# mem_copy_initiator_flat

File: src/rtl/mem_copy_pkg.sv
`default_nettype none
// ============================================================================
// Module   : mem_copy_pkg
// Brief    : Shared widths and FSM state encoding for the memory copy
//            initiator.
// Revision : 1.0 - initial release
// ============================================================================
package mem_copy_pkg;

  localparam int ADDR_W_DEF = 10;
  localparam int DATA_W_DEF = 16;
  localparam int LEN_W_DEF  = 10;

  localparam logic [1:0] ST_IDLE = 2'd0;
  localparam logic [1:0] ST_RD   = 2'd1;
  localparam logic [1:0] ST_WR   = 2'd2;
  localparam logic [1:0] ST_FIN  = 2'd3;

  typedef enum logic [1:0] {
    IDLE = ST_IDLE,
    RD   = ST_RD,
    WR   = ST_WR,
    FIN  = ST_FIN
  } state_e;

endpackage
`default_nettype wire

File: src/rtl/mem_copy_if.sv
`default_nettype none
// ============================================================================
// Module   : mem_copy_if
// Brief    : Command and memory data-port bundle of the copy initiator.
//            master = initiator side, slave = commander/memory side.
// Revision : 1.0 - initial release
// ============================================================================
interface mem_copy_if #(
  parameter int ADDR_W = mem_copy_pkg::ADDR_W_DEF,
  parameter int DATA_W = mem_copy_pkg::DATA_W_DEF,
  parameter int LEN_W  = mem_copy_pkg::LEN_W_DEF
);
  logic              start;
  logic [ADDR_W-1:0] src_adr;
  logic [ADDR_W-1:0] dst_adr;
  logic [LEN_W-1:0]  len;
  logic              busy;
  logic              done;
  logic [ADDR_W-1:0] data_adr;
  logic              mem_read;
  logic              mem_write;
  logic [DATA_W-1:0] write_data;
  logic [DATA_W-1:0] data_mem_out;
  logic [DATA_W-1:0] checksum;

  modport master (
    input  start, src_adr, dst_adr, len, data_mem_out,
    output busy, done, data_adr, mem_read, mem_write, write_data, checksum
  );

  modport slave (
    output start, src_adr, dst_adr, len, data_mem_out,
    input  busy, done, data_adr, mem_read, mem_write, write_data, checksum
  );
endinterface
`default_nettype wire

File: src/rtl/mem_copy_addr_gen.sv
`default_nettype none
// ============================================================================
// Module   : mem_copy_addr_gen
// Brief    : Holds the latched source/destination/length and the word index;
//            produces src+i, dst+i (modulo 2^ADDR_W) and the last-word flag.
// Revision : 1.0 - initial release
// ============================================================================
module mem_copy_addr_gen #(
  parameter int ADDR_W = 10,
  parameter int LEN_W  = 10
) (
  input  wire logic              clk,
  input  wire logic              rst_n,
  input  wire logic              load,
  input  wire logic              step,
  input  wire logic [ADDR_W-1:0] src_in,
  input  wire logic [ADDR_W-1:0] dst_in,
  input  wire logic [LEN_W-1:0]  len_in,
  output logic      [ADDR_W-1:0] src_adr,
  output logic      [ADDR_W-1:0] dst_adr,
  output logic                   last
);
  logic [ADDR_W-1:0] src_q, src_d;
  logic [ADDR_W-1:0] dst_q, dst_d;
  logic [LEN_W-1:0]  len_q, len_d;
  logic [LEN_W-1:0]  idx_q, idx_d;

  // Latch transfer parameters on load; advance the index on step.
  always_comb begin
    src_d = src_q;
    dst_d = dst_q;
    len_d = len_q;
    idx_d = idx_q;
    if (load) begin
      src_d = src_in;
      dst_d = dst_in;
      len_d = len_in;
      idx_d = '0;
    end else if (step) begin
      idx_d = idx_q + LEN_W'(1);
    end
  end

  // Parameter and index registers.
  always_ff @(posedge clk or negedge rst_n) begin
    if (!rst_n) begin
      src_q <= '0;
      dst_q <= '0;
      len_q <= '0;
      idx_q <= '0;
    end else begin
      src_q <= src_d;
      dst_q <= dst_d;
      len_q <= len_d;
      idx_q <= idx_d;
    end
  end

  // Additions wrap naturally at the address width.
  assign src_adr = src_q + ADDR_W'(idx_q);
  assign dst_adr = dst_q + ADDR_W'(idx_q);
  assign last    = (idx_q == (len_q - LEN_W'(1)));

endmodule
`default_nettype wire

File: src/rtl/mem_copy_initiator.sv
`default_nettype none
// ============================================================================
// Module   : mem_copy_initiator
// Brief    : Copies len words from src_adr to dst_adr over the memory data
//            port, one read cycle then one write cycle per word.
//            Optional macro MEM_COPY_CHECKSUM_EN adds a running word sum of
//            everything read; without it checksum is tied to zero.
// Revision : 1.0 - initial release
// ============================================================================
module mem_copy_initiator
  import mem_copy_pkg::*;
#(
  parameter int ADDR_W = ADDR_W_DEF,
  parameter int DATA_W = DATA_W_DEF,
  parameter int LEN_W  = LEN_W_DEF
) (
  input wire logic  clk,
  input wire logic  rst_n,
  mem_copy_if.master bus
);
  state_e            state_q, state_d;
  logic              busy_q, busy_d;
  logic              done_q, done_d;
  logic              mem_read_q, mem_read_d;
  logic              mem_write_q, mem_write_d;
  logic [DATA_W-1:0] buf_q, buf_d;

  logic              ag_load;
  logic              ag_step;
  logic              ag_last;
  logic [ADDR_W-1:0] ag_src;
  logic [ADDR_W-1:0] ag_dst;

  mem_copy_addr_gen #(
    .ADDR_W (ADDR_W),
    .LEN_W  (LEN_W)
  ) u_addr_gen (
    .clk     (clk),
    .rst_n   (rst_n),
    .load    (ag_load),
    .step    (ag_step),
    .src_in  (bus.src_adr),
    .dst_in  (bus.dst_adr),
    .len_in  (bus.len),
    .src_adr (ag_src),
    .dst_adr (ag_dst),
    .last    (ag_last)
  );

  // Next-state logic; strobe outputs are derived from the next state so they
  // are flops that line up exactly with the state register.
  always_comb begin
    state_d = state_q;
    buf_d   = buf_q;
    ag_load = 1'b0;
    ag_step = 1'b0;
    unique case (state_q)
      IDLE: begin
        if (bus.start) begin
          ag_load = 1'b1;
          state_d = (bus.len == '0) ? FIN : RD;
        end
      end
      RD: begin
        buf_d   = bus.data_mem_out;
        state_d = WR;
      end
      WR: begin
        if (ag_last) begin
          state_d = FIN;
        end else begin
          ag_step = 1'b1;
          state_d = RD;
        end
      end
      FIN:     state_d = IDLE;
      default: state_d = IDLE;
    endcase
    busy_d      = (state_d == RD) || (state_d == WR);
    done_d      = (state_d == FIN);
    mem_read_d  = (state_d == RD);
    mem_write_d = (state_d == WR);
  end

  // State and registered outputs; reset drops mem_write immediately.
  always_ff @(posedge clk or negedge rst_n) begin
    if (!rst_n) begin
      state_q     <= IDLE;
      busy_q      <= 1'b0;
      done_q      <= 1'b0;
      mem_read_q  <= 1'b0;
      mem_write_q <= 1'b0;
      buf_q       <= '0;
    end else begin
      state_q     <= state_d;
      busy_q      <= busy_d;
      done_q      <= done_d;
      mem_read_q  <= mem_read_d;
      mem_write_q <= mem_write_d;
      buf_q       <= buf_d;
    end
  end

  assign bus.busy       = busy_q;
  assign bus.done       = done_q;
  assign bus.mem_read   = mem_read_q;
  assign bus.mem_write  = mem_write_q;
  // Address and data only depend on flops, so they hold for the whole cycle.
  assign bus.data_adr   = mem_read_q  ? ag_src :
                          mem_write_q ? ag_dst : '0;
  assign bus.write_data = mem_write_q ? buf_q : '0;

`ifdef MEM_COPY_CHECKSUM_EN
  logic [DATA_W-1:0] checksum_q, checksum_d;

  // Clear on an accepted start, accumulate every word read, hold otherwise.
  always_comb begin
    checksum_d = checksum_q;
    if (ag_load) begin
      checksum_d = '0;
    end else if (state_q == RD) begin
      checksum_d = checksum_q + bus.data_mem_out;
    end
  end

  // Checksum register.
  always_ff @(posedge clk or negedge rst_n) begin
    if (!rst_n) begin
      checksum_q <= '0;
    end else begin
      checksum_q <= checksum_d;
    end
  end

  assign bus.checksum = checksum_q;
`else
  assign bus.checksum = '0;
`endif

endmodule
`default_nettype wire

File: src/flat_wrapper.sv
// flat-port wrapper written by rule: the top's interface ports become plain ports
module mem_copy_initiator_flat import mem_copy_pkg::*;
#(
  parameter int ADDR_W = ADDR_W_DEF,
  parameter int DATA_W = DATA_W_DEF,
  parameter int LEN_W  = LEN_W_DEF
)
  (clk, rst_n, bus_start, bus_src_adr, bus_dst_adr, bus_len, bus_data_mem_out, bus_busy, bus_done, bus_data_adr, bus_mem_read, bus_mem_write, bus_write_data, bus_checksum);
  mem_copy_if #(.ADDR_W(ADDR_W), .DATA_W(DATA_W), .LEN_W(LEN_W)) bus_i ();
  input wire logic clk;
  input wire logic rst_n;
  input wire logic [$bits(bus_i.start)-1:0] bus_start;
  input wire logic [$bits(bus_i.src_adr)-1:0] bus_src_adr;
  input wire logic [$bits(bus_i.dst_adr)-1:0] bus_dst_adr;
  input wire logic [$bits(bus_i.len)-1:0] bus_len;
  input wire logic [$bits(bus_i.data_mem_out)-1:0] bus_data_mem_out;
  output wire logic [$bits(bus_i.busy)-1:0] bus_busy;
  output wire logic [$bits(bus_i.done)-1:0] bus_done;
  output wire logic [$bits(bus_i.data_adr)-1:0] bus_data_adr;
  output wire logic [$bits(bus_i.mem_read)-1:0] bus_mem_read;
  output wire logic [$bits(bus_i.mem_write)-1:0] bus_mem_write;
  output wire logic [$bits(bus_i.write_data)-1:0] bus_write_data;
  output wire logic [$bits(bus_i.checksum)-1:0] bus_checksum;
  assign bus_i.start = bus_start;
  assign bus_i.src_adr = bus_src_adr;
  assign bus_i.dst_adr = bus_dst_adr;
  assign bus_i.len = bus_len;
  assign bus_i.data_mem_out = bus_data_mem_out;
  assign bus_busy = bus_i.busy;
  assign bus_done = bus_i.done;
  assign bus_data_adr = bus_i.data_adr;
  assign bus_mem_read = bus_i.mem_read;
  assign bus_mem_write = bus_i.mem_write;
  assign bus_write_data = bus_i.write_data;
  assign bus_checksum = bus_i.checksum;
  mem_copy_initiator #(.ADDR_W(ADDR_W), .DATA_W(DATA_W), .LEN_W(LEN_W)) u_core (.clk(clk), .rst_n(rst_n), .bus(bus_i));
endmodule
File: config.mk
export PLATFORM = sky130hd
export DESIGN_NAME = mem_copy_initiator_flat
export DESIGN_NICKNAME = d
export VERILOG_FILES = /design/src/rtl/mem_copy_pkg.sv /design/src/rtl/mem_copy_if.sv /design/src/rtl/mem_copy_addr_gen.sv /design/src/rtl/mem_copy_initiator.sv /design/src/flat_wrapper.sv
export SDC_FILE = /design/constraint.sdc
export NUM_CORES = 1
export LEC_CHECK = 0
export CORE_MARGIN = 2
export CORE_UTILIZATION = 45
export DETAILED_ROUTE_END_ITERATION = 7
export GPL_TIMING_DRIVEN = 0
export HOLD_SLACK_MARGIN = 0.08
export PLACE_DENSITY = 0.77
export SYNTH_ARGS = -nofsm -noshare
export SYNTH_HDL_FRONTEND = slang
export SYNTH_SLANG_ARGS = --single-unit
File: constraint.sdc
create_clock -name clk -period 2.7 [get_ports clk]
set_clock_uncertainty 0.05 [all_clocks]
set_input_delay 0.405 -clock clk [delete_from_list [all_inputs] [get_ports clk]]
set_output_delay 0.405 -clock clk [all_outputs]
set_load 0.03 [all_outputs]
# mem_stage

$ cat src/rtl/riscv_pkg.sv
// riscv_pkg: shared definitions for the memory stage.
//   - funct3 encodings for loads and stores
//   - FSM state encoding for mem_stage
//   - access_misaligned(): decides whether an access must be refused
package riscv_pkg;

  // funct3 load/store size encodings
  localparam logic [2:0] F3_B  = 3'b000;
  localparam logic [2:0] F3_H  = 3'b001;
  localparam logic [2:0] F3_W  = 3'b010;
  localparam logic [2:0] F3_D  = 3'b011;
  localparam logic [2:0] F3_BU = 3'b100;
  localparam logic [2:0] F3_HU = 3'b101;
  localparam logic [2:0] F3_WU = 3'b110;

  // mem_stage FSM states
  localparam logic [0:0] ST_IDLE = 1'b0;
  localparam logic [0:0] ST_WAIT = 1'b1;

  // Returns 1 when the access cannot be issued: natural alignment is violated,
  // the size is not available on a 32-bit datapath (LD/SD/LWU), or a store
  // uses one of the unsigned (load-only) encodings.
  function automatic logic access_misaligned(input logic [2:0] f3,
                                             input logic       is_store,
                                             input logic [2:0] addr_lo,
                                             input logic       wide);
    logic bad;
    bad = is_store && f3[2];
    case (f3[1:0])
      2'b00:   bad = bad;
      2'b01:   bad = bad || addr_lo[0];
      2'b10:   bad = bad || (addr_lo[1:0] != 2'b00) || (f3[2] && !wide);
      default: bad = bad || (addr_lo != 3'b000) || f3[2] || !wide;
    endcase
    return bad;
  endfunction

endpackage

$ cat src/rtl/load_formatter.sv
// load_formatter: combinational load data extraction and extension.
//   rdata  : raw bus read word
//   offset : byte lane of the access within the word
//   funct3 : load size/sign encoding
//   data   : lane-aligned, sign/zero-extended result
module load_formatter
  import riscv_pkg::*;
#(
  parameter int unsigned WORD_BITWIDTH = 32
) (
  input  logic [WORD_BITWIDTH-1:0]             rdata,
  input  logic [$clog2(WORD_BITWIDTH/8)-1:0]   offset,
  input  logic [2:0]                           funct3,
  output logic [WORD_BITWIDTH-1:0]             data
);

  logic [WORD_BITWIDTH-1:0] lane;

  always_comb begin
    // Bring the addressed byte lane down to bit 0 before extending.
    lane = rdata >> {offset, 3'b000};
    data = '0;
    case (funct3)
      F3_B:    data = WORD_BITWIDTH'($signed(lane[7:0]));
      F3_H:    data = WORD_BITWIDTH'($signed(lane[15:0]));
      F3_W:    data = WORD_BITWIDTH'($signed(lane[31:0]));
      F3_BU:   data = WORD_BITWIDTH'(lane[7:0]);
      F3_HU:   data = WORD_BITWIDTH'(lane[15:0]);
      F3_WU:   data = WORD_BITWIDTH'(lane[31:0]);
      default: data = lane;
    endcase
  end

endmodule

$ cat src/rtl/mem_stage.sv
// mem_stage: MEM pipeline stage with a simple req/ack data bus.
//   clk, rst_n            : clock, asynchronous active-low reset
//   in_valid .. rd        : EX/MEM stage inputs
//   mem_req .. mem_be     : bus request (word-aligned address, lane strobes)
//   mem_rdata, mem_ack    : bus response
//   stall                 : upstream must hold its inputs
//   wb_valid, wb_regWrite,
//   wb_rd, regWriteData   : write-back result, one-cycle pulse per instruction
//   misaligned            : pulses with wb_valid for a refused access
module mem_stage
  import riscv_pkg::*;
#(
  parameter int unsigned WORD_BITWIDTH    = 32,
  parameter int unsigned REG_NUM_BITWIDTH = 5
) (
  input  logic                          clk,
  input  logic                          rst_n,
  input  logic                          in_valid,
  input  logic [WORD_BITWIDTH-1:0]      ALUresult,
  input  logic [WORD_BITWIDTH-1:0]      finalReadData2,
  input  logic [2:0]                    funct3,
  input  logic                          memRead,
  input  logic                          memWrite,
  input  logic                          memToReg,
  input  logic                          regWrite,
  input  logic [REG_NUM_BITWIDTH-1:0]   rd,
  output logic                          mem_req,
  output logic                          mem_we,
  output logic [WORD_BITWIDTH-1:0]      mem_addr,
  output logic [WORD_BITWIDTH-1:0]      mem_wdata,
  output logic [WORD_BITWIDTH/8-1:0]    mem_be,
  input  logic [WORD_BITWIDTH-1:0]      mem_rdata,
  input  logic                          mem_ack,
  output logic                          stall,
  output logic                          wb_valid,
  output logic                          wb_regWrite,
  output logic [REG_NUM_BITWIDTH-1:0]   wb_rd,
  output logic [WORD_BITWIDTH-1:0]      regWriteData,
  output logic                          misaligned
);

  localparam int unsigned BE_BITS  = WORD_BITWIDTH / 8;
  localparam int unsigned OFF_BITS = $clog2(BE_BITS);

  logic [0:0]                  state;
  logic [2:0]                  f3_q;
  logic [OFF_BITS-1:0]         off_q;
  logic [REG_NUM_BITWIDTH-1:0] rd_q;
  logic                        mem_to_reg_q;
  logic                        reg_write_q;
  logic [WORD_BITWIDTH-1:0]    alu_q;

  logic                        mem_op;
  logic                        bad_access;
  logic [OFF_BITS-1:0]         offset_in;
  logic [WORD_BITWIDTH-1:0]    aligned_addr;
  logic [WORD_BITWIDTH-1:0]    st_data;
  logic [BE_BITS-1:0]          st_be;
  logic [WORD_BITWIDTH-1:0]    load_data;

  always_comb begin
    mem_op       = memRead | memWrite;
    bad_access   = access_misaligned(funct3, memWrite, ALUresult[2:0],
                                     WORD_BITWIDTH == 64);
    offset_in    = ALUresult[OFF_BITS-1:0];
    aligned_addr = {ALUresult[WORD_BITWIDTH-1:OFF_BITS], OFF_BITS'(0)};
    stall        = (state == ST_WAIT) || (in_valid && mem_op);
  end

  // Store data is replicated across all lanes so the slave can pick any lane;
  // mem_be marks the bytes actually written.
  always_comb begin
    st_data = finalReadData2;
    st_be   = '1;
    case (funct3[1:0])
      2'b00: begin
        st_data = {BE_BITS{finalReadData2[7:0]}};
        st_be   = BE_BITS'(1) << offset_in;
      end
      2'b01: begin
        st_data = {(BE_BITS/2){finalReadData2[15:0]}};
        st_be   = BE_BITS'(2'b11) << offset_in;
      end
      2'b10: begin
        st_data = {(BE_BITS/4){finalReadData2[31:0]}};
        st_be   = BE_BITS'(4'hF) << offset_in;
      end
      default: begin
        st_data = finalReadData2;
        st_be   = '1;
      end
    endcase
  end

  load_formatter #(
    .WORD_BITWIDTH (WORD_BITWIDTH)
  ) u_load_formatter (
    .rdata  (mem_rdata),
    .offset (off_q),
    .funct3 (f3_q),
    .data   (load_data)
  );

  always_ff @(posedge clk or negedge rst_n) begin
    if (!rst_n) begin
      state        <= ST_IDLE;
      mem_req      <= 1'b0;
      mem_we       <= 1'b0;
      mem_addr     <= '0;
      mem_wdata    <= '0;
      mem_be       <= '0;
      f3_q         <= '0;
      off_q        <= '0;
      rd_q         <= '0;
      mem_to_reg_q <= 1'b0;
      reg_write_q  <= 1'b0;
      alu_q        <= '0;
      wb_valid     <= 1'b0;
      wb_regWrite  <= 1'b0;
      wb_rd        <= '0;
      regWriteData <= '0;
      misaligned   <= 1'b0;
    end else begin
      wb_valid   <= 1'b0;
      misaligned <= 1'b0;
      case (state)
        ST_IDLE: begin
          // mem_ack is deliberately not looked at here.
          if (in_valid) begin
            if (!mem_op) begin
              regWriteData <= ALUresult;
              wb_rd        <= rd;
              wb_regWrite  <= regWrite;
              wb_valid     <= 1'b1;
            end else if (bad_access) begin
              wb_rd        <= rd;
              wb_regWrite  <= 1'b0;
              wb_valid     <= 1'b1;
              misaligned   <= 1'b1;
            end else begin
              mem_req      <= 1'b1;
              mem_we       <= memWrite;
              mem_addr     <= aligned_addr;
              mem_wdata    <= st_data;
              mem_be       <= st_be;
              f3_q         <= funct3;
              off_q        <= offset_in;
              rd_q         <= rd;
              mem_to_reg_q <= memToReg;
              reg_write_q  <= regWrite;
              alu_q        <= ALUresult;
              state        <= ST_WAIT;
            end
          end
        end
        default: begin
          // Bus outputs are only written on entry, so they hold until ack.
          if (mem_ack) begin
            mem_req      <= 1'b0;
            state        <= ST_IDLE;
            wb_valid     <= 1'b1;
            wb_rd        <= rd_q;
            wb_regWrite  <= reg_write_q & ~mem_we;
            regWriteData <= mem_to_reg_q ? load_data : alu_q;
          end
        end
      endcase
    end
  end

endmodule

$ cat config.mk
export PLATFORM = sky130hd
export DESIGN_NAME = mem_stage
export DESIGN_NICKNAME = d
export VERILOG_FILES = /design/src/rtl/riscv_pkg.sv /design/src/rtl/load_formatter.sv /design/src/rtl/mem_stage.sv
export SDC_FILE = /design/constraint.sdc
export NUM_CORES = 1
export LEC_CHECK = 0
export CAP_MARGIN = 10
export CORE_MARGIN = 3
export CORE_UTILIZATION = 46
export DETAILED_ROUTE_END_ITERATION = 10
export PLACE_DENSITY = 0.81
export SLEW_MARGIN = 30
export SYNTH_ARGS = -nofsm -noshare
export SYNTH_HDL_FRONTEND = slang
export SYNTH_SLANG_ARGS = --single-unit
$ cat constraint.sdc
create_clock -name clk -period 1.96 [get_ports clk]
set_input_delay 0.196 -clock clk [delete_from_list [all_inputs] [get_ports clk]]
set_output_delay 0.196 -clock clk [all_outputs]
set_load 0.02 [all_outputs]

==> layout pictures side by side <==
Wires at chosen ports, followed through buffers.
(a)
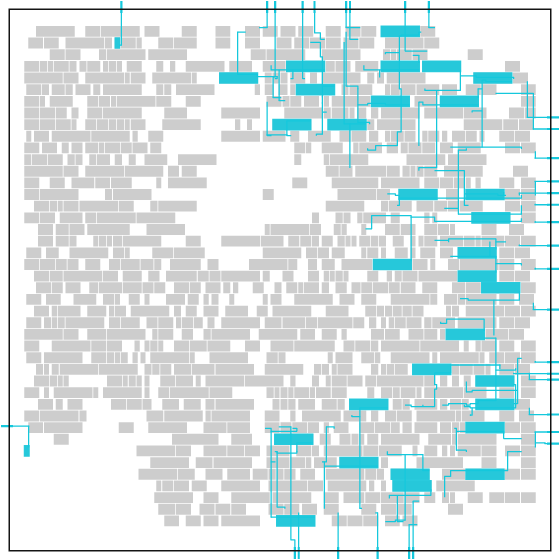
(b)
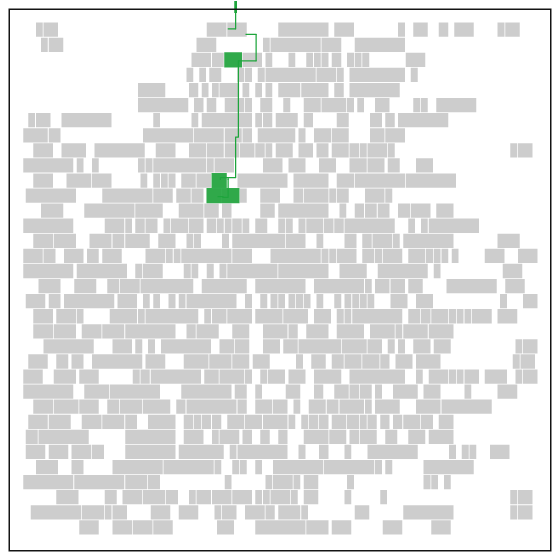
(a) is mem_stage.
(b) is mem_copy_initiator_flat.
The one with the most cells is (a).

Key to (b):
Key: `bus_start` = green [bits 1, direction input, end cells 4, buffers 1, wire 44.6 microns]

**mem_copy_initiator_flat: clock wiring as the flow saved it**

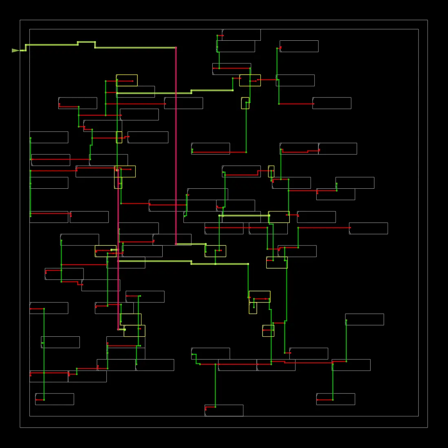
Clk Latency, worst-skew pair: 0.34 ns
Clock buffer cells: 12
registers: 62
clock group power: 0.723 mW
count of clock tree sinks: 62

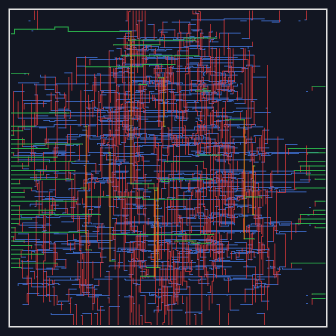
**Above:** mem_copy_initiator_flat (metal layers overlaid).
Key: met1 = blue [wire length 4010 microns]; met2 = red [wire length 4790 microns]; met3 = green [wire length 731 microns]; met4 = orange [wire length 236 microns]
vias after detailed routing: 3468
final WL: 9760 microns

==> flow_summary.toml, mem_copy_initiator_flat <==
# implementation run metrics
[outcome]
status = "finished with violations"
failed_checks = "negative setup slack"

[final_timing]
worst_slack_ns = -0.453
setup_viol = 6
hold_viol_final = 0

[cells_and_area]
fin_cells = 666
combGateArea_sq_mm = 0.00233
dominant-cell-class = "multi-input combinational cells"
final_core_util_pct = 62.4
antenna_cells = 0

[power_and_ir_drop]
p_per_area_mw_per_mm2 = 996
finalPower_mw = 5.34

[clocking]
clk_path_buf_depth = 2
cts_resized = 74

[floorplanning]
n_tap_cell = 108
coreArea_sq_mm = 0.00859

[logic_synthesis]
synth_dominant_cell_count = "nand2_1"
synth-edff-count = 0

[global_route]
gr-total-overflow = 0

[worst_setup_path]
endpoint_kind = "primary output"
crit_cells = 10
critPathRequiredTime_ns = 2.25
startpoint = "u_core.u_addr_gen.idx_q[0]"

[run]
maxCapViolCount = 0

[worst_hold_path]
hold_start = "u_core.u_addr_gen.src_q[7]"
hold_class = "reg2reg"
mem_copy_initiator_flat: per-layer routing:
layer / up-vias / wire length [microns] / track usage (%)
li1: 1692 / - / -
met1: 1651 / 4010 / 26.6
met2: 106 / 4780 / 33.2
met3: 19 / 730 / 6.69
met4: 0 / 235 / 8.97
met5: - / 0 / 0
mem_copy_initiator_flat: power by group:
group / switching, mW / internal, mW / total [mW]
combinational: 1.66 / 1.32 / 2.97
clock: 0.369 / 0.354 / 0.723
sequential: 0.313 / 1.33 / 1.64
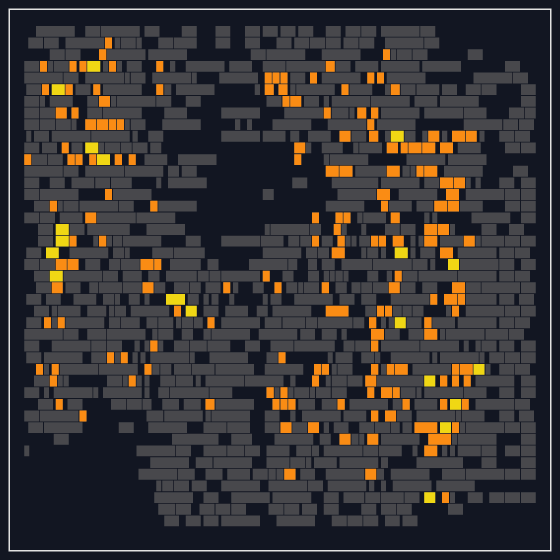
**Above:** mem_stage (gate families picked out).
Key: AND-OR and OR-AND gates = yellow [cells 19]; inverting AOI/OAI gates = orange [cells 167]

==> flow_summary.toml, mem_stage <==
# implementation run metrics
[cells_and_area]
syn2layout_area_growth_pct = 49.0
mostFrequentLayoutCells = "216 x clkdlybuf4s50_1, 120 x dfrtp_1, 78 x nand2_1, 61 x o21ai_0"
fill_cells = 1003

[logic_synthesis]
synthArstFlopShare_pct = 100
ff_type = "dfrtp_1"
syn_area_sq_mm = 0.00663
synthTopCellsByCount = "121 x dfrtp_1, 78 x nand2_1, 61 x o21ai_0, 48 x mux2_4, 41 x a21oi_1"
yosysWarningCount = 0
synth-edff-count = 0
simple_gate_share_pct = 9.10
ys_area_sq_mm = 0.00663

[clocking]
clkTransAtPathRegs_ns = 0.05
cts_setup_buffers = 0

[final_timing]
skew_ns = 0.00581
finalCriticalPeriod_ns = 1.88

[power_and_ir_drop]
switchingPower_mw = 4.61
p_clk_mw = 3.39
p_comb_mw = 5.73
power-top-group = "combinational cells"
leakage_nw = 4.42

[place]
place.gp.congestion = 0.875

[outcome]
status = "complete, no violations"

[worst_setup_path]
criticalPathCategory = "reg2reg"
crit_arrival_ns = 2.21
start_kind = "register"
r2r_cells = 6

[global_route]
busiest_layer = "met2"
grt_use_total_pct = 27.9
first_global_vias = 6296

[route]
num_vias = 6079
top_layer = "met4"

[worst_hold_path]
hold_class = "in2reg"
==> mem_stage: final cells by class <==
cell class / instances / area [sq um] / share of cell area [%]
multi-input cells: 430 / 3110 / 31.5
clock inverters: 7 / 138 / 1.39
inverters: 4 / 15.0 / 0.152
well taps: 180 / 225 / 2.28
flip-flops and latches: 121 / 3030 / 30.7
clock buffers: 25 / 495 / 5.02
repair buffers: 282 / 2860 / 29.0

# vga_timing_gen_flat

### config.mk
export PLATFORM = sky130hd
export DESIGN_NAME = vga_timing_gen_flat
export DESIGN_NICKNAME = d
export VERILOG_FILES = /design/src/rtl/vga_timing_gen_if.sv /design/src/rtl/vga_timing_gen.sv /design/src/flat_wrapper.sv
export SDC_FILE = /design/constraint.sdc
export NUM_CORES = 1
export LEC_CHECK = 0
export CORE_MARGIN = 4
export CORE_UTILIZATION = 51
export DETAILED_ROUTE_END_ITERATION = 6
export HOLD_SLACK_MARGIN = 0.08
export PLACE_DENSITY = 0.93
export SYNTH_ARGS = -nofsm -noshare
export SYNTH_HDL_FRONTEND = slang
export SYNTH_SLANG_ARGS = --single-unit
### constraint.sdc
create_clock -name clk -period 3 [get_ports clk]
set_clock_uncertainty 0.2 [all_clocks]
set_input_delay 0.6 -clock clk [delete_from_list [all_inputs] [get_ports clk]]
set_output_delay 0.6 -clock clk [all_outputs]
set_load 0.02 [all_outputs]
### src/rtl/vga_timing_gen_if.sv
// vga_if: raster bundle passed down the draw pipeline (timing source -> background -> sprites -> overlays).
interface vga_if;
  logic [10:0] hcount;
  logic [10:0] vcount;
  logic        hsync;
  logic        vsync;
  logic        hblnk;
  logic        vblnk;
  logic [11:0] rgb;

  modport out (output hcount, vcount, hsync, vsync, hblnk, vblnk, rgb);
  modport in  (input  hcount, vcount, hsync, vsync, hblnk, vblnk, rgb);
endinterface

### src/rtl/vga_timing_gen.sv
// vga_timing_gen: free-running raster timing source (default 1024x768@60) feeding vga_if.
// Define VGA_TIMING_SOF_EN to add the frame_start pulse and frame_cnt counter ports.
module vga_timing_gen #(
  parameter int   H_ACTIVE = 1024,
  parameter int   H_FP     = 24,
  parameter int   H_SYNC   = 136,
  parameter int   H_BP     = 160,
  parameter int   V_ACTIVE = 768,
  parameter int   V_FP     = 3,
  parameter int   V_SYNC   = 6,
  parameter int   V_BP     = 29,
  parameter logic SYNC_POL = 1'b1
) (
  input  logic        clk,
  input  logic        rst,
  input  logic        en,
  vga_if.out          vga_out
`ifdef VGA_TIMING_SOF_EN
  ,
  output logic        frame_start,
  output logic [15:0] frame_cnt
`endif
);

  localparam int H_TOTAL = H_ACTIVE + H_FP + H_SYNC + H_BP;
  localparam int V_TOTAL = V_ACTIVE + V_FP + V_SYNC + V_BP;

  if (H_TOTAL > 2048 || V_TOTAL > 2048) begin : g_size_check
    $fatal(1, "vga_timing_gen: H_TOTAL/V_TOTAL exceed 11-bit counter range");
  end

  localparam logic [10:0] H_MAX  = 11'(H_TOTAL - 1);
  localparam logic [10:0] V_MAX  = 11'(V_TOTAL - 1);
  // 12-bit bounds so an end-of-window equal to 2048 still compares correctly
  localparam logic [11:0] HB_ON  = 12'(H_ACTIVE);
  localparam logic [11:0] HS_ON  = 12'(H_ACTIVE + H_FP);
  localparam logic [11:0] HS_OFF = 12'(H_ACTIVE + H_FP + H_SYNC);
  localparam logic [11:0] VB_ON  = 12'(V_ACTIVE);
  localparam logic [11:0] VS_ON  = 12'(V_ACTIVE + V_FP);
  localparam logic [11:0] VS_OFF = 12'(V_ACTIVE + V_FP + V_SYNC);

  logic [10:0] hcount, vcount, h_nxt, v_nxt;
  logic        hsync, vsync, hblnk, vblnk;
  logic        h_wrap, v_wrap;

  always_comb begin
    h_wrap = (hcount == H_MAX);
    v_wrap = (vcount == V_MAX);
    h_nxt  = h_wrap ? 11'd0 : hcount + 11'd1;
    v_nxt  = vcount;
    if (h_wrap) v_nxt = v_wrap ? 11'd0 : vcount + 11'd1;
  end

  // Flags are decoded from the next counts so counts and flags land in the same register stage.
  always_ff @(posedge clk) begin
    if (rst) begin
      hcount <= '0;
      vcount <= '0;
      hblnk  <= 1'b0;
      vblnk  <= 1'b0;
      hsync  <= ~SYNC_POL;
      vsync  <= ~SYNC_POL;
    end else if (en) begin
      hcount <= h_nxt;
      vcount <= v_nxt;
      hblnk  <= ({1'b0, h_nxt} >= HB_ON);
      vblnk  <= ({1'b0, v_nxt} >= VB_ON);
      hsync  <= (({1'b0, h_nxt} >= HS_ON) && ({1'b0, h_nxt} < HS_OFF)) ? SYNC_POL : ~SYNC_POL;
      vsync  <= (({1'b0, v_nxt} >= VS_ON) && ({1'b0, v_nxt} < VS_OFF)) ? SYNC_POL : ~SYNC_POL;
    end
  end

  assign vga_out.hcount = hcount;
  assign vga_out.vcount = vcount;
  assign vga_out.hsync  = hsync;
  assign vga_out.vsync  = vsync;
  assign vga_out.hblnk  = hblnk;
  assign vga_out.vblnk  = vblnk;
  assign vga_out.rgb    = 12'h000;

`ifdef VGA_TIMING_SOF_EN
  logic sof;
  assign sof = en && h_wrap && v_wrap;

  // Only a wrap into (0,0) counts as a frame start; reset does not.
  always_ff @(posedge clk) begin
    if (rst) begin
      frame_start <= 1'b0;
      frame_cnt   <= '0;
    end else begin
      frame_start <= sof;
      if (sof) frame_cnt <= frame_cnt + 16'd1;
    end
  end
`endif

endmodule

### src/flat_wrapper.sv
// flat-port wrapper written by rule: the top's interface ports become plain ports
module vga_timing_gen_flat 
#(
  parameter int   H_ACTIVE = 1024,
  parameter int   H_FP     = 24,
  parameter int   H_SYNC   = 136,
  parameter int   H_BP     = 160,
  parameter int   V_ACTIVE = 768,
  parameter int   V_FP     = 3,
  parameter int   V_SYNC   = 6,
  parameter int   V_BP     = 29,
  parameter logic SYNC_POL = 1'b1
)
  (clk, rst, en, vga_out_hcount, vga_out_vcount, vga_out_hsync, vga_out_vsync, vga_out_hblnk, vga_out_vblnk, vga_out_rgb);
  vga_if vga_out_i ();
  input  logic clk;
  input  logic rst;
  input  logic en;
  output wire logic [$bits(vga_out_i.hcount)-1:0] vga_out_hcount;
  output wire logic [$bits(vga_out_i.vcount)-1:0] vga_out_vcount;
  output wire logic [$bits(vga_out_i.hsync)-1:0] vga_out_hsync;
  output wire logic [$bits(vga_out_i.vsync)-1:0] vga_out_vsync;
  output wire logic [$bits(vga_out_i.hblnk)-1:0] vga_out_hblnk;
  output wire logic [$bits(vga_out_i.vblnk)-1:0] vga_out_vblnk;
  output wire logic [$bits(vga_out_i.rgb)-1:0] vga_out_rgb;
  assign vga_out_hcount = vga_out_i.hcount;
  assign vga_out_vcount = vga_out_i.vcount;
  assign vga_out_hsync = vga_out_i.hsync;
  assign vga_out_vsync = vga_out_i.vsync;
  assign vga_out_hblnk = vga_out_i.hblnk;
  assign vga_out_vblnk = vga_out_i.vblnk;
  assign vga_out_rgb = vga_out_i.rgb;
  vga_timing_gen #(.H_ACTIVE(H_ACTIVE), .H_FP(H_FP), .H_SYNC(H_SYNC), .H_BP(H_BP), .V_ACTIVE(V_ACTIVE), .V_FP(V_FP), .V_SYNC(V_SYNC), .V_BP(V_BP), .SYNC_POL(SYNC_POL)) u_core (.clk(clk), .rst(rst), .en(en), .vga_out(vga_out_i));
endmodule
# seq_player

File: config.mk
export PLATFORM = sky130hd
export DESIGN_NAME = seq_player
export DESIGN_NICKNAME = d
export VERILOG_FILES = /design/src/rtl/seq_player.sv
export SDC_FILE = /design/constraint.sdc
export NUM_CORES = 1
export LEC_CHECK = 0
export ABC_AREA = 1
export CAP_MARGIN = 10
export CORE_MARGIN = 4
export CORE_UTILIZATION = 49
export CTS_CLUSTER_DIAMETER = 120
export DETAILED_ROUTE_END_ITERATION = 16
export PLACE_DENSITY = 0.69
export SETUP_SLACK_MARGIN = 0.3
export SYNTH_ARGS = -nofsm -noshare
export SYNTH_HDL_FRONTEND = slang
export SYNTH_SLANG_ARGS = --single-unit
File: constraint.sdc
create_clock -name clk -period 2.05 [get_ports clk]
set_input_delay 0.205 -clock clk [delete_from_list [all_inputs] [get_ports clk]]
set_output_delay 0.205 -clock clk [all_outputs]
set_load 0.02 [all_outputs]
File: src/rtl/seq_player.sv
// Loadable pattern player: plays a DEPTH x CH word memory at a programmable step period, one-shot or looped.
// Optional macro SEQ_PLAYER_ERRINJ_EN adds live error-injection ports that corrupt one selected step.
module seq_player #(
    parameter int CH = 2,
    parameter int DEPTH = 32,
    parameter int DIV_W = 16,
    parameter logic [CH-1:0] IDLE_VAL = {CH{1'b0}},
    localparam int AW = $clog2(DEPTH)
) (
    input  logic             clk,
    input  logic             rst_n,
    input  logic             wr_en,
    input  logic [AW-1:0]    wr_addr,
    input  logic [CH-1:0]    wr_data,
    input  logic [AW:0]      len,
    input  logic [DIV_W-1:0] period,
    input  logic             loop,
    input  logic             start,
    input  logic             stop,
    output logic [CH-1:0]    out,
    output logic             step_strobe,
    output logic [AW-1:0]    idx,
    output logic             busy,
    output logic             done
`ifdef SEQ_PLAYER_ERRINJ_EN
    ,
    input  logic             err_en,
    input  logic [AW-1:0]    err_idx,
    input  logic [CH-1:0]    err_mask
`endif
);

    typedef enum logic {
        S_IDLE = 1'b0,
        S_PLAY = 1'b1
    } state_t;

    localparam logic [AW:0]  DEPTH_L = (AW+1)'(DEPTH);
    localparam logic [31:0]  DEPTH_U = 32'(DEPTH);

    logic [CH-1:0]    r_mem [DEPTH];

    state_t           r_state;
    state_t           w_state_nxt;
    logic [CH-1:0]    r_out;
    logic [CH-1:0]    w_out_nxt;
    logic [AW-1:0]    r_idx;
    logic [AW-1:0]    w_idx_nxt;
    logic [DIV_W-1:0] r_cnt;
    logic [DIV_W-1:0] w_cnt_nxt;
    logic [DIV_W-1:0] r_per_m1;
    logic [DIV_W-1:0] w_per_m1_nxt;
    logic [AW-1:0]    r_last;
    logic [AW-1:0]    w_last_nxt;
    logic             r_loop;
    logic             w_loop_nxt;
    logic             r_strobe;
    logic             w_strobe_nxt;
    logic             r_done;
    logic             w_done_nxt;

    logic             w_wr_ok;
    logic [AW:0]      w_eff_len;
    logic [AW:0]      w_len_m1;
    logic [DIV_W-1:0] w_eff_per_m1;
    logic             w_start_ok;
    logic             w_last_hit;
    logic [AW-1:0]    w_fetch_idx;
    logic [CH-1:0]    w_fetch_dat;

    // Out-of-range write addresses (non power-of-two DEPTH) are dropped.
    assign w_wr_ok = wr_en && (32'(wr_addr) < DEPTH_U);

    always_ff @(posedge clk) begin
        if (w_wr_ok) begin
            r_mem[wr_addr] <= wr_data;
        end
    end

    assign w_eff_len    = (len > DEPTH_L) ? DEPTH_L : len;
    assign w_len_m1     = w_eff_len - (AW+1)'(1);
    assign w_eff_per_m1 = (period == '0) ? '0 : period - DIV_W'(1);
    assign w_start_ok   = start && !stop && (len != '0);
    assign w_last_hit   = (r_idx == r_last);

    // Every fetch is either index 0 (start or wrap) or the next index; a same-edge write is forwarded.
    assign w_fetch_idx = ((r_state == S_PLAY) && !w_last_hit) ? r_idx + AW'(1) : '0;
    assign w_fetch_dat = (w_wr_ok && (wr_addr == w_fetch_idx)) ? wr_data : r_mem[w_fetch_idx];

    always_comb begin
        w_state_nxt  = r_state;
        w_out_nxt    = r_out;
        w_idx_nxt    = r_idx;
        w_cnt_nxt    = r_cnt;
        w_per_m1_nxt = r_per_m1;
        w_last_nxt   = r_last;
        w_loop_nxt   = r_loop;
        w_strobe_nxt = 1'b0;
        w_done_nxt   = 1'b0;

        case (r_state)
            S_IDLE: begin
                w_out_nxt = IDLE_VAL;
                w_idx_nxt = '0;
                w_cnt_nxt = '0;
                if (w_start_ok) begin
                    w_state_nxt  = S_PLAY;
                    w_out_nxt    = w_fetch_dat;
                    w_strobe_nxt = 1'b1;
                    w_cnt_nxt    = w_eff_per_m1;
                    w_per_m1_nxt = w_eff_per_m1;
                    w_last_nxt   = w_len_m1[AW-1:0];
                    w_loop_nxt   = loop;
                end
            end
            S_PLAY: begin
                if (stop) begin
                    w_state_nxt = S_IDLE;
                    w_out_nxt   = IDLE_VAL;
                    w_idx_nxt   = '0;
                    w_cnt_nxt   = '0;
                end else if (r_cnt != '0) begin
                    w_cnt_nxt = r_cnt - DIV_W'(1);
                end else if (!w_last_hit || r_loop) begin
                    w_idx_nxt    = w_fetch_idx;
                    w_out_nxt    = w_fetch_dat;
                    w_strobe_nxt = 1'b1;
                    w_cnt_nxt    = r_per_m1;
                end else begin
                    w_state_nxt = S_IDLE;
                    w_out_nxt   = IDLE_VAL;
                    w_idx_nxt   = '0;
                    w_cnt_nxt   = '0;
                    w_done_nxt  = 1'b1;
                end
            end
            default: begin
                w_state_nxt = S_IDLE;
                w_out_nxt   = IDLE_VAL;
                w_idx_nxt   = '0;
                w_cnt_nxt   = '0;
            end
        endcase
    end

    always_ff @(posedge clk) begin
        if (!rst_n) begin
            r_state  <= S_IDLE;
            r_out    <= IDLE_VAL;
            r_idx    <= '0;
            r_cnt    <= '0;
            r_per_m1 <= '0;
            r_last   <= '0;
            r_loop   <= 1'b0;
            r_strobe <= 1'b0;
            r_done   <= 1'b0;
        end else begin
            r_state  <= w_state_nxt;
            r_out    <= w_out_nxt;
            r_idx    <= w_idx_nxt;
            r_cnt    <= w_cnt_nxt;
            r_per_m1 <= w_per_m1_nxt;
            r_last   <= w_last_nxt;
            r_loop   <= w_loop_nxt;
            r_strobe <= w_strobe_nxt;
            r_done   <= w_done_nxt;
        end
    end

    assign busy        = (r_state == S_PLAY);
    assign idx         = r_idx;
    assign step_strobe = r_strobe;
    assign done        = r_done;

`ifdef SEQ_PLAYER_ERRINJ_EN
    assign out = (busy && err_en && (r_idx == err_idx)) ? (r_out ^ err_mask) : r_out;
`else
    assign out = r_out;
`endif

endmodule
# noc_receiver

--- src/rtl/noc_receiver_pkg.sv ---
// Shared definitions for the NoC node: flit layout helpers and default sizing.
// The transceiver and the node FIFO import the same package, so all three
// blocks agree on where the valid, address and payload fields sit.
package noc_receiver_pkg;

    // Default node configuration.
    localparam int DEF_DATA_SIZE = 4;
    localparam int DEF_ADDR_SIZE = 1;
    localparam int DEF_PORTS_NUM = 4;

    // Payload always starts at bit 0 of a flit.
    localparam int DATA_LSB = 0;

    // Flit width: valid bit on top, then address, then payload.
    function automatic int bus_size(input int data_size, input int addr_size);
        return data_size + addr_size + 1;
    endfunction

    // Position of the valid bit (MSB of the flit).
    function automatic int valid_bit(input int data_size, input int addr_size);
        return data_size + addr_size;
    endfunction

    // Address field sits directly above the payload.
    function automatic int addr_lsb(input int data_size);
        return data_size;
    endfunction

    // Width of an index able to address n channels (at least one bit).
    function automatic int idx_width(input int n);
        return (n > 1) ? $clog2(n) : 1;
    endfunction

    // Layout for the default configuration.
    localparam int DEF_BUS_SIZE  = bus_size(DEF_DATA_SIZE, DEF_ADDR_SIZE);
    localparam int DEF_VALID_BIT = valid_bit(DEF_DATA_SIZE, DEF_ADDR_SIZE);
    localparam int DEF_ADDR_LSB  = addr_lsb(DEF_DATA_SIZE);

endpackage

--- src/rtl/noc_receiver_rr_arbiter.sv ---
// Combinational round-robin arbiter. Scans requests starting at ptr_i and
// wrapping modulo N; the first requester found wins. With enable_i low no
// grant is issued at all (the index output is then don't-care, driven 0).
module rr_arbiter
    import noc_receiver_pkg::*;
#(
    parameter int N     = DEF_PORTS_NUM + 1,
    parameter int PTR_W = idx_width(N)
) (
    input  logic [N-1:0]     req_i,
    input  logic [PTR_W-1:0] ptr_i,
    input  logic             enable_i,
    output logic [N-1:0]     grant_o,
    output logic [PTR_W-1:0] grant_idx_o
);

    // Priority scan from the pointer; a single subtract gives the wrap
    // because the pointer never exceeds N-1.
    always_comb begin
        int   c;
        logic found;
        grant_o     = '0;
        grant_idx_o = '0;
        found       = 1'b0;
        c           = 0;
        for (int k = 0; k < N; k++) begin
            c = int'(ptr_i) + k;
            if (c >= N) c = c - N;
            if (enable_i && !found && c < N && req_i[c]) begin
                found       = 1'b1;
                grant_o[c]  = 1'b1;
                grant_idx_o = PTR_W'(c);
            end
        end
    end

endmodule

--- src/rtl/noc_receiver.sv ---
// NoC receiver: arbitrates PORTS_NUM neighbour channels plus the local
// channel into the node FIFO. One flit per cycle is accepted while the FIFO
// has room; the winner goes through a single output register to the FIFO.
module noc_receiver
    import noc_receiver_pkg::*;
#(
    parameter int DATA_SIZE = DEF_DATA_SIZE,
    parameter int ADDR_SIZE = DEF_ADDR_SIZE,
    parameter int PORTS_NUM = DEF_PORTS_NUM
) (
    input  logic                                                   clk,
    input  logic                                                   a_rst,
    input  logic [bus_size(DATA_SIZE, ADDR_SIZE)*(PORTS_NUM+1)-1:0] data_i,
    output logic [PORTS_NUM:0]                                     r_ready_out,
    input  logic                                                   full,
    input  logic                                                   almost_full,
    output logic                                                   w_req,
    output logic [bus_size(DATA_SIZE, ADDR_SIZE)-1:0]              data_o
);

    localparam int BUS_SIZE  = bus_size(DATA_SIZE, ADDR_SIZE);
    localparam int VALID_BIT = valid_bit(DATA_SIZE, ADDR_SIZE);
    localparam int NCH       = PORTS_NUM + 1;
    localparam int PTR_W     = idx_width(NCH);
    localparam logic [PTR_W-1:0] LAST_CH = PTR_W'(PORTS_NUM);

    logic [PTR_W-1:0]    ptr_q, ptr_d;
    logic                w_req_q, w_req_d;
    logic [BUS_SIZE-1:0] data_q, data_d;

    logic [NCH-1:0]      req;
    logic [NCH-1:0]      grant;
    logic [PTR_W-1:0]    grant_idx;
    logic                space;
    logic                arb_en;
    logic                xfer;
    logic [BUS_SIZE-1:0] flit_sel;

    // A channel requests purely on its valid bit; address is ignored here.
    for (genvar c = 0; c < NCH; c++) begin : g_req
        assign req[c] = data_i[c*BUS_SIZE + VALID_BIT];
    end

    // A write already sitting in the output register will consume the last
    // free slot, so almost_full blocks while that write is still pending.
    assign space  = !full && !(w_req_q && almost_full);
    // Reset gates the arbiter so no sender sees a ready strobe while held.
    assign arb_en = space && a_rst;

    rr_arbiter #(
        .N     (NCH),
        .PTR_W (PTR_W)
    ) u_arb (
        .req_i       (req),
        .ptr_i       (ptr_q),
        .enable_i    (arb_en),
        .grant_o     (grant),
        .grant_idx_o (grant_idx)
    );

    assign r_ready_out = grant;
    assign xfer        = |grant;

    // One-hot AND-OR mux selecting the granted channel's flit.
    always_comb begin
        flit_sel = '0;
        for (int c = 0; c < NCH; c++) begin
            flit_sel = flit_sel | ({BUS_SIZE{grant[c]}} & data_i[c*BUS_SIZE +: BUS_SIZE]);
        end
    end

    // Next state: on a transfer advance the pointer past the winner and load
    // the flit; otherwise hold pointer and data and drop the write strobe.
    always_comb begin
        ptr_d   = ptr_q;
        data_d  = data_q;
        w_req_d = 1'b0;
        if (xfer) begin
            ptr_d   = (grant_idx == LAST_CH) ? '0 : grant_idx + 1'b1;
            data_d  = flit_sel;
            w_req_d = 1'b1;
        end
    end

    // State registers; reset drops any flit not yet written to the FIFO.
    always_ff @(posedge clk or negedge a_rst) begin
        if (!a_rst) begin
            ptr_q   <= '0;
            w_req_q <= 1'b0;
            data_q  <= '0;
        end else begin
            ptr_q   <= ptr_d;
            w_req_q <= w_req_d;
            data_q  <= data_d;
        end
    end

    assign w_req  = w_req_q;
    assign data_o = data_q;

endmodule

--- config.mk ---
export PLATFORM = sky130hd
export DESIGN_NAME = noc_receiver
export DESIGN_NICKNAME = d
export VERILOG_FILES = /design/src/rtl/noc_receiver_pkg.sv /design/src/rtl/noc_receiver_rr_arbiter.sv /design/src/rtl/noc_receiver.sv
export SDC_FILE = /design/constraint.sdc
export NUM_CORES = 1
export LEC_CHECK = 0
export ABC_CLOCK_PERIOD_IN_PS = 5200
export CORE_MARGIN = 2
export CORE_UTILIZATION = 50
export CTS_CLUSTER_DIAMETER = 200
export DETAILED_ROUTE_END_ITERATION = 10
export GPL_TIMING_DRIVEN = 0
export PLACE_DENSITY_LB_ADDON = 0.05
export SKIP_CTS_REPAIR_TIMING = 1
export SLEW_MARGIN = 10
export SYNTH_ARGS = -nofsm -noshare
export SYNTH_HDL_FRONTEND = slang
export SYNTH_SLANG_ARGS = --single-unit
export TNS_END_PERCENT = 10
--- constraint.sdc ---
create_clock -name clk -period 5.2 [get_ports clk]
set_clock_uncertainty 0.2 [all_clocks]
set_input_delay 1.3 -clock clk [delete_from_list [all_inputs] [get_ports clk]]
set_output_delay 1.3 -clock clk [all_outputs]
set_load 0.01 [all_outputs]
# mio_bus_ctrl

## src/rtl/mio_pkg.sv

```systemverilog
// Shared state encoding, address-map constants and decode types for the MIO bus controller.
package mio_pkg;

  typedef enum logic [1:0] {
    IDLE    = 2'd0,
    RAM_ACC = 2'd1,
    DONE    = 2'd2
  } mio_state_e;

  localparam logic [3:0]  REG_RAM = 4'h0;
  localparam logic [3:0]  REG_LED = 4'hE;
  localparam logic [3:0]  REG_IO  = 4'hF;

  localparam logic [27:0] SW_OFS  = 28'h000_0000;
  localparam logic [27:0] CNT_OFS = 28'h000_0004;

  typedef struct packed {
    logic ram;
    logic led;
    logic sw;
    logic cnt;
    logic unmapped;
  } mio_sel_t;

  function automatic logic is_word_aligned(input logic [31:0] addr);
    return (addr[1:0] == 2'b00);
  endfunction

endpackage

```

## src/rtl/mio_addr_dec.sv

```systemverilog
// Combinational address decoder: one-hot region select, with misaligned or
// unclaimed addresses folded into the unmapped flag.
module mio_addr_dec
  import mio_pkg::*;
#(
  parameter bit CNT_EN = 1'b0
) (
  input  logic [31:0] addr,
  output mio_sel_t    sel
);

  logic [3:0]  region_s;
  logic [27:0] ofs_s;
  logic        aligned_s;

  assign region_s  = addr[31:28];
  assign ofs_s     = addr[27:0];
  assign aligned_s = is_word_aligned(addr);

  // Region decode; anything not claimed by a region is reported as unmapped
  always_comb begin
    sel = '0;
    if (aligned_s) begin
      case (region_s)
        REG_RAM: sel.ram = 1'b1;
        REG_LED: sel.led = 1'b1;
        REG_IO: begin
          if (ofs_s == SW_OFS) begin
            sel.sw = 1'b1;
          end else if (CNT_EN && (ofs_s == CNT_OFS)) begin
            sel.cnt = 1'b1;
          end else begin
            sel.unmapped = 1'b1;
          end
        end
        default: sel.unmapped = 1'b1;
      endcase
    end else begin
      sel.unmapped = 1'b1;
    end
  end

endmodule

```

## src/rtl/mio_bus_ctrl.sv

```systemverilog
// Memory/IO bus controller behind the single-cycle CPU: RAM with fixed wait states,
// LED register, switch input. Define MIO_CYCLE_COUNTER_EN to add the cycle counter at 0xF000_0004.
module mio_bus_ctrl
  import mio_pkg::*;
#(
  parameter int RAM_AW   = 10,
  parameter int RAM_WAIT = 1,
  parameter int LED_W    = 16,
  parameter int SW_W     = 16
) (
  input  logic              clk,
  input  logic              rst,
  input  logic              cpu_req,
  input  logic              cpu_we,
  input  logic [31:0]       cpu_addr,
  input  logic [31:0]       cpu_wdata,
  output logic [31:0]       cpu_rdata,
  output logic              cpu_ready,
  output logic              bus_err,
  output logic              ram_en,
  output logic              ram_we,
  output logic [RAM_AW-1:0] ram_addr,
  output logic [31:0]       ram_wdata,
  input  logic [31:0]       ram_rdata,
  input  logic [SW_W-1:0]   sw_in,
  output logic [LED_W-1:0]  led_out
);

`ifdef MIO_CYCLE_COUNTER_EN
  localparam bit CNT_EN = 1'b1;
`else
  localparam bit CNT_EN = 1'b0;
`endif

  localparam logic [2:0] RAM_WAIT_C = 3'(RAM_WAIT);

  mio_state_e  state_r;
  mio_state_e  state_nxt_s;
  logic [2:0]  wait_cnt_r;
  logic        we_r;
  logic        accept_s;
  mio_sel_t    sel_s;
  logic [31:0] io_rdata_s;
  logic [31:0] led_ext_s;
  logic [31:0] sw_ext_s;
  logic [31:0] cnt_val_s;

  mio_addr_dec #(
    .CNT_EN (CNT_EN)
  ) u_addr_dec (
    .addr (cpu_addr),
    .sel  (sel_s)
  );

  assign accept_s  = (state_r == IDLE) && cpu_req;
  assign led_ext_s = 32'(led_out);
  assign sw_ext_s  = 32'(sw_in);

`ifdef MIO_CYCLE_COUNTER_EN
  logic [31:0] cnt_r;

  // Free-running cycle counter, wraps naturally at 2**32
  always_ff @(posedge clk) begin
    if (!rst) begin
      cnt_r <= 32'h0000_0000;
    end else begin
      cnt_r <= cnt_r + 32'h0000_0001;
    end
  end

  assign cnt_val_s = cnt_r;
`else
  assign cnt_val_s = 32'h0000_0000;
`endif

  // Read-data source for single-cycle IO accesses; unmapped reads return zero
  always_comb begin
    io_rdata_s = 32'h0000_0000;
    if (sel_s.led) begin
      io_rdata_s = led_ext_s;
    end else if (sel_s.sw) begin
      io_rdata_s = sw_ext_s;
    end else if (sel_s.cnt) begin
      io_rdata_s = cnt_val_s;
    end else begin
      io_rdata_s = 32'h0000_0000;
    end
  end

  // Next-state logic: RAM goes through the wait-state phase, everything else completes directly
  always_comb begin
    state_nxt_s = state_r;
    case (state_r)
      IDLE: begin
        if (cpu_req) begin
          state_nxt_s = sel_s.ram ? RAM_ACC : DONE;
        end else begin
          state_nxt_s = IDLE;
        end
      end
      RAM_ACC: begin
        if (wait_cnt_r == 3'd0) begin
          state_nxt_s = DONE;
        end else begin
          state_nxt_s = RAM_ACC;
        end
      end
      DONE:    state_nxt_s = IDLE;
      default: state_nxt_s = IDLE;
    endcase
  end

  // State, datapath and output registers; outputs are set on the edge entering their state
  always_ff @(posedge clk) begin
    if (!rst) begin
      state_r    <= IDLE;
      wait_cnt_r <= 3'd0;
      we_r       <= 1'b0;
      cpu_rdata  <= 32'h0000_0000;
      cpu_ready  <= 1'b0;
      bus_err    <= 1'b0;
      ram_en     <= 1'b0;
      ram_we     <= 1'b0;
      ram_addr   <= '0;
      ram_wdata  <= 32'h0000_0000;
      led_out    <= '0;
    end else begin
      state_r   <= state_nxt_s;
      cpu_ready <= (state_nxt_s == DONE);
      ram_en    <= (state_nxt_s == RAM_ACC);
      bus_err   <= accept_s & sel_s.unmapped;
      if (accept_s) begin
        we_r       <= cpu_we;
        wait_cnt_r <= RAM_WAIT_C;
        if (sel_s.ram) begin
          ram_addr  <= cpu_addr[RAM_AW+1:2];
          ram_wdata <= cpu_wdata;
          ram_we    <= cpu_we;
        end else begin
          ram_we <= 1'b0;
          if (!cpu_we) begin
            cpu_rdata <= io_rdata_s;
          end
          if (cpu_we && sel_s.led) begin
            led_out <= cpu_wdata[LED_W-1:0];
          end
        end
      end else if (state_r == RAM_ACC) begin
        if (wait_cnt_r == 3'd0) begin
          ram_we <= 1'b0;
          if (!we_r) begin
            cpu_rdata <= ram_rdata;
          end
        end else begin
          wait_cnt_r <= wait_cnt_r - 3'd1;
        end
      end
    end
  end

endmodule
```

## config.mk

```make
export PLATFORM = sky130hd
export DESIGN_NAME = mio_bus_ctrl
export DESIGN_NICKNAME = d
export VERILOG_FILES = /design/src/rtl/mio_pkg.sv /design/src/rtl/mio_addr_dec.sv /design/src/rtl/mio_bus_ctrl.sv
export SDC_FILE = /design/constraint.sdc
export NUM_CORES = 1
export LEC_CHECK = 0
export CORE_AREA = 4 4 102 104
export DETAILED_ROUTE_END_ITERATION = 16
export DIE_AREA = 0 0 106 108
export PLACE_DENSITY_LB_ADDON = 0.2
export SYNTH_ARGS = -nofsm -noshare
export SYNTH_HDL_FRONTEND = slang
export SYNTH_HIERARCHICAL = 1
export SYNTH_SLANG_ARGS = --single-unit
```

## constraint.sdc

```tcl
create_clock -name clk -period 6.8 [get_ports clk]
set_input_delay 1.36 -clock clk [delete_from_list [all_inputs] [get_ports clk]]
set_output_delay 1.36 -clock clk [all_outputs]
set_load 0.01 [all_outputs]
```


## Gallery

Clock wiring as the flow saved it.
panel A
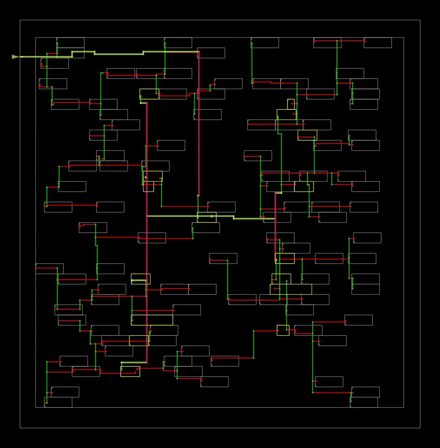
panel B
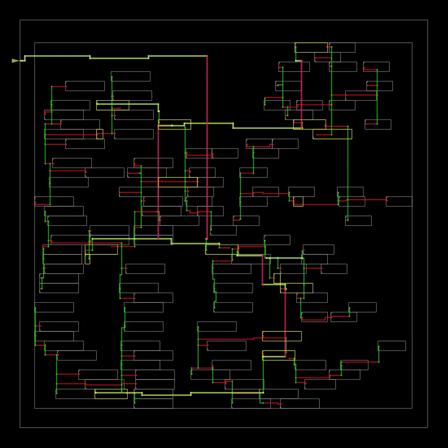
panel C
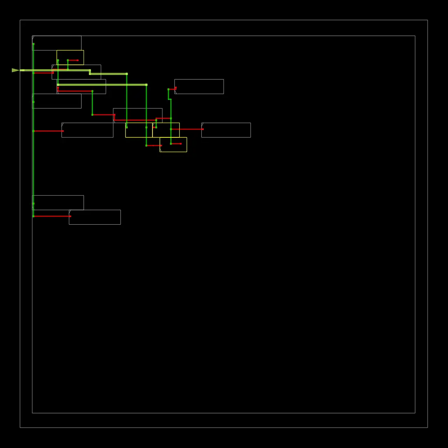
panel D
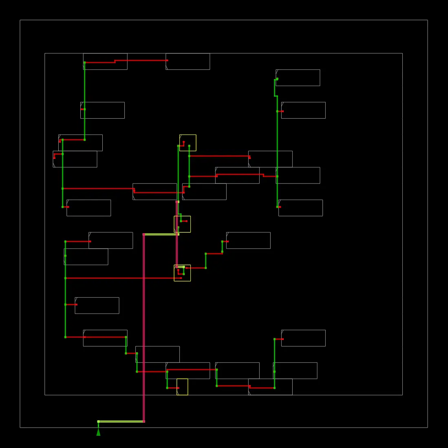
noc_receiver: panel C
vga_timing_gen_flat: panel D
seq_player: panel B
mio_bus_ctrl: panel A
The one with the fewest sequential cells is panel C.

**noc_receiver: clock distribution**

Scale bar: 20 microns.
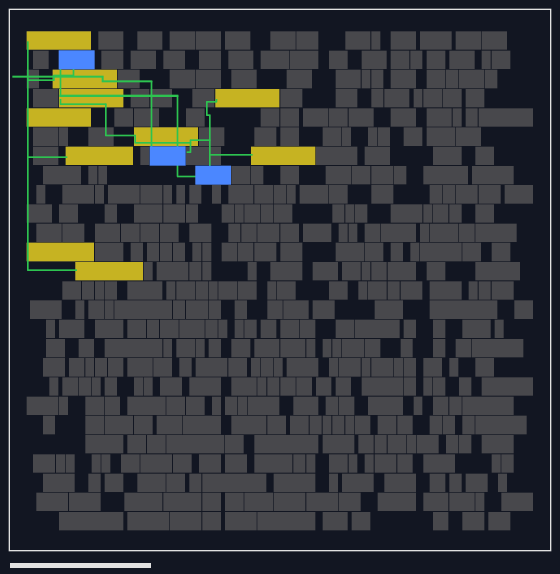
Key: clock wires = green [length 171 microns]; flip-flops = yellow [count 10]; cells driving clock nets = blue [count 3]
Position of the flops: top left.

==> flow_summary.toml, noc_receiver <==
# implementation run metrics
[floorplanning]
io_pins = 46
die_y_microns = 76.4

[cells_and_area]
mostFrequentLayoutCells = "42 x buf_4, 34 x clkdlybuf4s50_1, 29 x nor2_1, 28 x nand2_1, 23 x a21oi_1"
num-nonclk-inverters = 23
final_core_util_pct = 75.8
drive_gt1_share_pct = 29.0

[outcome]
failed_checks = "negative setup slack"
status = "finished with violations"

[final_timing]
worst_slack_ns = -0.137
setup_viol = 5

[route]
drt-initial-drc-count = 533
dr_wl_met2_microns = 4710
drc = 0
drt-met1-wl_microns = 4240

[logic_synthesis]
ys_area_sq_mm = 0.00262
floorplan.nets = 414
top_cell_area_share_pct = 11.5

[worst_setup_path]
critPathRequiredTime_ns = 3.70

[global_route]
grt_pass1_wl_microns = 15000
==> noc_receiver: registers in the layout (all words and copies together) (netlist names) <==
register / cells
data_o: 6
ptr_q: 3
w_req: 1
==> noc_receiver: worst paths after layout <==
path,start,to,cells after the start
worst max-delay path,data_i[17],r_ready_out[1],11
worst min-delay path,data_o[5],data_o[5],1
worst max register to register,ptr_q[0],ptr_q[1],15
worst min register to register,data_o[5],data_o[5],1
max in group asynchronous,a_rst,ptr_q[0],1
min in group asynchronous,a_rst,data_o[0],1
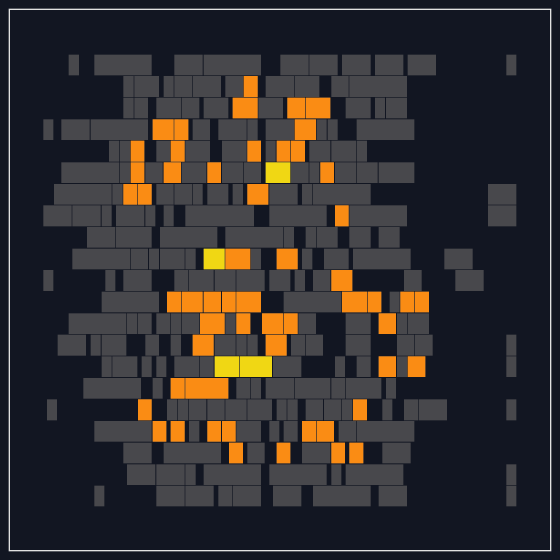
**Above:** vga_timing_gen_flat (gate families picked out).
Key: inverting AOI/OAI gates = orange [cells 55]; AND-OR and OR-AND gates = yellow [cells 4, where middle]

==> flow_summary.toml, vga_timing_gen_flat <==
# implementation run metrics
[final_timing]
drv_slew = 0
fmax_mhz = 371
rsz0062_at_grt = "false"
finalCriticalPeriod_ns = 2.69

[cells_and_area]
buffers_excl_clock = 36
clk_share_pct = 1.30
sh_comb_area_pct = 55.0
top_regs = "u_core.vga_out.vcount: 11 flops, u_core.vga_out.hcount: 10 flops"

[logic_synthesis]
top_cell_area_share_pct = 27.1
ys_sh_aoi_pct = 20.4
synthArstFlopShare_pct = 0
yosysWarningCount = 0
ff_type = "dfxtp_1"
simple_gate_share_pct = 29.4
top_area_cell = "dfxtp_1"
ys_cells = 244

[global_route]
grt_pass1_wl_microns = 6860
gr-total-overflow = 0

[power_and_ir_drop]
pwr-share-comb_pct = 8.9
p_comb_mw = 0.0481
power-top-group = "sequential cells"
powerSeq_mw = 0.338
p_int_mw = 0.401

[floorplanning]
io_pins = 41

[worst_setup_path]
regToRegEndpoint = "u_core.vga_out.vcount[3]"
crit_arrival_ns = 2.76
critical-path-top-delay-family = "simple AND/OR/NAND/NOR gates"

[worst_hold_path]
holdPathEnd = "u_core.vga_out.hblnk"

[outcome]
status = "complete, no violations"

[clocking]
cts_sinks = 25
vga_timing_gen_flat: metal layers:
metal / GRT usage [%] / vias up / wire length (microns)
li1: - / 883 / -
met5: 0 / - / 0
met4: 6.45 / 0 / 48
met1: 25.9 / 803 / 1920
met3: 1.64 / 6 / 269
met2: 30.0 / 75 / 1910
vga_timing_gen_flat: cells in the final DEF, fill, tap and decap left out, drive strengths merged, types with 4 or more instances in the layout:
cell,instances
nand4,5
nand2,19
nor2,28
a21oi,20
dfxtp,25
buf,8
inv,7
xnor2,11
nor3,7
conb,12
nand3,6
mux2i,5
and3,7
a31oi,4
clkdlybuf4s50,28
o21ai,12
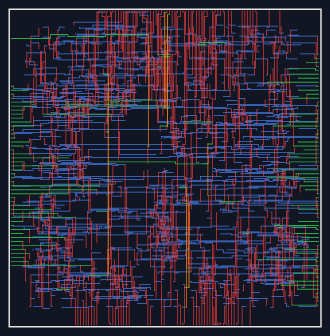
**Above:** mio_bus_ctrl (metal layers overlaid).
Key: met3 = green [wire length 986 microns]; met4 = orange [wire length 265 microns]; met2 = red [wire length 5790 microns]; met1 = blue [wire length 5570 microns]
All-Layer GR Usage: 21.5%
WL/cell: 15.9 microns
final WL: 12600 microns

==> flow_summary.toml, mio_bus_ctrl <==
# implementation run metrics
[cells_and_area]
nets = 775
mostFrequentLayoutCell = "clkdlybuf4s50_1"
antenna_cells = 0
drive_gt1_share_pct = 5.14
clock_buffers = 11

[floorplanning]
rows = 36
io_pins = 210

[outcome]
status = "complete, no violations"

[global_route]
busiest_layer = "met2"
grt_use_met2_pct = 34.0

[logic_synthesis]
syn_avg_cell_area_sq_um = 8.47

[clocking]
cts_tree = "built"

[worst_setup_path]
crit_slowest_cell = "nor2b_1"
criticalPathCategory = "in2reg"

[route]
firstDrtPassIters = 4
==> mio_bus_ctrl: registers in the layout, summed over array words and instances (netlist names) <==
name / flops
ram_wdata: 32
cpu_rdata: 32
led_out: 16
ram_en: 1
bus_err: 1
ram_addr: 10
state_r: 2
ram_we: 1
wait_cnt_r: 3
we_r: 1
cpu_ready: 1
==> mio_bus_ctrl: where the power goes <==
part           leakage [nW]  internal [mW]  total, mW  switching (mW)
clock network         0.116          0.228      0.429           0.201
registers             0.810          0.600      0.608         0.00828
logic                  1.23          0.100      0.171          0.0706
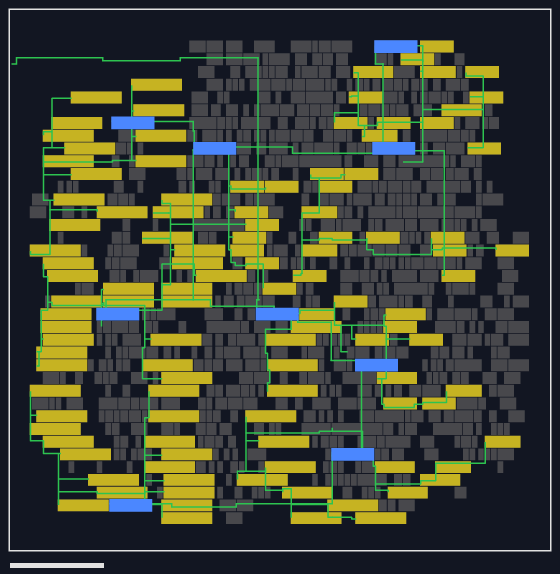
**Above:** seq_player (clock distribution).
Scale bar: 20 microns.
Key: flip-flops = yellow [count 112]; clock wires = green [length 1270 microns]; cells driving clock nets = blue [count 9]
Position of the flops: widely spread.
Clock power frac: 35.0%
Max Clock Skew: 0.00772 ns

==> flow_summary.toml, seq_player <==
# implementation run metrics
[outcome]
status = "complete, no violations"

[worst_setup_path]
path_buffers = 3
r2r_cells = 14
critical-path-top-delay-family = "simple AND/OR/NAND/NOR gates"
crit_slowest_cell = "dfxtp_4"

[floorplanning]
floorplan.core_util_pct = 51.1

[global_route]
first_global_vias = 5025
gr-total-overflow = 0
grt_use_total_pct = 23.7

[final_timing]
timing.final.crit_share_pct = 95.3
tightest_slew_ns = 0.694
rsz0062_at_grt = "true"
finalCriticalPeriod_ns = 1.95

[logic_synthesis]
yosysWarningCount = 0
syn_area_sq_mm = 0.00563
syn_avg_cell_area_sq_um = 8.47

[power_and_ir_drop]
switching_share_pct = 26.7
p_per_area_mw_per_mm2 = 745
finalPower_mw = 5.63
p_clk_mw = 1.97

[route]
num_vias = 5144
drt-initial-drc-count = 336
ant_nets = 0

[cells_and_area]
final_core_util_pct = 68.5
clk_share_pct = 4.45
buffer_area_share_pct = 15.0
clock_buffers = 10
seq_share_pct = 38.6

[clocking]
clkTransAtPathRegs_ns = 0.07
cts_setup_buffers = 11
clk_latency_ns = 0.36
[seq_player: per-layer routing]
layer	global-route usage [%]	share of wire, %	up-vias
met3	4.16	6.0	37
met2	39.9	50	181
met5	0	0	-
met4	9.23	2.3	0
met1	30.4	42	2458
li1	-	-	2468
[seq_player: tightest hold or removal path: stages]
cell,delay (ns)
dlymetal6s2s_1,0.14
nand2_1,0.09
nand3_1,0.12
nand2_1,0.06
[seq_player: sequential cells by signal (all words and copies together) (netlist names)]
register and count:
step_strobe 1, idx 5, r_loop 1, out 2
r_last 5, r_mem 64, busy 1, r_per_m1 16
r_cnt 16, done 1


## Gallery

Metal layers overlaid.
shot_01.png
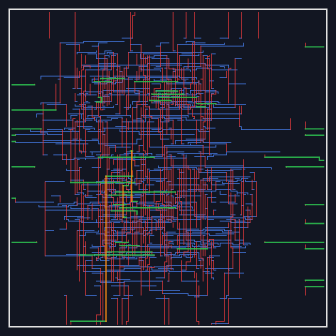
shot_02.png
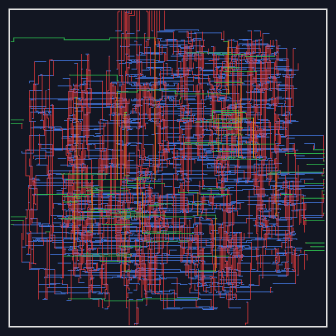
shot_03.png
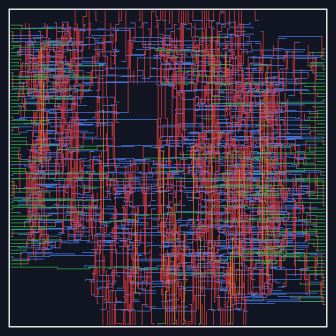
shot_04.png
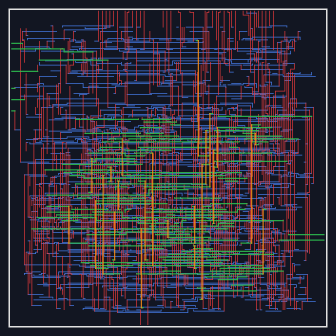
Of these, least wire: shot_01.png
Of these, most wire: shot_03.png
seq_player is shot_02.png.
mem_stage is shot_03.png.
noc_receiver is shot_04.png.
vga_timing_gen_flat is shot_01.png.

Key to shot_01.png:
Key: met2 = red [wire length 1910 microns]; met1 = blue [wire length 1920 microns]; met4 = orange [wire length 49.0 microns]; met3 = green [wire length 269 microns]


==> gallery <==
Wires at chosen ports, followed through buffers.
Plate I
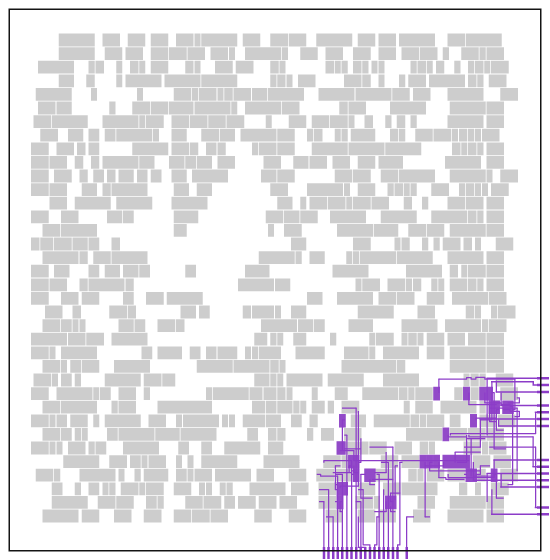
Plate II
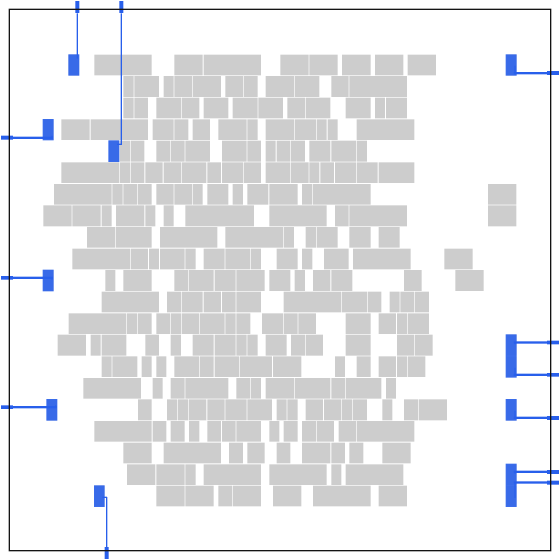
Plate III
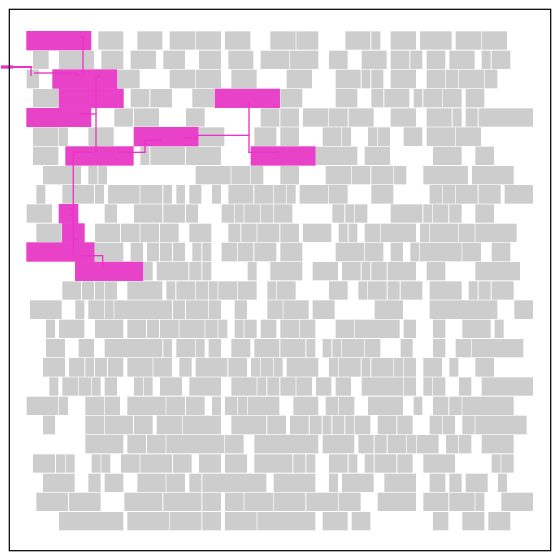
Plate IV
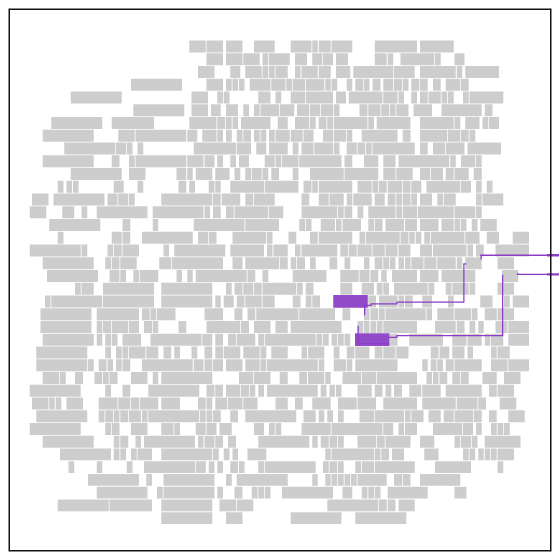
The one with the most cells is Plate IV.
Plate I: mio_bus_ctrl
Plate III: noc_receiver
Plate IV: seq_player
Plate II: vga_timing_gen_flat

Key to Plate II:
Key: `vga_out_rgb` = blue [bits 12, direction output, end cells 12, buffers 0, wire 73.0 microns]

Power figures rest on the tool's default switching activity, not on a simulated workload.
